=== design 1 ===
Figure 1. Gate families picked out (design 1).
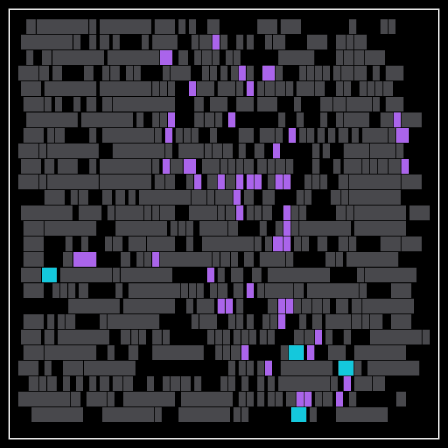

===== config.mk =====
export PLATFORM = sky130hd
export DESIGN_NAME = sftctl
export DESIGN_NICKNAME = d
export VERILOG_FILES = /design/src/rtl/dazz_pkg.sv /design/src/rtl/sft_ratediv.sv /design/src/rtl/sftctl.sv
export SDC_FILE = /design/constraint.sdc
export NUM_CORES = 1
export LEC_CHECK = 0
export ABC_AREA = 1
export CORE_UTILIZATION = 60
export DETAILED_ROUTE_END_ITERATION = 6
export PLACE_DENSITY = 0.81
export SYNTH_ARGS = -nofsm -noshare
export SYNTH_HDL_FRONTEND = slang
export SYNTH_SLANG_ARGS = --single-unit

===== constraint.sdc =====
create_clock -name clk8 -period 5.3 [get_ports clk8]
set_input_delay 1.06 -clock clk8 [delete_from_list [all_inputs] [get_ports clk8]]
set_output_delay 1.06 -clock clk8 [all_outputs]
set_load 0.01 [all_outputs]

===== src/rtl/dazz_pkg.sv =====
// Shared constants for the lites shift controller: mode codes, shift width
// and controller state encodings.
package dazz_pkg;

    localparam int SFT_W = 6;

    localparam logic [1:0] MODE_OFF = 2'd0;
    localparam logic [1:0] MODE_FWD = 2'd1;
    localparam logic [1:0] MODE_REV = 2'd2;
    localparam logic [1:0] MODE_BNC = 2'd3;

    typedef enum logic [1:0] {
        S_OFF   = 2'd0,
        S_RUN   = 2'd1,
        S_PAUSE = 2'd2
    } sft_state_e;

endpackage


===== src/rtl/sft_ratediv.sv =====
// Frame divider: counts frame_end pulses and ticks on the frame where the
// count reaches rate, so a tick lands every rate+1 counted frames.
module sft_ratediv #(
    parameter int RATE_W = 8
) (
    input  logic              clk8,
    input  logic              reset8_n,
    input  logic              frame_end,
    input  logic              en,
    input  logic              clr,
    input  logic [RATE_W-1:0] rate,
    output logic              tick
);

    logic [RATE_W-1:0] cnt_q;

    assign tick = frame_end & en & (cnt_q == rate);

    always_ff @(posedge clk8 or negedge reset8_n) begin
        if (!reset8_n) begin
            cnt_q <= '0;
        end else if (clr) begin
            cnt_q <= '0;
        end else if (frame_end && en) begin
            cnt_q <= tick ? '0 : cnt_q + RATE_W'(1);
        end
    end

endmodule


===== src/rtl/sftctl.sv =====
// Shift-sequence controller: produces sftbynum/sftbymax for sftbyn, stepping
// once every rate+1 frames; config is shadowed and applied on a frame boundary.
//
//   state   | meaning
//   S_OFF   | active mode is off; num and divider held at 0
//   S_RUN   | divider counts frames, num steps on divider tick
//   S_PAUSE | pause held; num and divider frozen
module sftctl
    import dazz_pkg::*;
#(
    parameter int RATE_W = 8
) (
    input  logic              clk8,
    input  logic              reset8_n,
    input  logic              frame_end,
    input  logic              pause,
    input  logic              cfg_load,
    input  logic [1:0]        cfg_mode,
    input  logic [RATE_W-1:0] cfg_rate,
    input  logic [5:0]        cfg_max,
    output logic              cfg_ack,
    output logic [7:0]        sftbynum,
    output logic [7:0]        sftbymax,
    output logic              step
);

    sft_state_e        state_q, state_d;
    logic [1:0]        shd_mode_q, mode_q;
    logic [RATE_W-1:0] shd_rate_q, rate_q;
    logic [SFT_W-1:0]  shd_max_q, max_q;
    logic [SFT_W-1:0]  num_q, num_d, num_inc, num_dec;
    logic              dir_q, dir_d;
    logic              pend_q, step_q, step_d, ack_q;
    logic              apply, div_en, div_clr, tick;

    // A pending shadow always wins over pause on a frame boundary.
    assign apply   = frame_end & pend_q;
    assign div_en  = ~apply & ~pause & (state_q != S_OFF);
    assign div_clr = apply | (state_q == S_OFF);

    sft_ratediv #(.RATE_W(RATE_W)) u_ratediv (
        .clk8      (clk8),
        .reset8_n  (reset8_n),
        .frame_end (frame_end),
        .en        (div_en),
        .clr       (div_clr),
        .rate      (rate_q),
        .tick      (tick)
    );

    always_ff @(posedge clk8 or negedge reset8_n) begin
        if (!reset8_n) begin
            state_q <= S_OFF;
        end else begin
            state_q <= state_d;
        end
    end

    always_comb begin
        state_d = state_q;
        if (apply) begin
            state_d = (shd_mode_q == MODE_OFF) ? S_OFF : S_RUN;
        end else begin
            case (state_q)
                S_RUN:   if (pause)  state_d = S_PAUSE;
                S_PAUSE: if (!pause) state_d = S_RUN;
                default: state_d = S_OFF;
            endcase
        end
    end

    always_comb begin
        num_inc = num_q + 6'd1;
        num_dec = num_q - 6'd1;
        num_d   = num_q;
        dir_d   = dir_q;
        step_d  = 1'b0;
        if (apply) begin
            num_d = '0;
            dir_d = 1'b0;
        end else if (tick && (max_q > 6'd1)) begin
            step_d = 1'b1;
            case (mode_q)
                MODE_FWD: num_d = (num_inc == max_q) ? '0 : num_inc;
                MODE_REV: num_d = (num_q == '0) ? (max_q - 6'd1) : num_dec;
                MODE_BNC: begin
                    if (!dir_q) begin
                        num_d = num_inc;
                        if (num_inc == (max_q - 6'd1)) dir_d = 1'b1;
                    end else begin
                        num_d = num_dec;
                        if (num_dec == '0) dir_d = 1'b0;
                    end
                end
                default: step_d = 1'b0;
            endcase
        end
    end

    always_ff @(posedge clk8 or negedge reset8_n) begin
        if (!reset8_n) begin
            shd_mode_q <= MODE_OFF;
            shd_rate_q <= '0;
            shd_max_q  <= '0;
            pend_q     <= 1'b0;
            mode_q     <= MODE_OFF;
            rate_q     <= '0;
            max_q      <= '0;
            num_q      <= '0;
            dir_q      <= 1'b0;
            step_q     <= 1'b0;
            ack_q      <= 1'b0;
        end else begin
            num_q  <= num_d;
            dir_q  <= dir_d;
            step_q <= step_d;
            ack_q  <= apply;
            // On a coincident load the old shadow is applied and the new one waits.
            if (apply) begin
                mode_q <= shd_mode_q;
                rate_q <= shd_rate_q;
                max_q  <= shd_max_q;
            end
            if (cfg_load) begin
                shd_mode_q <= cfg_mode;
                shd_rate_q <= cfg_rate;
                shd_max_q  <= cfg_max;
            end
            pend_q <= cfg_load | (pend_q & ~frame_end);
        end
    end

    assign sftbynum = {2'b00, num_q};
    assign sftbymax = {2'b00, max_q};
    assign step     = step_q;
    assign cfg_ack  = ack_q;

endmodule


=== design 2 ===
$ cat config.mk
export PLATFORM = sky130hd
export DESIGN_NAME = muldiv_seq
export DESIGN_NICKNAME = d
export VERILOG_FILES = /design/src/rtl/muldiv_seq.sv
export SDC_FILE = /design/constraint.sdc
export NUM_CORES = 1
export LEC_CHECK = 0
export ABC_AREA = 1
export CAP_MARGIN = 20
export CORE_ASPECT_RATIO = 0.75
export CORE_MARGIN = 1
export CORE_UTILIZATION = 45
export DETAILED_ROUTE_END_ITERATION = 8
export PLACE_DENSITY = 0.73
export SLEW_MARGIN = 20
export SYNTH_ARGS = -nofsm -noshare
export SYNTH_HDL_FRONTEND = slang
export SYNTH_SLANG_ARGS = --single-unit
$ cat constraint.sdc
create_clock -name clk -period 3.4 [get_ports clk]
set_clock_uncertainty 0.1 [all_clocks]
set_input_delay 0.68 -clock clk [delete_from_list [all_inputs] [get_ports clk]]
set_output_delay 0.68 -clock clk [all_outputs]
set_load 0.005 [all_outputs]
$ cat src/rtl/muldiv_seq.sv
// Iterative RV32M multiply/divide sequencer: radix-2 shift-add multiply and
// restoring divide on operand magnitudes, with sign fix-up and a one-cycle done strobe.
module muldiv_seq #(
  parameter int XLEN = 32
) (
  input  logic            clk,
  input  logic            rst_n,
  input  logic            start,
  input  logic [2:0]      op,
  input  logic [XLEN-1:0] rs1,
  input  logic [XLEN-1:0] rs2,
  input  logic            kill,
  output logic            busy,
  output logic            done,
  output logic [XLEN-1:0] result
);

  localparam logic [2:0] S_IDLE = 3'd0;
  localparam logic [2:0] S_PREP = 3'd1;
  localparam logic [2:0] S_CALC = 3'd2;
  localparam logic [2:0] S_SIGN = 3'd3;
  localparam logic [2:0] S_DONE = 3'd4;
  localparam int CW = (XLEN > 1) ? $clog2(XLEN) : 1;

  logic [2:0]        state;
  logic [CW-1:0]     cnt;
  logic [2:0]        op_q;
  logic [XLEN-1:0]   rs1_q, rs2_q;
  logic [XLEN-1:0]   opa;
  logic [2*XLEN-1:0] acc;
  logic              neg_q, neg_r;
  logic [XLEN-1:0]   res_pend;
  logic [XLEN-1:0]   result_q;

  logic              sgn1, sgn2, s1, s2;
  logic [XLEN-1:0]   mag1, mag2;
  logic              div_zero, div_ovf, special;
  logic [XLEN-1:0]   special_val;
  logic [XLEN:0]     mul_sum;
  logic [XLEN:0]     div_rem;
  logic              div_ok;
  logic [XLEN-1:0]   div_diff;
  logic [2*XLEN-1:0] acc_nx;
  logic [2*XLEN-1:0] prod;
  logic [XLEN-1:0]   quot, rem;
  logic [XLEN-1:0]   sign_val;

  always_comb begin
    sgn1 = op_q[2] ? !op_q[0] : (op_q[1:0] == 2'b01 || op_q[1:0] == 2'b10);
    sgn2 = op_q[2] ? !op_q[0] : (op_q[1:0] == 2'b01);
    s1   = sgn1 & rs1_q[XLEN-1];
    s2   = sgn2 & rs2_q[XLEN-1];
    mag1 = s1 ? -rs1_q : rs1_q;
    mag2 = s2 ? -rs2_q : rs2_q;

    div_zero = (rs2_q == '0);
    div_ovf  = op_q[2] && !op_q[0] && (rs2_q == '1) &&
               (rs1_q == {1'b1, {(XLEN-1){1'b0}}});
    special  = op_q[2] && (div_zero || div_ovf);
    if (div_zero)
      special_val = op_q[1] ? rs1_q : '1;
    else
      special_val = op_q[1] ? '0 : {1'b1, {(XLEN-1){1'b0}}};
  end

  // Remainder is carried one bit wider during the trial subtract so a divisor
  // with its MSB set cannot lose the bit shifted out of the remainder.
  always_comb begin
    mul_sum  = {1'b0, acc[2*XLEN-1:XLEN]} + (acc[0] ? {1'b0, opa} : '0);
    div_rem  = acc[2*XLEN-1:XLEN-1];
    div_ok   = (div_rem >= {1'b0, opa});
    div_diff = div_rem[XLEN-1:0] - opa;
    if (op_q[2])
      acc_nx = div_ok ? {div_diff, acc[XLEN-2:0], 1'b1}
                      : {div_rem[XLEN-1:0], acc[XLEN-2:0], 1'b0};
    else
      acc_nx = {mul_sum, acc[XLEN-1:1]};
  end

  always_comb begin
    prod = neg_q ? -acc : acc;
    quot = neg_q ? -acc[XLEN-1:0] : acc[XLEN-1:0];
    rem  = neg_r ? -acc[2*XLEN-1:XLEN] : acc[2*XLEN-1:XLEN];
    case (op_q)
      3'b000:                 sign_val = prod[XLEN-1:0];
      3'b001, 3'b010, 3'b011: sign_val = prod[2*XLEN-1:XLEN];
      3'b100, 3'b101:         sign_val = quot;
      default:                sign_val = rem;
    endcase
  end

  always_ff @(posedge clk or negedge rst_n) begin
    if (!rst_n) begin
      state    <= S_IDLE;
      cnt      <= '0;
      op_q     <= '0;
      rs1_q    <= '0;
      rs2_q    <= '0;
      opa      <= '0;
      acc      <= '0;
      neg_q    <= 1'b0;
      neg_r    <= 1'b0;
      res_pend <= '0;
      result_q <= '0;
    end else begin
      case (state)
        S_IDLE: begin
          if (start && !kill) begin
            op_q  <= op;
            rs1_q <= rs1;
            rs2_q <= rs2;
            state <= S_PREP;
          end
        end
        S_PREP: begin
          cnt   <= CW'(XLEN - 1);
          neg_q <= s1 ^ s2;
          neg_r <= s1;
          if (op_q[2]) begin
            acc <= {{XLEN{1'b0}}, mag1};
            opa <= mag2;
          end else begin
            acc <= {{XLEN{1'b0}}, mag2};
            opa <= mag1;
          end
          if (special) begin
            res_pend <= special_val;
            state    <= S_DONE;
          end else begin
            state <= S_CALC;
          end
        end
        S_CALC: begin
          acc <= acc_nx;
          cnt <= cnt - 1'b1;
          if (cnt == '0)
            state <= S_SIGN;
        end
        S_SIGN: begin
          res_pend <= sign_val;
          state    <= S_DONE;
        end
        S_DONE: begin
          if (!kill)
            result_q <= res_pend;
          state <= S_IDLE;
        end
        default: state <= S_IDLE;
      endcase
      if (kill && state != S_IDLE)
        state <= S_IDLE;
    end
  end

  // The DONE-cycle value is forwarded so it is visible with the strobe, while a
  // kill in that cycle leaves the previously held result in place.
  assign busy   = (state != S_IDLE);
  assign done   = (state == S_DONE) && !kill;
  assign result = done ? res_pend : result_q;

endmodule

=== design 3 ===
**src/rtl/regfile_port_arbiter.sv**
```systemverilog
// Shares a 2R1W register file between the core (A) and the debug port (B).
// Picks one winner per cycle and returns tagged read data one cycle later.
module regfile_port_arbiter #(
  parameter int ADDRESS_WIDTH = 5,
  parameter int DATA_WIDTH    = 32,
  parameter int MAX_WAIT      = 4
) (
  input  logic                     clk,
  input  logic                     rst_n,
  input  logic                     a_req,
  input  logic [ADDRESS_WIDTH-1:0] a_rs1,
  input  logic [ADDRESS_WIDTH-1:0] a_rs2,
  input  logic [ADDRESS_WIDTH-1:0] a_rd,
  input  logic                     a_we,
  input  logic [DATA_WIDTH-1:0]    a_wd,
  output logic                     a_gnt,
  output logic                     a_rvalid,
  output logic [DATA_WIDTH-1:0]    a_rd1,
  output logic [DATA_WIDTH-1:0]    a_rd2,
  input  logic                     b_req,
  input  logic [ADDRESS_WIDTH-1:0] b_addr,
  input  logic                     b_we,
  input  logic [DATA_WIDTH-1:0]    b_wd,
  output logic                     b_gnt,
  output logic                     b_rvalid,
  output logic [DATA_WIDTH-1:0]    b_rdata,
  output logic [ADDRESS_WIDTH-1:0] rf_addr1,
  output logic [ADDRESS_WIDTH-1:0] rf_addr2,
  output logic [ADDRESS_WIDTH-1:0] rf_addr3,
  output logic                     rf_we3,
  output logic [DATA_WIDTH-1:0]    rf_wd3,
  input  logic [DATA_WIDTH-1:0]    rf_rd1,
  input  logic [DATA_WIDTH-1:0]    rf_rd2
);

  localparam logic [1:0] OWN_NONE = 2'd0;
  localparam logic [1:0] OWN_A    = 2'd1;
  localparam logic [1:0] OWN_B    = 2'd2;
  localparam logic [3:0] WAIT_MAX = 4'(MAX_WAIT);

  logic [3:0]            wait_cnt_q, wait_cnt_d;
  logic [1:0]            owner_q, owner_d;
  logic                  zero1_q, zero1_d;
  logic                  zero2_q, zero2_d;
  logic                  byp1_q, byp1_d;
  logic                  byp2_q, byp2_d;
  logic [DATA_WIDTH-1:0] fwd_wd_q, fwd_wd_d;

  logic a_win, b_win;
  logic we_sel;

  // Grants are suppressed during reset so nothing is written or launched.
  always_comb begin
    b_win = rst_n && b_req && (!a_req || (wait_cnt_q == WAIT_MAX));
    a_win = rst_n && a_req && !b_win;
    a_gnt = a_win;
    b_gnt = b_win;
  end

  always_comb begin
    rf_addr1 = '0;
    rf_addr2 = '0;
    rf_addr3 = '0;
    rf_wd3   = '0;
    we_sel   = 1'b0;
    if (a_win) begin
      rf_addr1 = a_rs1;
      rf_addr2 = a_rs2;
      rf_addr3 = a_rd;
      rf_wd3   = a_wd;
      we_sel   = a_we;
    end else if (b_win) begin
      rf_addr1 = b_addr;
      rf_addr3 = b_addr;
      rf_wd3   = b_wd;
      we_sel   = b_we;
    end
    rf_we3 = we_sel && (rf_addr3 != '0);
  end

  always_comb begin
    wait_cnt_d = wait_cnt_q;
    if (!b_req || b_win) begin
      wait_cnt_d = 4'd0;
    end else if (wait_cnt_q < WAIT_MAX) begin
      wait_cnt_d = wait_cnt_q + 4'd1;
    end

    owner_d = OWN_NONE;
    if (a_win) begin
      owner_d = OWN_A;
    end else if (b_win) begin
      owner_d = OWN_B;
    end

    // rf_we3 already excludes x0, so it doubles as the nonzero-write qualifier.
    zero1_d  = (rf_addr1 == '0);
    zero2_d  = (rf_addr2 == '0);
    byp1_d   = rf_we3 && (rf_addr1 == rf_addr3);
    byp2_d   = rf_we3 && (rf_addr2 == rf_addr3);
    fwd_wd_d = rf_wd3;
  end

  always_ff @(posedge clk) begin
    if (!rst_n) begin
      wait_cnt_q <= 4'd0;
      owner_q    <= OWN_NONE;
      zero1_q    <= 1'b0;
      zero2_q    <= 1'b0;
      byp1_q     <= 1'b0;
      byp2_q     <= 1'b0;
      fwd_wd_q   <= '0;
    end else begin
      wait_cnt_q <= wait_cnt_d;
      owner_q    <= owner_d;
      zero1_q    <= zero1_d;
      zero2_q    <= zero2_d;
      byp1_q     <= byp1_d;
      byp2_q     <= byp2_d;
      fwd_wd_q   <= fwd_wd_d;
    end
  end

  logic [DATA_WIDTH-1:0] port1_data, port2_data;

  // The regfile reads old contents on a same-edge write, hence the bypass.
  always_comb begin
    port1_data = zero1_q ? '0 : (byp1_q ? fwd_wd_q : rf_rd1);
    port2_data = zero2_q ? '0 : (byp2_q ? fwd_wd_q : rf_rd2);
    a_rvalid   = (owner_q == OWN_A);
    b_rvalid   = (owner_q == OWN_B);
    a_rd1      = a_rvalid ? port1_data : '0;
    a_rd2      = a_rvalid ? port2_data : '0;
    b_rdata    = b_rvalid ? port1_data : '0;
  end

endmodule

```
**config.mk**
```make
export PLATFORM = sky130hd
export DESIGN_NAME = regfile_port_arbiter
export DESIGN_NICKNAME = d
export VERILOG_FILES = /design/src/rtl/regfile_port_arbiter.sv
export SDC_FILE = /design/constraint.sdc
export NUM_CORES = 1
export LEC_CHECK = 0
export CAP_MARGIN = 20
export CORE_AREA = 2 2 117 119
export CTS_CLUSTER_DIAMETER = 60
export DETAILED_ROUTE_END_ITERATION = 8
export DIE_AREA = 0 0 119 121
export HOLD_SLACK_MARGIN = 0.15
export PLACE_DENSITY_LB_ADDON = 0.3
export SLEW_MARGIN = 20
export SYNTH_ARGS = -nofsm -noshare
export SYNTH_HDL_FRONTEND = slang
export SYNTH_SLANG_ARGS = --single-unit
```
**constraint.sdc**
```tcl
create_clock -name clk -period 3.4 [get_ports clk]
set_clock_uncertainty 0.2 [all_clocks]
set_input_delay 0.34 -clock clk [delete_from_list [all_inputs] [get_ports clk]]
set_output_delay 0.34 -clock clk [all_outputs]
set_load 0.01 [all_outputs]
```
=== design 4 ===
**config.mk**
```make
export PLATFORM = sky130hd
export DESIGN_NAME = rob_retire_tracker
export DESIGN_NICKNAME = d
export VERILOG_FILES = /design/src/rtl/rob_retire_tracker.sv
export SDC_FILE = /design/constraint.sdc
export NUM_CORES = 1
export LEC_CHECK = 0
export CAP_MARGIN = 20
export CORE_ASPECT_RATIO = 0.75
export CORE_MARGIN = 2
export CORE_UTILIZATION = 49
export CTS_CLUSTER_DIAMETER = 100
export DETAILED_ROUTE_END_ITERATION = 10
export PLACE_DENSITY = 0.74
export SLEW_MARGIN = 20
export SYNTH_ARGS = -nofsm -noshare
export SYNTH_HDL_FRONTEND = slang
export SYNTH_SLANG_ARGS = --single-unit
```
**constraint.sdc**
```tcl
create_clock -name clk -period 4 [get_ports clk]
set_input_delay 0.4 -clock clk [delete_from_list [all_inputs] [get_ports clk]]
set_output_delay 0.4 -clock clk [all_outputs]
set_load 0.02 [all_outputs]
```
**src/rtl/rob_retire_tracker.sv**
```systemverilog
// Reorder-buffer status tracker: circular head/tail pointers, per-entry valid/finish bits,
// occupancy, N-wide allocate, multi-port writeback, N-wide in-order retire and flush.
module rob_retire_tracker #(
    parameter int NUM_ROB_ENTRY = 32,
    parameter int ROB_WIDTH     = 5,
    parameter int ALLOC_WIDTH   = 2,
    parameter int RETIRE_WIDTH  = 2,
    parameter int NUM_WB        = 2
) (
    input  logic                             clk,
    input  logic                             rst,
    input  logic [ALLOC_WIDTH-1:0]           alloc_valid,
    output logic                             alloc_ready,
    output logic [ALLOC_WIDTH*ROB_WIDTH-1:0] alloc_id,
    input  logic [NUM_WB-1:0]                wb_valid,
    input  logic [NUM_WB*ROB_WIDTH-1:0]      wb_id,
    input  logic                             retire_ack,
    input  logic                             flush,
    output logic [ROB_WIDTH-1:0]             retire_num,
    output logic [ROB_WIDTH-1:0]             head_ptr,
    output logic [ROB_WIDTH-1:0]             tail_ptr,
    output logic [NUM_ROB_ENTRY-1:0]         rob_head,
    output logic [NUM_ROB_ENTRY-1:0]         rob_finish,
    output logic [ROB_WIDTH:0]               rob_count,
    output logic                             rob_full,
    output logic                             rob_empty
);
    localparam int CW = ROB_WIDTH + 1;
    localparam logic [CW-1:0] ENTRIES_C = CW'(NUM_ROB_ENTRY);
    localparam logic [CW-1:0] ALLOC_W_C = CW'(ALLOC_WIDTH);

    logic [ROB_WIDTH-1:0]     head_reg;
    logic [ROB_WIDTH-1:0]     tail_reg;
    logic [CW-1:0]            count_reg;
    logic [NUM_ROB_ENTRY-1:0] valid_reg;
    logic [NUM_ROB_ENTRY-1:0] finish_reg;
    logic [NUM_ROB_ENTRY-1:0] valid_next;
    logic [NUM_ROB_ENTRY-1:0] finish_next;

    logic [CW-1:0]            n_alloc;
    logic [CW-1:0]            n_alloc_eff;
    logic                     alloc_fire;
    logic                     retire_fire;
    logic [RETIRE_WIDTH-1:0]  slot_done;
    logic [ROB_WIDTH-1:0]     retire_num_int;
    logic [ROB_WIDTH-1:0]     n_retire_eff;

    // Readiness depends on registered occupancy only, so there is no path from requests back to ready.
    assign alloc_ready = (ENTRIES_C - count_reg) >= ALLOC_W_C;

    always_comb begin
        n_alloc = '0;
        for (int k = 0; k < ALLOC_WIDTH; k++) begin
            n_alloc = n_alloc + CW'(alloc_valid[k]);
        end
    end

    assign alloc_fire  = alloc_ready && (|alloc_valid) && !flush;
    assign n_alloc_eff = alloc_fire ? n_alloc : '0;

    generate
        for (genvar gi = 0; gi < ALLOC_WIDTH; gi++) begin : g_alloc_id
            assign alloc_id[gi*ROB_WIDTH +: ROB_WIDTH] = tail_reg + ROB_WIDTH'(gi);
        end

        for (genvar gi = 0; gi < RETIRE_WIDTH; gi++) begin : g_retire_slot
            logic [ROB_WIDTH-1:0] idx;
            assign idx           = head_reg + ROB_WIDTH'(gi);
            assign slot_done[gi] = valid_reg[idx] && finish_reg[idx];
        end
    endgenerate

    // Length of the finished run starting at head; the first gap ends it.
    always_comb begin
        logic run;
        run            = 1'b1;
        retire_num_int = '0;
        for (int k = 0; k < RETIRE_WIDTH; k++) begin
            run            = run && slot_done[k];
            retire_num_int = retire_num_int + ROB_WIDTH'(run);
        end
    end

    assign retire_fire  = retire_ack && !flush;
    assign n_retire_eff = retire_fire ? retire_num_int : '0;

    generate
        for (genvar gi = 0; gi < NUM_ROB_ENTRY; gi++) begin : g_entry
            logic [ROB_WIDTH-1:0] alloc_off;
            logic [ROB_WIDTH-1:0] retire_off;
            logic                 alloc_hit;
            logic                 retire_hit;
            logic [NUM_WB-1:0]    wb_match;

            assign alloc_off  = ROB_WIDTH'(gi) - tail_reg;
            assign retire_off = ROB_WIDTH'(gi) - head_reg;
            assign alloc_hit  = alloc_fire && ({1'b0, alloc_off} < n_alloc);
            assign retire_hit = retire_fire && (retire_off < retire_num_int);

            for (genvar gw = 0; gw < NUM_WB; gw++) begin : g_wb
                assign wb_match[gw] = wb_valid[gw] && (wb_id[gw*ROB_WIDTH +: ROB_WIDTH] == ROB_WIDTH'(gi));
            end

            // Retire beats a same-cycle writeback; writebacks only land on live entries.
            assign valid_next[gi]  = !flush && !retire_hit && (alloc_hit || valid_reg[gi]);
            assign finish_next[gi] = !flush && !retire_hit && !alloc_hit &&
                                     (finish_reg[gi] || ((|wb_match) && valid_reg[gi]));
            assign rob_head[gi]    = (head_reg == ROB_WIDTH'(gi));
        end
    endgenerate

    always_ff @(posedge clk) begin
        if (rst) begin
            head_reg   <= '0;
            tail_reg   <= '0;
            count_reg  <= '0;
            valid_reg  <= '0;
            finish_reg <= '0;
        end else if (flush) begin
            tail_reg   <= head_reg;
            count_reg  <= '0;
            valid_reg  <= '0;
            finish_reg <= '0;
        end else begin
            head_reg   <= head_reg + n_retire_eff;
            tail_reg   <= tail_reg + ROB_WIDTH'(n_alloc_eff);
            count_reg  <= count_reg + n_alloc_eff - {1'b0, n_retire_eff};
            valid_reg  <= valid_next;
            finish_reg <= finish_next;
        end
    end

    assign retire_num = retire_num_int;
    assign head_ptr   = head_reg;
    assign tail_ptr   = tail_reg;
    assign rob_finish = finish_reg;
    assign rob_count  = count_reg;
    assign rob_full   = (count_reg == ENTRIES_C);
    assign rob_empty  = (count_reg == '0);

endmodule

```
Figure 2. Close-up of the layout (design 1).
The bar under the picture is 5 um long. Region (27, 42) to (47, 62) um. Cells in grey, sequential cells in the stronger grey; small squares are vias.
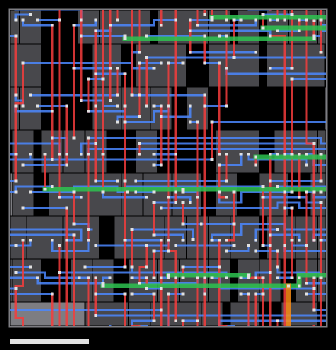
legend:
  M3:
    colour: green
  M1:
    colour: blue
  M2:
    colour: red
  M4:
    colour: orange
netlist names of flops here include: `state_q` (1)
cells with their middle in the window: 59
sequential cells in the window: 1
most frequent: nand2_1 (15), nor2_1 (13), nand3_1 (7)

## Picture notes: Figure 1
legend:
  non-inverting ao/oa cells:
    colour: cyan
    cells: 4
    most_used: o21a_1
  nor cells:
    colour: purple
    cells: 46
    most_used: nor2_1
final cell count without fillers: 555
most frequent logic cell in the layout: nand2_1

==> impl_metrics.yaml, design 1 <==
# yosys + openroad results
placed_design:
  dp_cells: 547
  place_ws_ns: 1.81
  gp_congestion: 0.953
clock_network:
  cts_repair_resize_count: 0
  numCtsBuffers: 5
  path_clk_slew_ns: 0.10
power:
  ir_drop_mv: 0.256
  p_seq_share_pct: 45.5
  clockPowerShare_pct: 32.1
  power_mw: 1.01
run_status:
  status: "finished, final reports clean"
global_route:
  grt_usage_pct: 26.5
  grt_antenna_before_repair: 0
finish:
  area_growth_pct: 15.7
logic_synthesis:
  synthesis.area_um2: 3200
  netlist_instances: 453
  aoi_share_pct: 11.3
  mux_area_share_pct: 0.352
  top_area_share_pct: 40.7
run:
  cap_violations: 0
timing:
  layout_setup_ws_ns: 2.05
  skew_ns: 0.00299
floorplan:
  fp.dieH_um: 75.0
critical_path:
  r2r.worst_path.cells: 6
routing:
  vias: 2886
==> design 1: placed cells by master, fill, tap and decap left out, drive strengths merged, types with 2 or more instances in the layout <==
cell type,instances
bufinv,2
o211ai,3
xnor2,2
o21a,3
o21ai,44
a21oi,9
ha,7
nand4,10
o22ai,3
clkdlybuf4s50,33
dfrtp,52
nand3,33
nand2,147
xor2,9
nor2,45
inv,67
conb,4
clkbuf,5
==> design 1: metal layers <==
metal | GRT usage (%) | part of all wire (%)
met5 | 0 | 0
met4 | 5.03 | 0.84
met3 | 4.28 | 5.7
met2 | 42.1 | 45
met1 | 38.7 | 48
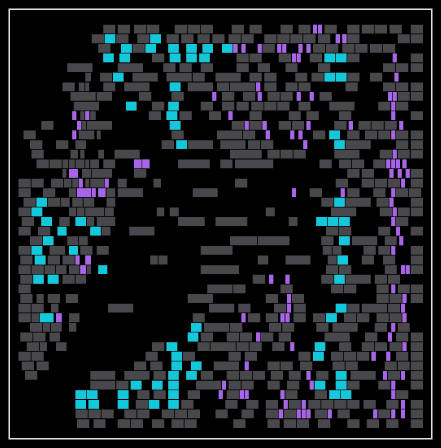
Figure 3: design 3, gate families picked out.
legend:
  non-inverting ao/oa cells:
    colour: cyan
    cells: 76
    most_used: a22o_1
    where: widely spread
  nor cells:
    colour: purple
    cells: 112
    most_used: nor2_1
    where: widely spread

==> impl_metrics.yaml, design 3 <==
# yosys + openroad results
run_status:
  status: "finished, final reports clean"
floorplan:
  taps: 176
  fp-utilization_pct: 24.1
critical_path:
  crit_slowest_cell: "clkdlybuf4s50_1"
  endpoint_kind: "output port"
  start_kind: "flop"
finish:
  largestClassByArea: "non-clock buffers"
  bufAreaShareNonClock_pct: 47.8
  antenna_cells: 0
  sh_seq_area_pct: 12.9
  layout-drive-gt1-share_pct: 4.32
  buffers: 314
power:
  pg_clk_mw: 0.630
  combPwrFrac_pct: 34.5
  clockPowerShare_pct: 35.1
global_route:
  grt.overflow.total: 0
  met2_usage_pct: 37.8
hold_path:
  hold_path_depth: 2
placed_design:
  gp_congestion: 0.895
  port_buffers: 301
routing:
  drt_drc_violations_left: 0
logic_synthesis:
  aoi_share_pct: 25.0
timing:
  finalCriticalPeriod_ns: 3.13
  slew_headroom_pct: 48.4
-- design 3: cell families (layout without fill, tap and decap cells) --
group | Yosys count | in the layout
AND-OR/OR-AND | 92 | 92
XOR/XNOR | 10 | 10
adder cells (fa/ha/maj) | 2 | 2
buffers and inverters | 39 | 327
flip-flops | 42 | 42
multiplexers | 64 | 64
AND/OR/NAND/NOR | 135 | 135
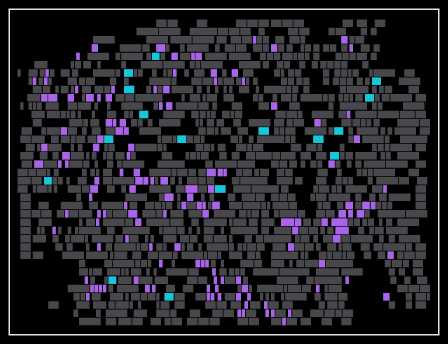
Figure 4: design 4, gate families picked out.
legend:
  non-inverting ao/oa cells:
    colour: cyan
    cells: 16
    most_used: a211o_1
  nor cells:
    colour: purple
    cells: 138
    most_used: nor2_1
    where: widely spread
final cell count without fillers: 1181
fraction of area in multi-input gates: 56.9%
most frequent logic cell in the layout: clkdlybuf4s50_1

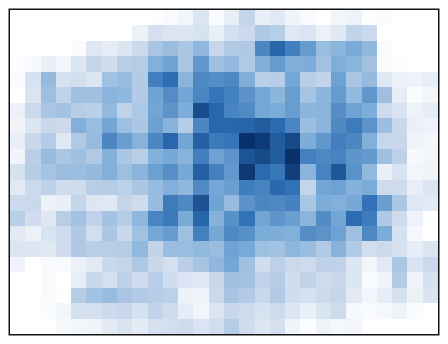
Figure 5: design 4, signal metal coverage by tile.
The die is cut into 28 by 21 equal tiles; white is low, dark blue is high, scaled to the fullest tile. Values are wire area over tile area, all layers added.
fullest tile: 0.92
mean over tiles: 0.29
nearly empty tiles: 10%
densest ninth of the die: centre

==> impl_metrics.yaml, design 4 <==
# yosys + openroad results
run_status:
  status: "finished, final reports clean"
finish:
  buffers: 149
  layout-drive-gt1-share_pct: 9.84
  finalNetCount: 1078
routing:
  wirelength_um: 25300
logic_synthesis:
  yosysCellCount: 888
  top_area_share_pct: 23.4
power:
  seq_cell_power_mw: 0.825
  p_leak_nw: 3.06
  combPwrFrac_pct: 19.5
timing:
  finalCriticalPeriod_ns: 3.87
  skew_ns: 0.0100
clock_network:
  cts_tree: "yes"
critical_path:
  rrSetupSlack_ns: 0.13
  crit_cells: 21
  crit_slowest_cell: "fa_1"
hold_path:
  hold_start: "valid_reg[27]"
[design 4: layer usage]
layer | track usage (%) | vias to the layer above | wire (um)
met4 | 11.5 | 0 | 803
met3 | 10.3 | 67 | 3100
met5 | 0 | - | 0
met1 | 45.7 | 3514 | 11100
li1 | - | 3454 | -
met2 | 46.8 | 441 | 10300
[design 4: per-stage QoR]
step	std cells	hold slack (ns)	setup TNS, ns
2_1_floorplan	890	0.460	-0.133
3_5_place_dp	1159	0.506	-0.130
4_1_cts	1175	0.515	0
5_1_grt	1181	0.523	-0.0204
6_report	1181	0.526	0
3_3_place_gp	1159	0.496	0
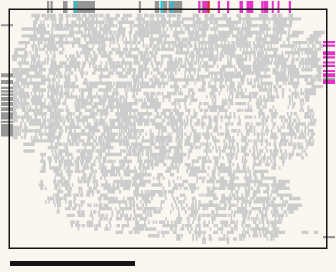
Figure 6: design 2, pin map.
The bar under the picture is 100 um long. Pins as bars across the die edge, other pins in grey.
legend:
  `result`:
    colour: magenta
    pins: 32
    direction: output
    edge: 20 top, 12 right
  `kill`:
    colour: red
    pins: 1
    direction: input
    edge: top
  `op`:
    colour: cyan
    pins: 3
    direction: input
    edge: top

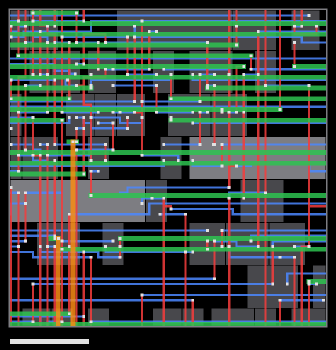
Figure 7: design 2, close-up of the layout.
The bar under the picture is 5 um long. Region (117, 124) to (137, 144) um. Cells in grey, sequential cells in the stronger grey; small squares are vias.
legend:
  M2:
    colour: red
  M4:
    colour: orange
  M1:
    colour: blue
  M3:
    colour: green
cells with their middle in the window: 31
sequential cells in the window: 2
netlist names of flops here include: `acc` (2)
most frequent: nand2_1 (4), nor2_1 (4)

==> impl_metrics.yaml, design 2 <==
# yosys + openroad results
timing:
  drv_slew: 0
logic_synthesis:
  largest_area_cell: "dfrtp_1"
  top_logic_kind: "simple AND/OR/NAND/NOR gates"
  area_leaders: "dfrtp_1, nand2_1, nand3_1, nor2_1, inv_1"
critical_path:
  rrSetupSlack_ns: 0.42
  cp_top_family: "buffers and inverters"
  critPathMaxFanout: 20
hold_path:
  min_path_type: "flop to flop"
  min_delay_worst_endpoint: "result_q[5]"
run_status:
  status: "finished, final reports clean"
clock_network:
  path_clk_slew_ns: 0.06
  cts_setup_buffers: 0
  ctsHoldBuffers: 1
  clk_latency_ns: 0.56
  cts_repair_resize_count: 0
floorplan:
  fp-utilization_pct: 46.0
finish:
  layout-drive-gt1-share_pct: 6.09
  antenna_cells: 0
  comb_cells: 2756
routing:
  wirelength_um: 88600
  wl_met3_um: 14500
  vias: 24600
run:
  warnings: 31
placed_design:
  place_ws_ns: 0.228
  place_area_um2: 23400
global_route:
  grt_antenna_before_repair: 1
  grt.overflow.total: 0
power:
  p_leak_nw: 12.3
[design 2: routing by layer]
metal,global-route usage [%],vias up
li1,-,11600
met1,55.5,11300
met2,46.0,1601
met3,14.2,145
met4,10.2,2
met5,0,-
[design 2: through the flow]
step | hold WS [ns] | power, mW
floorplan | 0.284 | 17.1
global placement | 0.353 | 23.7
detailed placement | 0.356 | 23.8
CTS | 0.371 | 26.9
global route | 0.385 | 29.5
finish | 0.370 | 27.8
[design 2: power breakdown]
part	leakage [nW]	switching [mW]	internal, mW
Combinational	9.01	13.4	5.66
Clock	0.428	1.28	1.73
Sequential	2.90	1.64	4.10
Total	12.3	16.3	11.5

==> layout pictures side by side <==
The clock network.
shot_01.png
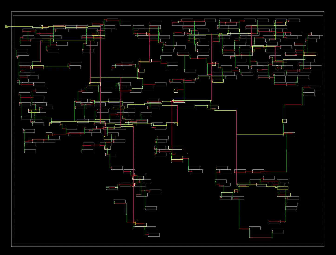
shot_02.png
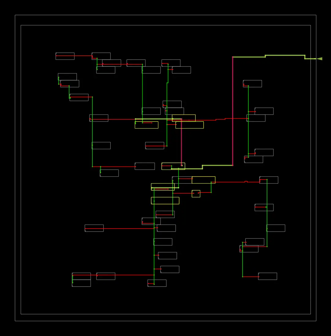
shot_03.png
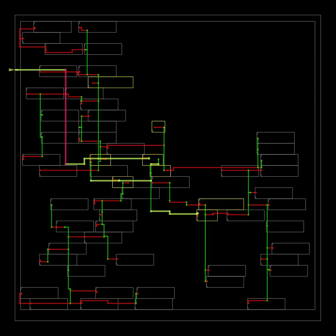
shot_04.png
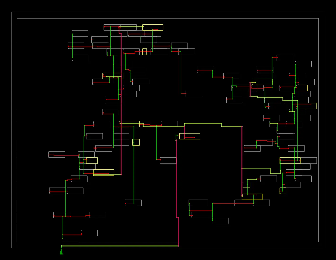
Design 2 is shot_01.png.
Design 1 is shot_03.png.
Design 3 is shot_02.png.
Design 4 is shot_04.png.
- most clock buffers: shot_01.png
- fewest sequential cells: shot_02.png


=== design 5 ===
Figure 8. Pin map (design 5).
The bar under the picture is 20 um long. Pins as bars across the die edge, other pins in grey.
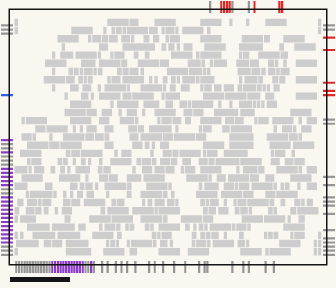

## src/rtl/bcd_scan_ctrl_if.sv

```systemverilog
// rtl/bcd_scan_ctrl_if.sv - CPU store/load path into the 7-segment scan controller
interface bcd_scan_ctrl_if;
    logic [31:0] WBwritadress;
    logic [31:0] WBwritdata;
    logic        BCDWrite;
    logic        BCDRead;
    logic [31:0] BCD_Read_data;

    modport master (
        output WBwritadress,
        output WBwritdata,
        output BCDWrite,
        output BCDRead,
        input  BCD_Read_data
    );

    modport slave (
        input  WBwritadress,
        input  WBwritdata,
        input  BCDWrite,
        input  BCDRead,
        output BCD_Read_data
    );
endinterface

```

## src/rtl/bcd_scan_ctrl.sv

```systemverilog
// rtl/bcd_scan_ctrl.sv - 4-digit common-anode 7-segment scan controller with frame-committed registers
// Optional leading-zero suppression: BCD_LEADING_ZERO_BLANK_EN
module bcd_scan_ctrl #(
    parameter int unsigned SCAN_DIV  = 100000,
    parameter logic [31:0] BASE_ADDR = 32'h40000010
) (
    input  logic            clk,
    input  logic            reset,
    bcd_scan_ctrl_if.slave  bus,
    output logic [11:0]     digi
);
    localparam int unsigned DIV_W = (SCAN_DIV > 2) ? $clog2(SCAN_DIV) : 1;
    localparam logic [DIV_W-1:0] DIV_LAST = DIV_W'(SCAN_DIV - 1);
    localparam logic [31:0] ADDR_VAL = BASE_ADDR;
    localparam logic [31:0] ADDR_CTL = BASE_ADDR + 32'd4;
    localparam logic [31:0] ADDR_STS = BASE_ADDR + 32'd8;

    logic [DIV_W-1:0] div_q, div_d;
    logic [1:0]       idx_q, idx_d;
    logic [15:0]      val_s_q, val_s_d, val_a_q, val_a_d;
    logic [11:0]      ctl_s_q, ctl_s_d, ctl_a_q, ctl_a_d;
    logic [11:0]      digi_q, digi_d;
    logic [31:0]      rdata_q, rdata_d;

    logic       tick, commit, pending, lz_blank;
    logic       hit_val, hit_ctl, hit_sts;
    logic [3:0] nib, blank_a, dp_a;
    logic [6:0] seg;

    function automatic logic [6:0] hex_seg(input logic [3:0] n);
        case (n)
            4'h0: hex_seg = 7'h40;
            4'h1: hex_seg = 7'h79;
            4'h2: hex_seg = 7'h24;
            4'h3: hex_seg = 7'h30;
            4'h4: hex_seg = 7'h19;
            4'h5: hex_seg = 7'h12;
            4'h6: hex_seg = 7'h02;
            4'h7: hex_seg = 7'h78;
            4'h8: hex_seg = 7'h00;
            4'h9: hex_seg = 7'h10;
            4'hA: hex_seg = 7'h08;
            4'hB: hex_seg = 7'h03;
            4'hC: hex_seg = 7'h46;
            4'hD: hex_seg = 7'h21;
            4'hE: hex_seg = 7'h06;
            default: hex_seg = 7'h0E;
        endcase
    endfunction

`ifdef BCD_LEADING_ZERO_BLANK_EN
    // A slot is dark when it and every more-significant nibble are zero.
    always_comb begin
        case (idx_q)
            2'd3:    lz_blank = (val_a_q[15:12] == 4'h0);
            2'd2:    lz_blank = (val_a_q[15:8]  == 8'h00);
            2'd1:    lz_blank = (val_a_q[15:4]  == 12'h000);
            default: lz_blank = 1'b0;
        endcase
    end
`else
    assign lz_blank = 1'b0;
`endif

    assign blank_a = ctl_a_q[7:4];
    assign dp_a    = ctl_a_q[11:8];
    assign nib     = val_a_q[{idx_q, 2'b00} +: 4];
    assign seg     = hex_seg(nib);

    assign hit_val = (bus.WBwritadress == ADDR_VAL);
    assign hit_ctl = (bus.WBwritadress == ADDR_CTL);
    assign hit_sts = (bus.WBwritadress == ADDR_STS);

    assign tick    = (div_q == DIV_LAST);
    // While disabled the active copy tracks staging so enabling shows fresh data.
    assign commit  = (tick && (idx_q == 2'd3)) || !ctl_a_q[0];
    assign pending = (val_s_q != val_a_q) || (ctl_s_q != ctl_a_q);

    always_comb begin
        div_d   = tick ? '0 : div_q + 1'b1;
        idx_d   = tick ? idx_q + 2'd1 : idx_q;
        val_s_d = val_s_q;
        ctl_s_d = ctl_s_q;
        val_a_d = commit ? val_s_q : val_a_q;
        ctl_a_d = commit ? ctl_s_q : ctl_a_q;
        rdata_d = rdata_q;

        if (bus.BCDWrite) begin
            if (hit_val) val_s_d = bus.WBwritdata[15:0];
            if (hit_ctl) ctl_s_d = {bus.WBwritdata[11:4], 3'b000, bus.WBwritdata[0]};
        end else if (bus.BCDRead) begin
            if (hit_val)      rdata_d = {16'h0000, val_s_q};
            else if (hit_ctl) rdata_d = {20'h00000, ctl_s_q[11:4], 3'b000, ctl_s_q[0]};
            else if (hit_sts) rdata_d = {29'h0, idx_q, pending};
            else              rdata_d = 32'h0;
        end

        if (!ctl_a_q[0] || blank_a[idx_q] || lz_blank) begin
            digi_d = 12'hFFF;
        end else begin
            digi_d = {~(4'b0001 << idx_q), ~dp_a[idx_q], seg};
        end
    end

    always_ff @(posedge clk) begin
        if (reset) begin
            div_q   <= '0;
            idx_q   <= 2'd0;
            val_s_q <= 16'h0000;
            val_a_q <= 16'h0000;
            ctl_s_q <= 12'h000;
            ctl_a_q <= 12'h000;
            digi_q  <= 12'hFFF;
            rdata_q <= 32'h0;
        end else begin
            div_q   <= div_d;
            idx_q   <= idx_d;
            val_s_q <= val_s_d;
            val_a_q <= val_a_d;
            ctl_s_q <= ctl_s_d;
            ctl_a_q <= ctl_a_d;
            digi_q  <= digi_d;
            rdata_q <= rdata_d;
        end
    end

    assign digi              = digi_q;
    assign bus.BCD_Read_data = rdata_q;
endmodule

```

## src/flat_wrapper.sv

```systemverilog
// flat-port wrapper written by rule: the top's interface ports become plain ports
module bcd_scan_ctrl_flat 
#(
    parameter int unsigned SCAN_DIV  = 100000,
    parameter logic [31:0] BASE_ADDR = 32'h40000010
)
  (clk, reset, digi, bus_WBwritadress, bus_WBwritdata, bus_BCDWrite, bus_BCDRead, bus_BCD_Read_data);
  bcd_scan_ctrl_if bus_i ();
  input  logic clk;
  input  logic reset;
  output logic [11:0] digi;
  input wire logic [$bits(bus_i.WBwritadress)-1:0] bus_WBwritadress;
  input wire logic [$bits(bus_i.WBwritdata)-1:0] bus_WBwritdata;
  input wire logic [$bits(bus_i.BCDWrite)-1:0] bus_BCDWrite;
  input wire logic [$bits(bus_i.BCDRead)-1:0] bus_BCDRead;
  output wire logic [$bits(bus_i.BCD_Read_data)-1:0] bus_BCD_Read_data;
  assign bus_i.WBwritadress = bus_WBwritadress;
  assign bus_i.WBwritdata = bus_WBwritdata;
  assign bus_i.BCDWrite = bus_BCDWrite;
  assign bus_i.BCDRead = bus_BCDRead;
  assign bus_BCD_Read_data = bus_i.BCD_Read_data;
  bcd_scan_ctrl #(.SCAN_DIV(SCAN_DIV), .BASE_ADDR(BASE_ADDR)) u_core (.clk(clk), .reset(reset), .bus(bus_i), .digi(digi));
endmodule
```

## config.mk

```make
export PLATFORM = sky130hd
export DESIGN_NAME = bcd_scan_ctrl_flat
export DESIGN_NICKNAME = d
export VERILOG_FILES = /design/src/rtl/bcd_scan_ctrl_if.sv /design/src/rtl/bcd_scan_ctrl.sv /design/src/flat_wrapper.sv
export SDC_FILE = /design/constraint.sdc
export NUM_CORES = 1
export LEC_CHECK = 0
export CORE_ASPECT_RATIO = 0.8
export CORE_UTILIZATION = 55
export CTS_BUF_LIST = sky130_fd_sc_hd__clkbuf_8
export CTS_CLUSTER_DIAMETER = 50
export DETAILED_ROUTE_END_ITERATION = 10
export DONT_BUFFER_PORTS = 1
export PLACE_DENSITY = 0.67
export SYNTH_ARGS = -nofsm -noshare
export SYNTH_HDL_FRONTEND = slang
export SYNTH_SLANG_ARGS = --single-unit
```

## constraint.sdc

```tcl
create_clock -name clk -period 2.8 [get_ports clk]
set_input_delay 0.42 -clock clk [delete_from_list [all_inputs] [get_ports clk]]
set_output_delay 0.42 -clock clk [all_outputs]
set_load 0.005 [all_outputs]
```

=== design 6 ===
===== config.mk =====
export PLATFORM = sky130hd
export DESIGN_NAME = cdb_arbiter
export DESIGN_NICKNAME = d
export VERILOG_FILES = /design/src/rtl/cdb_arbiter.sv
export SDC_FILE = /design/constraint.sdc
export NUM_CORES = 1
export LEC_CHECK = 0
export CAP_MARGIN = 20
export CORE_ASPECT_RATIO = 0.5
export CORE_MARGIN = 3
export CORE_UTILIZATION = 30
export CTS_BUF_LIST = sky130_fd_sc_hd__clkbuf_8
export DETAILED_ROUTE_END_ITERATION = 8
export MAX_ROUTING_LAYER = met4
export PLACE_DENSITY = 0.93
export REMOVE_ABC_BUFFERS = 1
export SLEW_MARGIN = 10
export SYNTH_ARGS = -nofsm -noshare
export SYNTH_HDL_FRONTEND = slang
export SYNTH_SLANG_ARGS = --single-unit
export TNS_END_PERCENT = 100

===== constraint.sdc =====
create_clock -name clk -period 1.8 [get_ports clk]
set_input_delay 0.18 -clock clk [delete_from_list [all_inputs] [get_ports clk]]
set_output_delay 0.18 -clock clk [all_outputs]
set_load 0.1 [all_outputs]

===== src/rtl/cdb_arbiter.sv =====
// cdb_arbiter: arbitrates N_REQ result producers onto one common data bus with a one-cycle broadcast pipeline
// Ports: clk, reset (async, active-high); req_valid/req_ready request/grant per producer;
//   req_tag (ROB tag, valid in request cycle); req_data (result, valid the cycle after grant);
//   cdb {valid, tag, data} broadcast; grant_count saturating 16-bit grant counter.
// Config: define CDB_ARB_RR_EN for round-robin priority; otherwise lowest index wins.
package cdb_pkg;
  parameter int ROB_WIDTH = 6;
  typedef struct packed {
    logic                 valid;
    logic [ROB_WIDTH-1:0] tag;
    logic [31:0]          data;
  } cdb_t;
endpackage

module cdb_arbiter
  import cdb_pkg::*;
#(
  parameter int N_REQ = 4
) (
  input  logic                            clk,
  input  logic                            reset,
  input  logic [N_REQ-1:0]                req_valid,
  output logic [N_REQ-1:0]                req_ready,
  input  logic [N_REQ-1:0][ROB_WIDTH-1:0] req_tag,
  input  logic [N_REQ-1:0][31:0]          req_data,
  output cdb_t                            cdb,
  output logic [15:0]                     grant_count
);
  localparam int PW = $clog2(N_REQ);
  logic                 r_vld;
  logic [ROB_WIDTH-1:0] r_tag;
  logic [PW-1:0]        r_idx;
  logic [15:0]          r_cnt;
  logic [PW-1:0]        w_base, w_idx, w_cand;
  logic [PW:0]          w_sum;
  logic                 w_found;
`ifdef CDB_ARB_RR_EN
  logic [PW-1:0] r_rr_ptr;
  assign w_base = r_rr_ptr;
  always_ff @(posedge clk or posedge reset)
    if (reset) r_rr_ptr <= '0;
    else if (w_found) r_rr_ptr <= (w_idx == PW'(N_REQ-1)) ? '0 : w_idx + 1'b1;
`else
  assign w_base = '0;
`endif
  // Scan from the highest offset down so the requester closest to w_base is the last (winning) assignment.
  always_comb begin
    w_found = 1'b0;
    w_idx   = '0;
    w_sum   = '0;
    w_cand  = '0;
    for (int k = N_REQ-1; k >= 0; k--) begin
      w_sum  = {1'b0, w_base} + (PW+1)'(k);
      w_cand = (w_sum >= (PW+1)'(N_REQ)) ? PW'(w_sum - (PW+1)'(N_REQ)) : PW'(w_sum);
      if (req_valid[w_cand]) begin
        w_found = 1'b1;
        w_idx   = w_cand;
      end
    end
  end
  assign req_ready = (w_found && !reset) ? (N_REQ'(1) << w_idx) : '0;
  always_ff @(posedge clk or posedge reset)
    if (reset) begin
      r_vld <= 1'b0;
      r_tag <= '0;
      r_idx <= '0;
      r_cnt <= '0;
    end else begin
      r_vld <= w_found;
      if (w_found) begin
        r_tag <= req_tag[w_idx];
        r_idx <= w_idx;
        r_cnt <= &r_cnt ? r_cnt : r_cnt + 16'd1;
      end
    end
  // Producers register their result, so data is picked up one cycle after the grant.
  assign cdb         = {r_vld, r_tag, req_data[r_idx]};
  assign grant_count = r_cnt;
endmodule


==> gallery <==
Signal metal coverage by tile.
Plate I
The die is cut into 25 by 13 equal tiles; white is low, dark blue is high, scaled to the fullest tile. Values are wire area over tile area, all layers added.
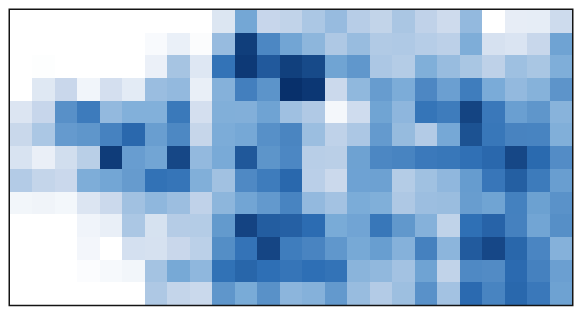
Plate II
The die is cut into 21 by 17 equal tiles; white is low, dark blue is high, scaled to the fullest tile. Values are wire area over tile area, all layers added.
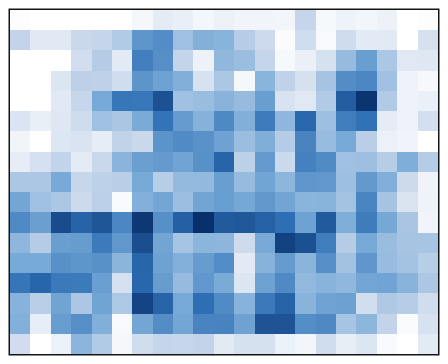
For design 6, see Plate I.
For design 5, see Plate II.

Key to Plate II:
mean over tiles: 0.17
emptiest ninth of the die: upper left
nearly empty tiles: 5.6%
fullest tile: 0.44
tiles over half the peak: 35%
densest ninth of the die: centre

Figure 9. Gate families picked out (design 6).
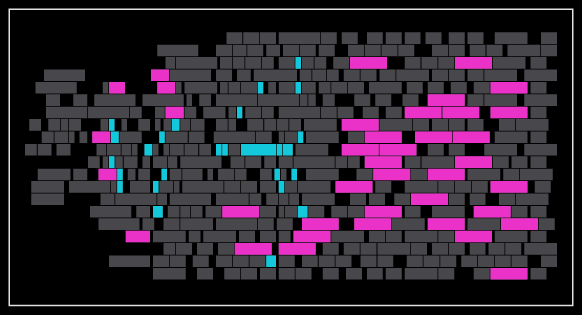
legend:
  nor cells:
    colour: cyan
    cells: 26
    most_used: nor2_1
  mux cells:
    colour: magenta
    cells: 39
    most_used: mux4_2

==> impl_metrics.yaml, design 6 <==
# yosys + openroad results
routing:
  dr.pass1.iters: 5
  vias: 2638
floorplan:
  num_rows: 20
critical_path:
  rrSetupSlack_ns: 0.09
  endpoint_kind: "output port"
  crit_path_end: "cdb[24]"
  path_class: "flop to output port"
timing:
  setup_violations: 32
  layout_setup_ws_ns: -0.0605
finish:
  comb_share_pct: 28.0
power:
  power_density_nw_per_um2: 844
  pg_clk_mw: 0.343
  p_seq_share_pct: 19.9
run_status:
  violations: "negative setup slack"
  status: "finished with violations"
clock_network:
  cts_root_buffer: "clkbuf_8"
-- design 6: routing by layer --
metal  track usage (%)  up-vias
li1                  -     1150
met5                 -        -
met3              6.54       20
met4              5.52        0
met1              29.1     1341
met2              50.3      127
-- design 6: critical path, cell delays in order, from the launching register on --
cell	delay, ns
dfrtp_2	0.43
buf_12	0.20
mux4_2	0.57
buf_12	0.19
-- design 6: flip-flops by register name, summed over array words and instances, names as in the netlist --
register and cells:
grant_count 16, r_idx 2, r_tag 6, r_vld 1
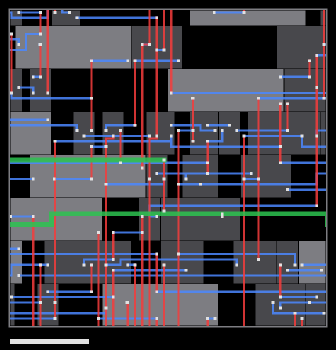
Figure 10: design 5, close-up of the layout.
The bar under the picture is 5 um long. Region (42, 49) to (62, 69) um. Cells in grey, sequential cells in the stronger grey; small squares are vias.
legend:
  M1:
    colour: blue
  M3:
    colour: green
  M2:
    colour: red
sequential cells in the window: 5
most frequent: nor2_1 (6), dfxtp_1 (5), ha_1 (3)
cells with their middle in the window: 26
netlist names of flops here include: `u_core.ctl_a_q` (2), `u_core.div_q` (2)

About Figure 8:
legend:
  `reset`:
    colour: blue
    pins: 1
    direction: input
    edge: left
  `bus_WBwritadress`:
    colour: purple
    pins: 32
    direction: input
    edge: 19 left, 13 bottom
  `digi`:
    colour: red
    pins: 12
    direction: output
    edge: 7 top, 5 right
all pins by edge: 48 bottom, 33 left, 21 right, 10 top

==> impl_metrics.yaml, design 5 <==
# yosys + openroad results
critical_path:
  start_kind: "flop"
  cpPeakStageDelay_ns: 0.62
  endpoint_kind: "flop"
logic_synthesis:
  top_area_share_pct: 41.7
  ys.flops: 97
run_status:
  status: "finished, final reports clean"
global_route:
  met2_usage_pct: 35.0
clock_network:
  htreeDepth: 3
  numCtsBuffers: 9
placed_design:
  dp_cells: 584
routing:
  m1WireLength_um: 4470
timing:
  skew_ns: 0.00730
finish:
  finalNetCount: 566
  area_growth_pct: 4.64
  clk_share_pct: 4.00
power:
  pg_clk_mw: 0.891
-- design 5: flip-flops by register name (all words and copies together), names as in the netlist --
name,count
u_core.digi,12
u_core.val_s_q,16
u_core.bus.BCD_Read_data,16
u_core.ctl_a_q,9
u_core.idx_q,2
u_core.div_q,17
u_core.val_a_q,16
u_core.ctl_s_q,9
-- design 5: worst reg2reg max path, delay by kind of cell, from the launching register on --
family	cells	cell delay [ns]
mux	2	1.06
flops	1	0.54
buf+inv	2	0.20
simple gates	1	0.15
fa+ha+maj	1	0.14

=== design 7 ===
Figure 11. Gate families picked out (design 7).
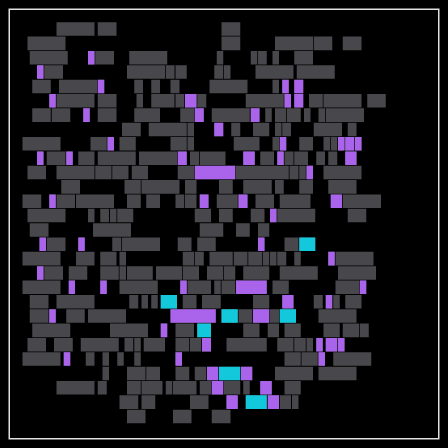

[config.mk]
export PLATFORM = sky130hd
export DESIGN_NAME = uart_rx_param
export DESIGN_NICKNAME = d
export VERILOG_FILES = /design/src/rtl/uart_rx_pkg.sv /design/src/rtl/uart_rx_sampler.sv /design/src/rtl/uart_rx_param.sv
export SDC_FILE = /design/constraint.sdc
export NUM_CORES = 1
export LEC_CHECK = 0
export CAP_MARGIN = 10
export CORE_MARGIN = 2
export CORE_UTILIZATION = 40
export CTS_BUF_LIST = sky130_fd_sc_hd__clkbuf_8
export CTS_CLUSTER_SIZE = 16
export DETAILED_ROUTE_END_ITERATION = 8
export GPL_ROUTABILITY_DRIVEN = 0
export HOLD_SLACK_MARGIN = 0.08
export SYNTH_ARGS = -nofsm -noshare
export SYNTH_HDL_FRONTEND = slang
export SYNTH_SLANG_ARGS = --single-unit
[constraint.sdc]
create_clock -name clk -period 3.2 [get_ports clk]
set_input_delay 0.64 -clock clk [delete_from_list [all_inputs] [get_ports clk]]
set_output_delay 0.64 -clock clk [all_outputs]
set_load 0.005 [all_outputs]
[src/rtl/uart_rx_pkg.sv]
// Shared types and constants for the parameterised UART receiver.
package uart_rx_pkg;

    typedef enum logic [2:0] {
        IDLE,
        START,
        DATA,
        PARITY,
        STOP,
        STOP2
    } rx_state_e;

    localparam logic PAR_EVEN = 1'b0;
    localparam logic PAR_ODD  = 1'b1;

    localparam int DATA_WIDTH_MIN = 5;
    localparam int DATA_WIDTH_MAX = 9;

    // Wide enough to index every legal data width.
    localparam int BIT_IDX_W = $clog2(DATA_WIDTH_MAX + 1);

endpackage

[src/rtl/uart_rx_sampler.sv]
// Per-bit edge counter and line sampler for uart_rx_param.
// Build option: define UART_RX_MAJ3_EN for 2-of-3 majority sampling around mid-bit.
module uart_rx_sampler
    import uart_rx_pkg::*;
#(
    parameter int PRESC_W = 6
) (
    input  logic               clk,
    input  logic               rst,
    input  logic               rx_in,
    input  logic               start,
    input  logic               active,
    input  logic [PRESC_W-1:0] prescale,
    output logic               sampled_bit,
    output logic               bit_done
);

    localparam logic [PRESC_W-1:0] ONE = PRESC_W'(1);

    logic [PRESC_W-1:0] edge_cnt;
    logic [PRESC_W-1:0] last_edge;
    logic [PRESC_W-1:0] half;
    logic               bit_q;

    assign last_edge = prescale - ONE;
    assign half      = prescale >> 1;
    assign bit_done  = active && (edge_cnt == last_edge);

    // The idle cycle that sees the start edge is edge 0, so counting begins there.
    // NOTE: registers use non-blocking assignments so every flop samples pre-edge values.
    always_ff @(posedge clk) begin
        if (rst) begin
            edge_cnt <= '0;
        end else if (active || start) begin
            edge_cnt <= (edge_cnt == last_edge) ? '0 : edge_cnt + ONE;
        end else begin
            edge_cnt <= '0;
        end
    end

`ifdef UART_RX_MAJ3_EN
    logic [1:0] early;
    logic       maj;
    logic       at_last_sample;

    assign maj            = (early[0] & early[1]) | (early[0] & rx_in) | (early[1] & rx_in);
    assign at_last_sample = edge_cnt == (half + ONE);

    always_ff @(posedge clk) begin
        if (rst) begin
            early <= 2'b11;
            bit_q <= 1'b1;
        end else if (active) begin
            if (edge_cnt == (half - ONE)) early[0] <= rx_in;
            if (edge_cnt == half)         early[1] <= rx_in;
            if (at_last_sample)           bit_q    <= maj;
        end
    end

    // With prescale=4 the third sample lands on the bit's last edge, so bypass the flop there.
    assign sampled_bit = at_last_sample ? maj : bit_q;
`else
    always_ff @(posedge clk) begin
        if (rst) begin
            bit_q <= 1'b1;
        end else if (active && (edge_cnt == half)) begin
            bit_q <= rx_in;
        end
    end

    assign sampled_bit = bit_q;
`endif

endmodule

[src/rtl/uart_rx_param.sv]
// Parameterised UART receiver: configurable width, parity, stop bits and oversampling.
// Build option: UART_RX_MAJ3_EN selects majority sampling inside uart_rx_sampler.
module uart_rx_param
    import uart_rx_pkg::*;
#(
    parameter int DATA_WIDTH = 8,
    parameter int PRESC_W    = 6
) (
    input  logic                  clk,
    input  logic                  rst,
    input  logic                  rx_in,
    input  logic [PRESC_W-1:0]    prescale,
    input  logic                  par_en,
    input  logic                  par_typ,
    input  logic                  stop2,
    output logic [DATA_WIDTH-1:0] p_data,
    output logic                  data_valid,
    output logic                  par_error,
    output logic                  stop_error,
    output logic                  busy
);

    localparam logic [BIT_IDX_W-1:0] LAST_IDX = BIT_IDX_W'(DATA_WIDTH - 1);
    localparam logic [BIT_IDX_W-1:0] IDX_ONE  = BIT_IDX_W'(1);

    rx_state_e state, state_nx;

    logic [PRESC_W-1:0]    presc_q;
    logic [PRESC_W-1:0]    presc_eff;
    logic                  par_en_q;
    logic                  par_typ_q;
    logic                  stop2_q;
    logic [DATA_WIDTH-1:0] data_sr;
    logic [BIT_IDX_W-1:0]  bit_idx;
    logic                  par_flag;
    logic                  stop_flag;

    logic start;
    logic active;
    logic sampled_bit;
    logic bit_done;
    logic frame_end;
    logic stop_bad;
    logic par_expected;

    assign start     = (state == IDLE) && !rx_in;
    assign active    = (state != IDLE);
    assign busy      = active;
    // Mid-frame prescale changes must not disturb the frame in progress.
    assign presc_eff = (state == IDLE) ? prescale : presc_q;

    assign stop_bad     = ((state == STOP) || (state == STOP2)) && bit_done && !sampled_bit;
    assign par_expected = (^data_sr) ^ (par_typ_q != PAR_EVEN);

    uart_rx_sampler #(
        .PRESC_W(PRESC_W)
    ) u_sampler (
        .clk        (clk),
        .rst        (rst),
        .rx_in      (rx_in),
        .start      (start),
        .active     (active),
        .prescale   (presc_eff),
        .sampled_bit(sampled_bit),
        .bit_done   (bit_done)
    );

    always_ff @(posedge clk) begin
        if (rst) state <= IDLE;
        else     state <= state_nx;
    end

    // NOTE: every combinational output gets a default first, so no path can infer a latch.
    always_comb begin
        state_nx  = state;
        frame_end = 1'b0;
        case (state)
            IDLE:   if (!rx_in) state_nx = START;
            START:  if (bit_done) state_nx = sampled_bit ? IDLE : DATA;
            DATA:   if (bit_done && (bit_idx == LAST_IDX)) state_nx = par_en_q ? PARITY : STOP;
            PARITY: if (bit_done) state_nx = STOP;
            STOP: begin
                if (bit_done) begin
                    if (stop2_q) begin
                        state_nx = STOP2;
                    end else begin
                        state_nx  = IDLE;
                        frame_end = 1'b1;
                    end
                end
            end
            STOP2: begin
                if (bit_done) begin
                    state_nx  = IDLE;
                    frame_end = 1'b1;
                end
            end
            default: state_nx = IDLE;
        endcase
    end

    always_ff @(posedge clk) begin
        if (rst) begin
            presc_q    <= '0;
            par_en_q   <= 1'b0;
            par_typ_q  <= 1'b0;
            stop2_q    <= 1'b0;
            data_sr    <= '0;
            bit_idx    <= '0;
            par_flag   <= 1'b0;
            stop_flag  <= 1'b0;
            p_data     <= '0;
            data_valid <= 1'b0;
            par_error  <= 1'b0;
            stop_error <= 1'b0;
        end else begin
            data_valid <= 1'b0;
            par_error  <= 1'b0;
            stop_error <= 1'b0;

            if (start) begin
                presc_q   <= prescale;
                par_en_q  <= par_en;
                par_typ_q <= par_typ;
                stop2_q   <= stop2;
                bit_idx   <= '0;
                par_flag  <= 1'b0;
                stop_flag <= 1'b0;
            end

            // LSB arrives first, so shift in from the top.
            if ((state == DATA) && bit_done) begin
                data_sr <= {sampled_bit, data_sr[DATA_WIDTH-1:1]};
                bit_idx <= bit_idx + IDX_ONE;
            end

            if ((state == PARITY) && bit_done && (sampled_bit != par_expected)) begin
                par_flag <= 1'b1;
            end

            if (stop_bad) begin
                stop_flag <= 1'b1;
            end

            if (frame_end) begin
                par_error  <= par_flag;
                stop_error <= stop_flag | stop_bad;
                if (!(par_flag || stop_flag || stop_bad)) begin
                    data_valid <= 1'b1;
                    p_data     <= data_sr;
                end
            end
        end
    end

endmodule
=== design 8 ===
$ cat config.mk
export PLATFORM = sky130hd
export DESIGN_NAME = exec_ctrl_issue
export DESIGN_NICKNAME = d
export VERILOG_FILES = /design/src/rtl/exec_ctrl_issue_pkg.sv /design/src/rtl/exec_ctrl_issue_ctrl_pipe_reg.sv /design/src/rtl/exec_ctrl_issue.sv
export SDC_FILE = /design/constraint.sdc
export NUM_CORES = 1
export LEC_CHECK = 0
export ABC_AREA = 0
export CORE_MARGIN = 1.5
export CORE_UTILIZATION = 29
export CTS_BUF_LIST = sky130_fd_sc_hd__clkbuf_16
export DETAILED_ROUTE_END_ITERATION = 6
export HOLD_SLACK_MARGIN = 0.03
export PLACE_DENSITY_LB_ADDON = 0.05
export SKIP_CTS_REPAIR_TIMING = 1
export SLEW_MARGIN = 20
export SYNTH_ARGS = -nofsm -noshare
export SYNTH_HDL_FRONTEND = slang
export SYNTH_SLANG_ARGS = --single-unit
$ cat constraint.sdc
create_clock -name clk -period 2.6 [get_ports clk]
set_clock_uncertainty 0.05 [all_clocks]
set_input_delay 0.52 -clock clk [delete_from_list [all_inputs] [get_ports clk]]
set_output_delay 0.52 -clock clk [all_outputs]
set_load 0.05 [all_outputs]
$ cat src/rtl/exec_ctrl_issue_pkg.sv
// Shared types for the decode-to-execute issue controller: FSM states and
// the packed control bundle that travels from D into the E-stage register.
package exec_ctrl_issue_pkg;

    // Widest register address the bundle can carry; narrower RAW values are
    // zero-extended into it so the bundle type does not depend on RAW.
    localparam int WA_MAX = 16;

    typedef enum logic [1:0] {
        BOOT    = 2'd0,
        RUN     = 2'd1,
        LDSTALL = 2'd2,
        MEMWAIT = 2'd3
    } issue_state_t;

    typedef struct packed {
        logic              branch;
        logic              mem_write;
        logic              reg_write;
        logic              flag_w;
        logic              no_write;
        logic              mem_to_reg;
        logic [1:0]        cond;
        logic [WA_MAX-1:0] wa3;
        logic              valid;
    } ctrl_bundle_t;

    // A bubble is the all-zero bundle: no side effects, not valid.
    localparam ctrl_bundle_t BUBBLE = '0;

endpackage

$ cat src/rtl/exec_ctrl_issue_ctrl_pipe_reg.sv
// E-stage control register: holds when en is low, loads a bubble on flush.
module ctrl_pipe_reg
    import exec_ctrl_issue_pkg::*;
(
    input  logic         clk,
    input  logic         rst,
    input  logic         en,
    input  logic         flush,
    input  ctrl_bundle_t d,
    output ctrl_bundle_t q
);

    // Capture the D bundle (or a bubble) when enabled; clear on reset.
    always_ff @(posedge clk or negedge rst) begin
        if (!rst) begin
            q <= BUBBLE;
        end else if (en) begin
            q <= flush ? BUBBLE : d;
        end
    end

endmodule

$ cat src/rtl/exec_ctrl_issue.sv
// Issue control between decode and execute: registers the decoded control
// bundle into E, inserting bubbles for branch flushes and load-use hazards,
// freezing on a busy memory stage, and counting branch flushes.
module exec_ctrl_issue
    import exec_ctrl_issue_pkg::*;
#(
    parameter int RAW  = 4,
    parameter int CNTW = 16
) (
    input  logic            clk,
    input  logic            rst,
    input  logic            ValidD,
    input  logic            BranchD,
    input  logic            MemWriteD,
    input  logic            RegWriteD,
    input  logic            FlagWD,
    input  logic            NoWriteD,
    input  logic            MemtoRegD,
    input  logic [1:0]      CondD,
    input  logic [RAW-1:0]  RA1D,
    input  logic [RAW-1:0]  RA2D,
    input  logic [RAW-1:0]  WA3D,
    input  logic            PCSrcE,
    input  logic            MemBusy,
    output logic            BranchE,
    output logic            MemWriteE,
    output logic            RegWriteE,
    output logic            FlagWE,
    output logic            NoWriteE,
    output logic            MemtoRegE,
    output logic [1:0]      CondE,
    output logic [RAW-1:0]  WA3E,
    output logic            ValidE,
    output logic            StallF,
    output logic            StallD,
    output logic            FlushD,
    output logic [CNTW-1:0] FlushCnt
);

    issue_state_t  state;
    ctrl_bundle_t  d_bundle;
    ctrl_bundle_t  e_bundle;
    logic [CNTW-1:0] flush_cnt;
    logic active;
    logic load_use;
    logic hold;
    logic take_branch;
    logic stall_load;
    logic pipe_en;
    logic pipe_flush;

    // Gather the decoded control bits into one bundle.
    always_comb begin
        d_bundle            = BUBBLE;
        d_bundle.branch     = BranchD;
        d_bundle.mem_write  = MemWriteD;
        d_bundle.reg_write  = RegWriteD;
        d_bundle.flag_w     = FlagWD;
        d_bundle.no_write   = NoWriteD;
        d_bundle.mem_to_reg = MemtoRegD;
        d_bundle.cond       = CondD;
        d_bundle.wa3        = WA_MAX'(WA3D);
        d_bundle.valid      = ValidD;
    end

    // Hazard resolution in priority order: memory busy, taken branch, load-use.
    always_comb begin
        active      = (state != BOOT);
        load_use    = e_bundle.mem_to_reg & e_bundle.valid & ValidD &
                      ((e_bundle.wa3 == WA_MAX'(RA1D)) | (e_bundle.wa3 == WA_MAX'(RA2D)));
        hold        = active & MemBusy;
        take_branch = active & ~MemBusy & PCSrcE;
        stall_load  = active & ~MemBusy & ~PCSrcE & load_use;
        StallF      = hold | stall_load;
        StallD      = hold | stall_load;
        FlushD      = ~active | take_branch;
        pipe_en     = ~hold;
        pipe_flush  = ~active | take_branch | stall_load | ~ValidD;
    end

    ctrl_pipe_reg u_e_reg (
        .clk   (clk),
        .rst   (rst),
        .en    (pipe_en),
        .flush (pipe_flush),
        .d     (d_bundle),
        .q     (e_bundle)
    );

    // State sequencing; LDSTALL always leaves after one cycle because E then
    // holds a bubble, so no load-use can be seen from it.
    always_ff @(posedge clk or negedge rst) begin
        if (!rst) begin
            state <= BOOT;
        end else begin
            case (state)
                BOOT: state <= RUN;
                RUN, LDSTALL, MEMWAIT: begin
                    if (MemBusy)       state <= MEMWAIT;
                    else if (PCSrcE)   state <= RUN;
                    else if (load_use) state <= LDSTALL;
                    else               state <= RUN;
                end
                default: state <= BOOT;
            endcase
        end
    end

    // Branch flush counter, saturating at all-ones.
    always_ff @(posedge clk or negedge rst) begin
        if (!rst) begin
            flush_cnt <= '0;
        end else if (take_branch && (flush_cnt != '1)) begin
            flush_cnt <= flush_cnt + 1'b1;
        end
    end

    assign BranchE   = e_bundle.branch;
    assign MemWriteE = e_bundle.mem_write;
    assign RegWriteE = e_bundle.reg_write;
    assign FlagWE    = e_bundle.flag_w;
    assign NoWriteE  = e_bundle.no_write;
    assign MemtoRegE = e_bundle.mem_to_reg;
    assign CondE     = e_bundle.cond;
    assign WA3E      = e_bundle.wa3[RAW-1:0];
    assign ValidE    = e_bundle.valid;
    assign FlushCnt  = flush_cnt;

endmodule

=== design 9 ===
$ cat src/rtl/fifo_pkg.sv
// Shared definitions for the read-side FIFO consumer: packer FSM states and
// small elaboration helpers for counter width and byte-keep masks.
package fifo_pkg;

    typedef enum logic {
        RUN   = 1'b0,
        FLUSH = 1'b1
    } state_t;

    function automatic int clog2(input int value);
        int r;
        r = 0;
        for (int i = 0; i < 31; i++) begin
            if ((1 << i) < value) r = i + 1;
        end
        return r;
    endfunction

    // Mask with the low cnt lanes set; callers truncate to their lane count.
    function automatic logic [31:0] keep_mask(input int unsigned cnt);
        return (32'd1 << cnt) - 32'd1;
    endfunction

endpackage

$ cat src/rtl/fifo_rd_packer_if.sv
// Bundle of the FIFO read port, flush request and packed output stream.
// The packer is the slave; the FIFO/downstream environment is the master.
interface fifo_rd_packer_if #(
    parameter int DATA_SIZE  = 8,
    parameter int WORD_BYTES = 4
);
    logic                              fifo_empty;
    logic [DATA_SIZE-1:0]              fifo_rd_data;
    logic                              fifo_rd_en;
    logic                              flush;
    logic                              out_valid;
    logic                              out_ready;
    logic [DATA_SIZE*WORD_BYTES-1:0]   out_data;
    logic [WORD_BYTES-1:0]             out_keep;

    modport master (
        output fifo_empty, fifo_rd_data, flush, out_ready,
        input  fifo_rd_en, out_valid, out_data, out_keep
    );

    modport slave (
        input  fifo_empty, fifo_rd_data, flush, out_ready,
        output fifo_rd_en, out_valid, out_data, out_keep
    );
endinterface

$ cat src/rtl/fifo_rd_packer.sv
// Pops FIFO entries, packs WORD_BYTES of them little-endian into one output
// word on a valid/ready stream; a flush emits the partial tail with a keep mask.
//
// state | meaning
// RUN   | popping entries into the accumulator, full words go to the output
// FLUSH | waiting for a free output register to emit the partial word
module fifo_rd_packer
    import fifo_pkg::*;
#(
    parameter int DATA_SIZE  = 8,
    parameter int WORD_BYTES = 4
) (
    input  logic             clk,
    input  logic             rst,
    fifo_rd_packer_if.slave  bus
);
    localparam int CW = clog2(WORD_BYTES);
    localparam int WW = DATA_SIZE * WORD_BYTES;

    state_t                  r_state;
    logic [CW-1:0]           r_cnt;
    logic [DATA_SIZE-1:0]    r_acc [WORD_BYTES];
    logic                    r_out_valid;
    logic [WW-1:0]           r_out_data;
    logic [WORD_BYTES-1:0]   r_out_keep;

    logic                    w_drain;
    logic                    w_out_free;
    logic                    w_last;
    logic                    w_pop;
    logic [WW-1:0]           w_full_word;
    logic [WW-1:0]           w_part_word;
    logic [WORD_BYTES-1:0]   w_part_keep;

    assign w_drain     = r_out_valid & bus.out_ready;
    assign w_out_free  = ~r_out_valid | w_drain;
    assign w_last      = (r_cnt == CW'(WORD_BYTES - 1));
    assign w_part_keep = WORD_BYTES'(keep_mask(32'(r_cnt)));

    // The last lane only needs the output register; earlier lanes fill the accumulator freely.
    assign w_pop = ~rst & (r_state == RUN) & ~bus.fifo_empty & ~bus.flush
                 & (~w_last | w_out_free);

    assign bus.fifo_rd_en = w_pop;
    assign bus.out_valid  = r_out_valid;
    assign bus.out_data   = r_out_data;
    assign bus.out_keep   = r_out_keep;

    always_comb begin
        w_full_word = '0;
        w_part_word = '0;
        for (int i = 0; i < WORD_BYTES; i++) begin
            if (i == WORD_BYTES - 1)
                w_full_word[i*DATA_SIZE +: DATA_SIZE] = bus.fifo_rd_data;
            else
                w_full_word[i*DATA_SIZE +: DATA_SIZE] = r_acc[i];
            if (w_part_keep[i])
                w_part_word[i*DATA_SIZE +: DATA_SIZE] = r_acc[i];
        end
    end

    always_ff @(posedge clk or posedge rst) begin
        if (rst) begin
            r_state     <= RUN;
            r_cnt       <= '0;
            r_out_valid <= 1'b0;
            r_out_data  <= '0;
            r_out_keep  <= '0;
            for (int i = 0; i < WORD_BYTES; i++) r_acc[i] <= '0;
        end else begin
            if (w_drain) r_out_valid <= 1'b0;

            case (r_state)
                RUN: begin
                    if (bus.flush) begin
                        r_state <= FLUSH;
                    end else if (w_pop) begin
                        r_acc[r_cnt] <= bus.fifo_rd_data;
                        if (w_last) begin
                            r_out_data  <= w_full_word;
                            r_out_keep  <= '1;
                            r_out_valid <= 1'b1;
                            r_cnt       <= '0;
                        end else begin
                            r_cnt <= r_cnt + 1'b1;
                        end
                    end
                end
                FLUSH: begin
                    if (r_cnt == '0) begin
                        r_state <= RUN;
                    end else if (w_out_free) begin
                        r_out_data  <= w_part_word;
                        r_out_keep  <= w_part_keep;
                        r_out_valid <= 1'b1;
                        r_cnt       <= '0;
                        r_state     <= RUN;
                    end
                end
                default: r_state <= RUN;
            endcase
        end
    end

endmodule

$ cat src/flat_wrapper.sv
// flat-port wrapper written by rule: the top's interface ports become plain ports
module fifo_rd_packer_flat import fifo_pkg::*;
#(
    parameter int DATA_SIZE  = 8,
    parameter int WORD_BYTES = 4
)
  (clk, rst, bus_fifo_empty, bus_fifo_rd_data, bus_flush, bus_out_ready, bus_fifo_rd_en, bus_out_valid, bus_out_data, bus_out_keep);
  fifo_rd_packer_if #(.DATA_SIZE(DATA_SIZE), .WORD_BYTES(WORD_BYTES)) bus_i ();
  input  logic clk;
  input  logic rst;
  input wire logic [$bits(bus_i.fifo_empty)-1:0] bus_fifo_empty;
  input wire logic [$bits(bus_i.fifo_rd_data)-1:0] bus_fifo_rd_data;
  input wire logic [$bits(bus_i.flush)-1:0] bus_flush;
  input wire logic [$bits(bus_i.out_ready)-1:0] bus_out_ready;
  output wire logic [$bits(bus_i.fifo_rd_en)-1:0] bus_fifo_rd_en;
  output wire logic [$bits(bus_i.out_valid)-1:0] bus_out_valid;
  output wire logic [$bits(bus_i.out_data)-1:0] bus_out_data;
  output wire logic [$bits(bus_i.out_keep)-1:0] bus_out_keep;
  assign bus_i.fifo_empty = bus_fifo_empty;
  assign bus_i.fifo_rd_data = bus_fifo_rd_data;
  assign bus_i.flush = bus_flush;
  assign bus_i.out_ready = bus_out_ready;
  assign bus_fifo_rd_en = bus_i.fifo_rd_en;
  assign bus_out_valid = bus_i.out_valid;
  assign bus_out_data = bus_i.out_data;
  assign bus_out_keep = bus_i.out_keep;
  fifo_rd_packer #(.DATA_SIZE(DATA_SIZE), .WORD_BYTES(WORD_BYTES)) u_core (.clk(clk), .rst(rst), .bus(bus_i));
endmodule
$ cat config.mk
export PLATFORM = sky130hd
export DESIGN_NAME = fifo_rd_packer_flat
export DESIGN_NICKNAME = d
export VERILOG_FILES = /design/src/rtl/fifo_pkg.sv /design/src/rtl/fifo_rd_packer_if.sv /design/src/rtl/fifo_rd_packer.sv /design/src/flat_wrapper.sv
export SDC_FILE = /design/constraint.sdc
export NUM_CORES = 1
export LEC_CHECK = 0
export CAP_MARGIN = 20
export CORE_ASPECT_RATIO = 1.75
export CORE_MARGIN = 3
export CORE_UTILIZATION = 50
export CTS_CLUSTER_SIZE = 24
export DETAILED_ROUTE_END_ITERATION = 10
export MAX_ROUTING_LAYER = met4
export PLACE_DENSITY_LB_ADDON = 0.3
export REMOVE_ABC_BUFFERS = 1
export SYNTH_ARGS = -nofsm -noshare
export SYNTH_HDL_FRONTEND = slang
export SYNTH_SLANG_ARGS = --single-unit
$ cat constraint.sdc
create_clock -name clk -period 2.87 [get_ports clk]
set_input_delay 0.574 -clock clk [delete_from_list [all_inputs] [get_ports clk]]
set_output_delay 0.574 -clock clk [all_outputs]
set_load 0.01 [all_outputs]
=== design 10 ===
$ cat config.mk
export PLATFORM = sky130hd
export DESIGN_NAME = phys_reg_free_list_mw
export DESIGN_NICKNAME = d
export VERILOG_FILES = /design/src/rtl/phys_reg_free_list_mw.sv
export SDC_FILE = /design/constraint.sdc
export NUM_CORES = 1
export LEC_CHECK = 0
export ABC_CLOCK_PERIOD_IN_PS = 8100
export CAP_MARGIN = 0
export CORE_MARGIN = 1
export CORE_UTILIZATION = 41
export CTS_CLUSTER_SIZE = 30
export DETAILED_ROUTE_END_ITERATION = 7
export GPL_TIMING_DRIVEN = 0
export HOLD_SLACK_MARGIN = 0.1
export PLACE_DENSITY_LB_ADDON = 0.25
export SLEW_MARGIN = 40
export SYNTH_ARGS = -nofsm -noshare
export SYNTH_HDL_FRONTEND = slang
export SYNTH_SLANG_ARGS = --single-unit
$ cat constraint.sdc
create_clock -name CLK -period 8.1 [get_ports CLK]
set_input_delay 1.215 -clock CLK [delete_from_list [all_inputs] [get_ports CLK]]
set_output_delay 1.215 -clock CLK [all_outputs]
set_load 0.01 [all_outputs]
$ cat src/rtl/phys_reg_free_list_mw.sv
`default_nettype none
// ============================================================================
// Module      : phys_reg_free_list_mw
// Description : Multi-ported physical register free list with per-lane revert
//               and ROB-tagged head checkpoints for mispredict recovery.
//               Optional same-cycle enqueue->dequeue bypass: PRFL_ENQ_BYPASS_EN
// Revision    : 1.0 - initial release
// ============================================================================
module phys_reg_free_list_mw #(
    parameter int NUM_PHYS_REGS   = 64,
    parameter int NUM_ARCH_REGS   = 32,
    parameter int DEQ_WIDTH       = 2,
    parameter int ENQ_WIDTH       = 2,
    parameter int NUM_CHECKPOINTS = 4,
    parameter int ROB_INDEX_W     = 5,
    localparam int TAG_W          = $clog2(NUM_PHYS_REGS),
    localparam int COL_W          = $clog2(NUM_CHECKPOINTS),
    localparam int RCNT_W         = $clog2(DEQ_WIDTH + 1)
) (
    input  logic                         CLK,
    input  logic                         RST,
    input  logic [DEQ_WIDTH-1:0]         deq_valid,
    output logic [DEQ_WIDTH-1:0]         deq_ready,
    output logic [DEQ_WIDTH*TAG_W-1:0]   deq_tag,
    input  logic [ENQ_WIDTH-1:0]         enq_valid,
    input  logic [ENQ_WIDTH*TAG_W-1:0]   enq_tag,
    input  logic                         revert_valid,
    input  logic [RCNT_W-1:0]            revert_count,
    input  logic                         save_valid,
    input  logic [ROB_INDEX_W-1:0]       save_rob_index,
    output logic                         save_ready,
    output logic [COL_W-1:0]             save_column,
    input  logic                         restore_valid,
    input  logic                         restore_speculate_failed,
    input  logic [COL_W-1:0]             restore_column,
    input  logic [ROB_INDEX_W-1:0]       restore_rob_index,
    output logic                         restore_success,
    output logic                         full,
    output logic                         empty,
    output logic                         overflow_err
);

    localparam int DEPTH = NUM_PHYS_REGS - NUM_ARCH_REGS;
    localparam int IDX_W = $clog2(DEPTH);
    localparam int PTR_W = IDX_W + 1;
    localparam logic [PTR_W-1:0] C_DEPTH = PTR_W'(DEPTH);

    logic [TAG_W-1:0]       r_entry   [DEPTH];
    logic [PTR_W-1:0]       r_head;
    logic [PTR_W-1:0]       r_tail;
    logic [NUM_CHECKPOINTS-1:0] r_ck_valid;
    logic [PTR_W-1:0]       r_ck_head [NUM_CHECKPOINTS];
    logic [ROB_INDEX_W-1:0] r_ck_rob  [NUM_CHECKPOINTS];
    logic [COL_W-1:0]       r_alloc;
    logic                   r_overflow;

    logic [PTR_W-1:0]       w_count;
    logic [PTR_W-1:0]       w_n_deq;
    logic [PTR_W-1:0]       w_n_enq;
    logic [PTR_W-1:0]       w_head_next;
    logic [PTR_W-1:0]       w_tail_next;
    logic [PTR_W:0]         w_occ_next;
    logic                   w_enq_drop;
    logic [ENQ_WIDTH-1:0]   w_enq_we;
    logic                   w_restore_hit;
    logic                   w_restore_fail;
    logic                   w_save_fire;
    logic [COL_W-1:0]       w_dist_alloc;
    logic [NUM_CHECKPOINTS-1:0] w_ck_kill;
    logic [NUM_CHECKPOINTS-1:0] w_ck_valid_next;
    logic [COL_W-1:0]       w_alloc_next;

    assign w_count         = r_tail - r_head;
    assign full            = (w_count == C_DEPTH);
    assign empty           = (w_count == '0);
    assign overflow_err    = r_overflow;
    assign save_ready      = !r_ck_valid[r_alloc];
    assign save_column     = r_alloc;

    assign w_restore_hit   = restore_valid && r_ck_valid[restore_column] &&
                             (r_ck_rob[restore_column] == restore_rob_index);
    assign restore_success = w_restore_hit;
    assign w_restore_fail  = w_restore_hit && restore_speculate_failed;
    assign w_save_fire     = save_valid && save_ready && !w_restore_fail;

    always_comb begin
        w_n_enq = '0;
        for (int j = 0; j < ENQ_WIDTH; j++) begin
            w_n_enq = w_n_enq + PTR_W'(enq_valid[j]);
        end
    end

    always_comb begin
        deq_ready = '0;
        deq_tag   = '0;
        w_n_deq   = '0;
        for (int i = 0; i < DEQ_WIDTH; i++) begin
`ifdef PRFL_ENQ_BYPASS_EN
            deq_ready[i] = ({1'b0, w_count} + {1'b0, w_n_enq}) > (PTR_W+1)'(i);
            if (PTR_W'(i) < w_count) begin
                deq_tag[i*TAG_W +: TAG_W] = r_entry[IDX_W'(r_head + PTR_W'(i))];
            end else begin
                // Lanes beyond the stored entries take the retiring tags in order
                for (int j = 0; j < ENQ_WIDTH; j++) begin
                    if ((PTR_W'(i) - w_count) == PTR_W'(j)) begin
                        deq_tag[i*TAG_W +: TAG_W] = enq_tag[j*TAG_W +: TAG_W];
                    end
                end
            end
`else
            deq_ready[i] = w_count > PTR_W'(i);
            deq_tag[i*TAG_W +: TAG_W] = r_entry[IDX_W'(r_head + PTR_W'(i))];
`endif
            w_n_deq = w_n_deq + PTR_W'(deq_valid[i] & deq_ready[i]);
        end
    end

    // Mispredict recovery beats revert, revert beats normal allocation
    always_comb begin
        w_head_next = r_head + w_n_deq;
        if (w_restore_fail) begin
            w_head_next = r_ck_head[restore_column];
        end else if (revert_valid) begin
            w_head_next = r_head - PTR_W'(revert_count);
        end
    end

    assign w_occ_next  = {1'b0, r_tail - w_head_next} + {1'b0, w_n_enq};
    assign w_enq_drop  = w_occ_next > (PTR_W+1)'(DEPTH);
    assign w_tail_next = w_enq_drop ? r_tail : r_tail + w_n_enq;

`ifdef PRFL_ENQ_BYPASS_EN
    logic             w_deq_fire;
    logic [PTR_W-1:0] w_n_byp;
    assign w_deq_fire = !w_restore_fail && !revert_valid;
    assign w_n_byp    = (w_deq_fire && (w_n_deq > w_count)) ? (w_n_deq - w_count) : '0;
`endif

    always_comb begin
        w_enq_we = '0;
        for (int j = 0; j < ENQ_WIDTH; j++) begin
            w_enq_we[j] = enq_valid[j] && !w_enq_drop;
`ifdef PRFL_ENQ_BYPASS_EN
            if (PTR_W'(j) < w_n_byp) begin
                w_enq_we[j] = 1'b0;
            end
`endif
        end
    end

    // A failed restore frees its column and every younger one up to the alloc pointer
    assign w_dist_alloc = r_alloc - restore_column;

    always_comb begin
        w_ck_kill = '0;
        if (w_restore_hit) begin
            if (restore_speculate_failed) begin
                for (int k = 0; k < NUM_CHECKPOINTS; k++) begin
                    if ((w_dist_alloc == '0) ||
                        (COL_W'(COL_W'(k) - restore_column) < w_dist_alloc)) begin
                        w_ck_kill[k] = 1'b1;
                    end
                end
            end else begin
                w_ck_kill[restore_column] = 1'b1;
            end
        end
    end

    always_comb begin
        w_ck_valid_next = r_ck_valid & ~w_ck_kill;
        w_alloc_next    = r_alloc;
        if (w_restore_fail) begin
            w_alloc_next = restore_column;
        end else if (w_save_fire) begin
            w_ck_valid_next[r_alloc] = 1'b1;
            w_alloc_next = (r_alloc == COL_W'(NUM_CHECKPOINTS - 1)) ? '0 : r_alloc + 1'b1;
        end
    end

    always_ff @(posedge CLK or posedge RST) begin
        if (RST) begin
            for (int k = 0; k < DEPTH; k++) begin
                r_entry[k] <= TAG_W'(NUM_ARCH_REGS + k);
            end
            for (int c = 0; c < NUM_CHECKPOINTS; c++) begin
                r_ck_head[c] <= '0;
                r_ck_rob[c]  <= '0;
            end
            r_head     <= '0;
            r_tail     <= C_DEPTH;
            r_ck_valid <= '0;
            r_alloc    <= '0;
            r_overflow <= 1'b0;
        end else begin
            r_head     <= w_head_next;
            r_tail     <= w_tail_next;
            r_ck_valid <= w_ck_valid_next;
            r_alloc    <= w_alloc_next;
            if (w_enq_drop) begin
                r_overflow <= 1'b1;
            end
            for (int j = 0; j < ENQ_WIDTH; j++) begin
                if (w_enq_we[j]) begin
                    r_entry[IDX_W'(r_tail + PTR_W'(j))] <= enq_tag[j*TAG_W +: TAG_W];
                end
            end
            if (w_save_fire) begin
                r_ck_head[r_alloc] <= w_head_next;
                r_ck_rob[r_alloc]  <= save_rob_index;
            end
        end
    end

endmodule
`default_nettype wire

==> layout pictures side by side <==
Close-up of the layout.
picture 1
The bar under the picture is 5 um long. Region (30, 46) to (50, 66) um. Cells in grey, sequential cells in the stronger grey; small squares are vias.
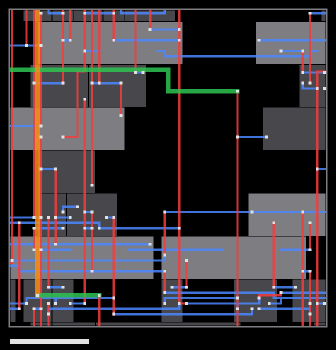
picture 2
The bar under the picture is 5 um long. Region (31, 47) to (51, 67) um. Cells in grey, sequential cells in the stronger grey; small squares are vias.
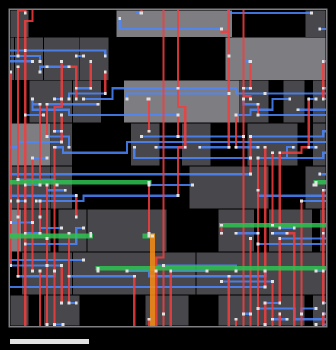
picture 3
The bar under the picture is 5 um long. Region (21, 64) to (41, 84) um. Cells in grey, sequential cells in the stronger grey; small squares are vias.
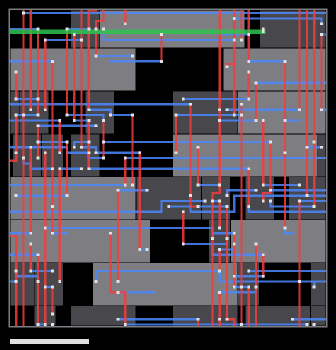
picture 4
The bar under the picture is 5 um long. Region (91, 131) to (111, 151) um. Cells in grey, sequential cells in the stronger grey; small squares are vias.
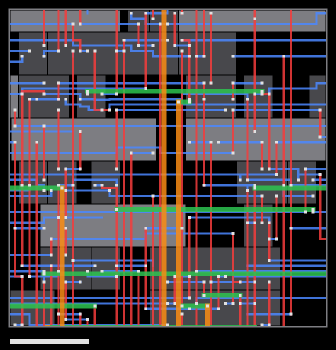
Of these, largest die: picture 4
Picture 2 is design 7.
Picture 4 is design 10.
Picture 3 is design 9.
Picture 1 is design 8.

Figure 12. The clock network (design 10).
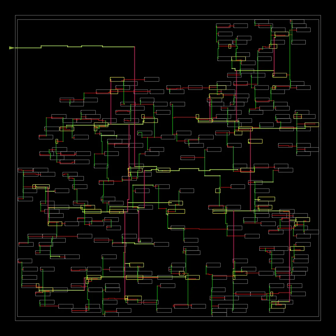
clkbuf count: 41
Fin Clk Skew: 0.0376 ns
clock latency (worst-skew pair): 0.60 ns

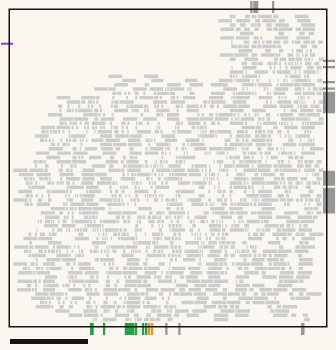
Figure 13: design 10, pin map.
The bar under the picture is 50 um long. Pins as bars across the die edge, other pins in grey.
legend:
  `enq_tag`:
    colour: green
    pins: 12
    direction: input
    edge: bottom
  `CLK`:
    colour: purple
    pins: 1
    direction: input
    edge: left
  `enq_valid`:
    colour: orange
    pins: 2
    direction: input
    edge: bottom
all pins by edge: 33 right, 18 bottom, 5 top, 1 left

==> impl_metrics.yaml, design 10 <==
# yosys + openroad results
run_status:
  status: "finished, final reports clean"
routing:
  wirelength_um: 66900
  dr.pass1.iters: 8
finish:
  largest-register: "r_entry"
  largest_reg_flops: 192
  clk_share_pct: 5.63
  final_cell_mix: "o21ai_0, dfrtp_1, nand2_1"
  mi_logic_area_um2: 9200
  comb_share_pct: 48.8
critical_path:
  start_kind: "flop"
  crit_cells: 30
  crit_slowest_cell: "or4b_2"
logic_synthesis:
  synth.avg_cell_area_um2: 10.8
  netlist_instances: 1504
  top_logic_kind: "multiplexers"
  yosysUniqueCellTypes: 54
timing:
  layout_setup_ws_ns: 0.331
  slew_headroom_pct: 26.5
  finalHoldViolations: 0
clock_network:
  htreeDepth: 1
  numCtsBuffers: 30
hold_path:
  hold_start: "r_ck_head[6]"
floorplan:
  fp.dieH_um: 201
global_route:
  grt_pass1_vias: 14400
design 10: repair_timing:
action | in CTS | in global routing
resized | 13 | 21
setup endpoints to repair | 198 | 198
buffers inserted | 1 | 9
pin swaps | 1 | 2
design 10: worst register-to-register path: cells and delay by family (launching register included):
kind / cells / cell delay (ns)
simple gates: 10 / 2.69
fa+ha+maj: 5 / 1.69
xor+xnor: 3 / 0.48
compound gates: 8 / 1.33
buf+inv: 4 / 1.11
flops: 1 / 0.35
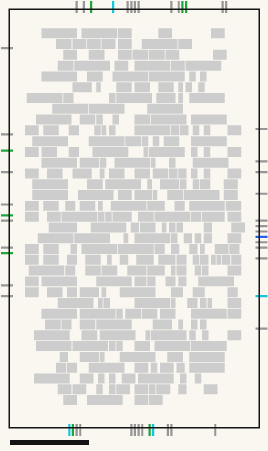
Figure 14: design 9, pin map.
The bar under the picture is 20 um long. Pins as bars across the die edge, other pins in grey.
legend:
  `bus_fifo_rd_data`:
    colour: green
    pins: 8
    direction: input
    edge: 3 top, 3 left, 2 bottom
  `bus_flush`:
    colour: blue
    pins: 1
    direction: input
    edge: right
  `bus_out_keep`:
    colour: cyan
    pins: 4
    direction: output
    edge: 2 bottom, 1 top, 1 right
DIE HEIGHT: 105 um
Die W: 62.7 um
number of port buffers: 50

==> impl_metrics.yaml, design 9 <==
# yosys + openroad results
run_status:
  status: "finished, final reports clean"
finish:
  fin_cells: 363
  area_growth_pct: 27.9
  sh_seq_area_pct: 46.7
  clk_share_pct: 4.32
  final_cell_mix: "dfrtp_1, clkdlybuf4s50_1, mux2_2"
  finalNetCount: 305
floorplan:
  fp-utilization_pct: 52.6
  io_pins: 51
  core-area_um2: 5340
  num_rows: 35
global_route:
  met2_usage_pct: 34.5
  grt_pass1_vias: 2075
  grt_antenna_before_repair: 0
  grt.overflow.total: 0
timing:
  clock.fmax_ghz: 0.358
  holdWs_ns: 0.475
placed_design:
  dp_hpwl_um: 3930
  gp_congestion: 0.810
run:
  warnings: 29
clock_network:
  numCtsBuffers: 9
  cts_root_buffer: "clkbuf_8"
logic_synthesis:
  top_area_share_pct: 59.7
  ys.flops: 67
  post-synth-top-count-cell: "dfrtp_1"
hold_path:
  hold_start: "u_core.bus.out_keep[0]"
critical_path:
  cp.required_ns: 2.30
-- design 9: repair_timing --
action / CTS / global route
gates resized: 0 / 1
setup endpoints to repair: 0 / 1
hold buffers: 0 / 0
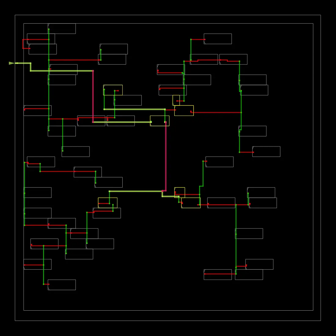
Figure 15: design 7, the clock network.
Sink Count: 44
clock latency (worst-skew pair): 0.29 ns
clkbuf count: 5
TritonCTS Buffers: 5

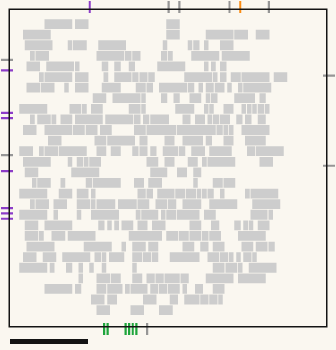
Figure 16: design 7, pin map.
The bar under the picture is 20 um long. Pins as bars across the die edge, other pins in grey.
legend:
  `p_data`:
    colour: purple
    pins: 8
    direction: output
    edge: 7 left, 1 top
  `prescale`:
    colour: green
    pins: 6
    direction: input
    edge: bottom
  `data_valid`:
    colour: orange
    pins: 1
    direction: output
    edge: top
all pins by edge: 9 left, 7 bottom, 6 top, 2 right
DIE HEIGHT: 81.1 um
Die W: 81.1 um

## Picture notes: Figure 11
legend:
  nor cells:
    colour: purple
    cells: 60
    most_used: nor2_1
    where: widely spread
  non-inverting ao/oa cells:
    colour: cyan
    cells: 7
most frequent logic cell in the layout: dfxtp_1
final cell count without fillers: 380

==> impl_metrics.yaml, design 7 <==
# yosys + openroad results
run_status:
  status: "finished, final reports clean"
critical_path:
  crit_path_end: "state[2]"
  cp.required_ns: 3.38
  critPathMaxFanout: 3
  endpoint_kind: "flop"
timing:
  setup_violations: 0
finish:
  final_cell_mix: "dfxtp_1, nor2_1, nand2_1"
logic_synthesis:
  synth_nets: 287
  yosys.stat.seqShare_pct: 37.0
  yosysWarnings: 0
routing:
  drt_drc_violations_left: 0
  final_antenna_net_count: 0
global_route:
  grt_pass1_wl_um: 8870
  grt_pass1_vias: 1888
  grt_antenna_before_repair: 0
clock_network:
  htreeDepth: 2
  cts_tree: "yes"
==> design 7: layer usage <==
layer / share of wire [%] / wire [um] / global-route usage, % / vias up
li1: - / - / - / 1016
met1: 49 / 2500 / 22.4 / 907
met2: 46 / 2370 / 28.4 / 36
met3: 3.9 / 200 / 4.33 / 6
met4: 1.1 / 58 / 4.41 / 0
met5: 0 / 0 / 0 / -
==> design 7: through the flow <==
stage / util, % / instance area, um2
after floorplan: - / 2380
after global placement: 47.5 / 2780
after detailed placement: 47.5 / 2780
after CTS: 49.0 / 2870
after global routing: 49.4 / 2890
final: 49.4 / 2890
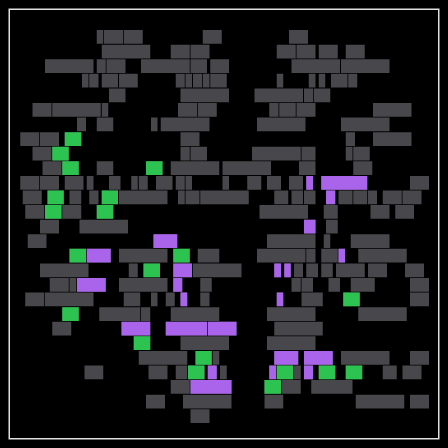
Figure 17: design 8, gate families picked out.
legend:
  xor and xnor cells:
    colour: green
    cells: 20
    most_used: xor2_1
  nor cells:
    colour: purple
    cells: 23
    most_used: nor2_1

==> impl_metrics.yaml, design 8 <==
# yosys + openroad results
run_status:
  status: "finished, final reports clean"
clock_network:
  htreeDepth: 2
  numCtsBuffers: 5
routing:
  detail_route.iter0.violations: 80
  wl_met3_um: 231
  m1WireLength_um: 2070
timing:
  finalSetupTns_ns: 0
  layout_setup_ws_ns: 0.255
  finalCriticalPeriod_ns: 2.35
  rsz0062_at_grt: "no"
floorplan:
  die_w_um: 79.8
  taps: 72
placed_design:
  dp_hpwl_um: 3090
  place_ws_ns: 0.183
finish:
  finalNetCount: 246
  final_cell_mix: "clkdlybuf4s50_1, dfrtp_1, nand2_1"
  largest_reg_flops: 16
critical_path:
  crit_chain: "clkdlybuf4s50_1 > xnor2_1 > nand4_1 > nand2_1 > a21o_2 > buf_12"
  cp-startpoint: "RA2D[3]"
logic_synthesis:
  top_logic_kind: "simple AND/OR/NAND/NOR gates"
## design 8: metrics by stage
| stage | std cells | utilization, % | instance area, um2 |
|---|---|---|---|
| global route | 291 | 45.2 | 2530 |
| CTS | 291 | 45.2 | 2530 |
| floorplan | 159 | - | 1710 |
| finish | 291 | 45.2 | 2530 |
| global placement | 285 | 42.9 | 2410 |
| detailed placement | 285 | 42.9 | 2410 |
## design 8: critical path: cells and delay by family
kind,cells,cell delay (ns)
buffers and inverters,2,0.64
and+or+nand+nor,2,0.29
AOI/OAI and AO/OA,1,0.20
xor gates and xnor gates,1,0.13


==> gallery <==
Gate families picked out.
(a)
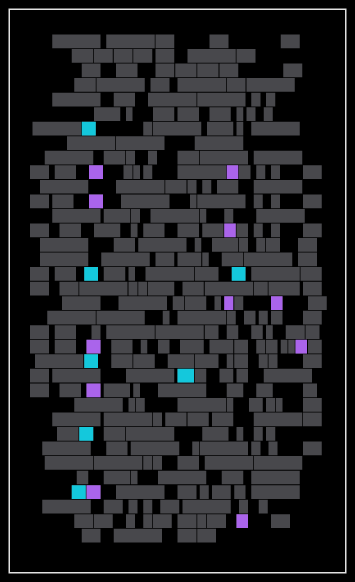
(b)
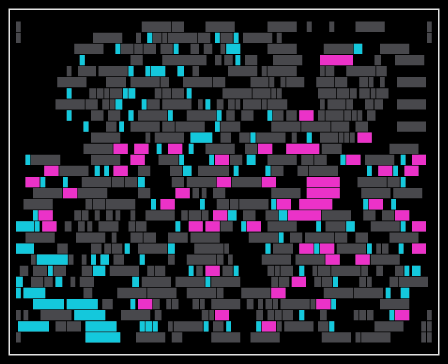
(c)
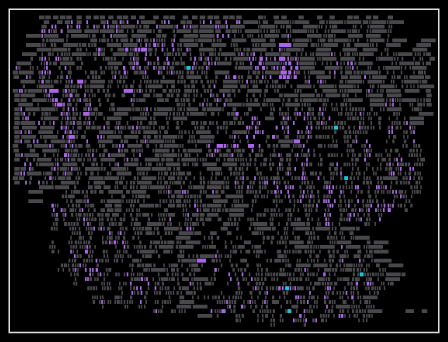
(d)
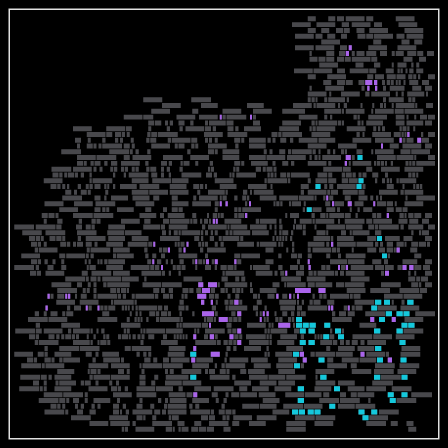
| picture | from |
|---|---|
| (b) | design 5 |
| (d) | design 10 |
| (c) | design 2 |
| (a) | design 9 |


==> screenshots <==
Signal metal coverage by tile.
panel A
The die is cut into 16 by 16 equal tiles; white is low, dark blue is high, scaled to the fullest tile. Values are wire area over tile area, all layers added.
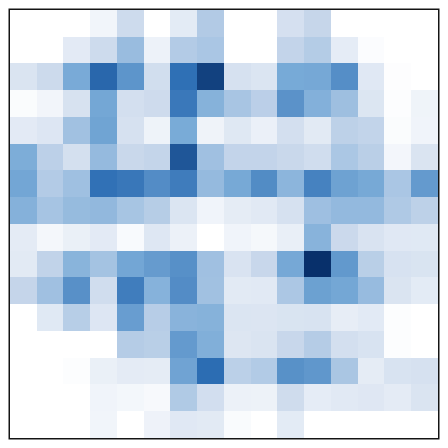
panel B
The die is cut into 24 by 24 equal tiles; white is low, dark blue is high, scaled to the fullest tile. Values are wire area over tile area, all layers added.
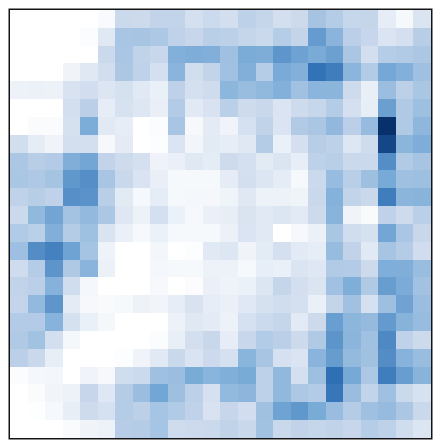
panel C
The die is cut into 13 by 21 equal tiles; white is low, dark blue is high, scaled to the fullest tile. Values are wire area over tile area, all layers added.
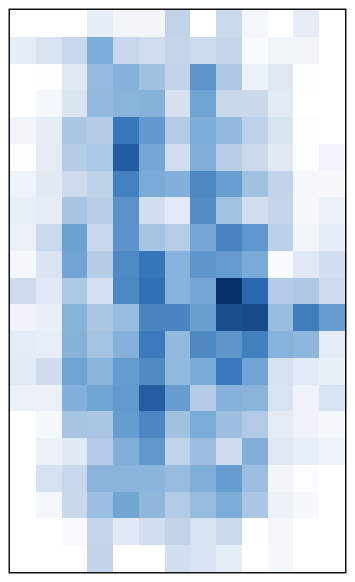
panel D
The die is cut into 25 by 19 equal tiles; white is low, dark blue is high, scaled to the fullest tile. Values are wire area over tile area, all layers added.
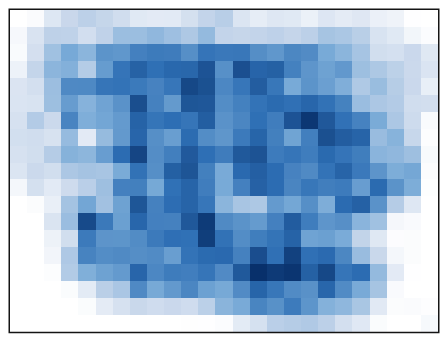
panel E
The die is cut into 15 by 15 equal tiles; white is low, dark blue is high, scaled to the fullest tile. Values are wire area over tile area, all layers added.
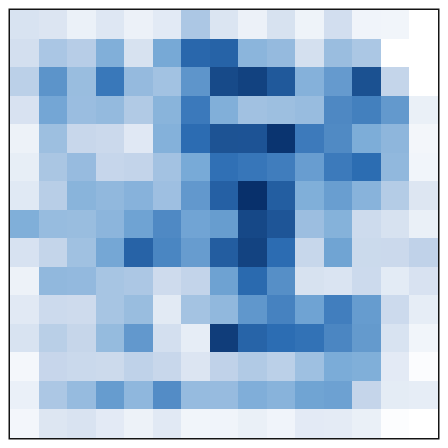
panel F
The die is cut into 20 by 20 equal tiles; white is low, dark blue is high, scaled to the fullest tile. Values are wire area over tile area, all layers added.
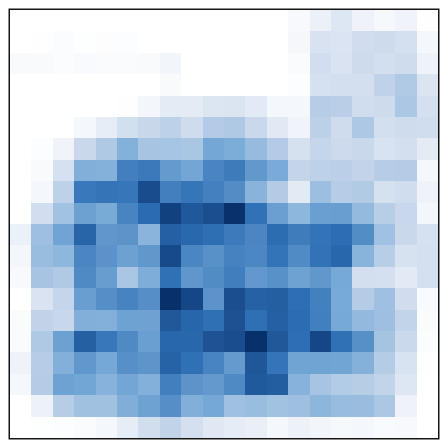
For design 1, see panel E.
For design 2, see panel D.
For design 9, see panel C.
For design 3, see panel B.
For design 10, see panel F.
For design 8, see panel A.

No activity file was given, so power comes from the tool's default toggle rates.
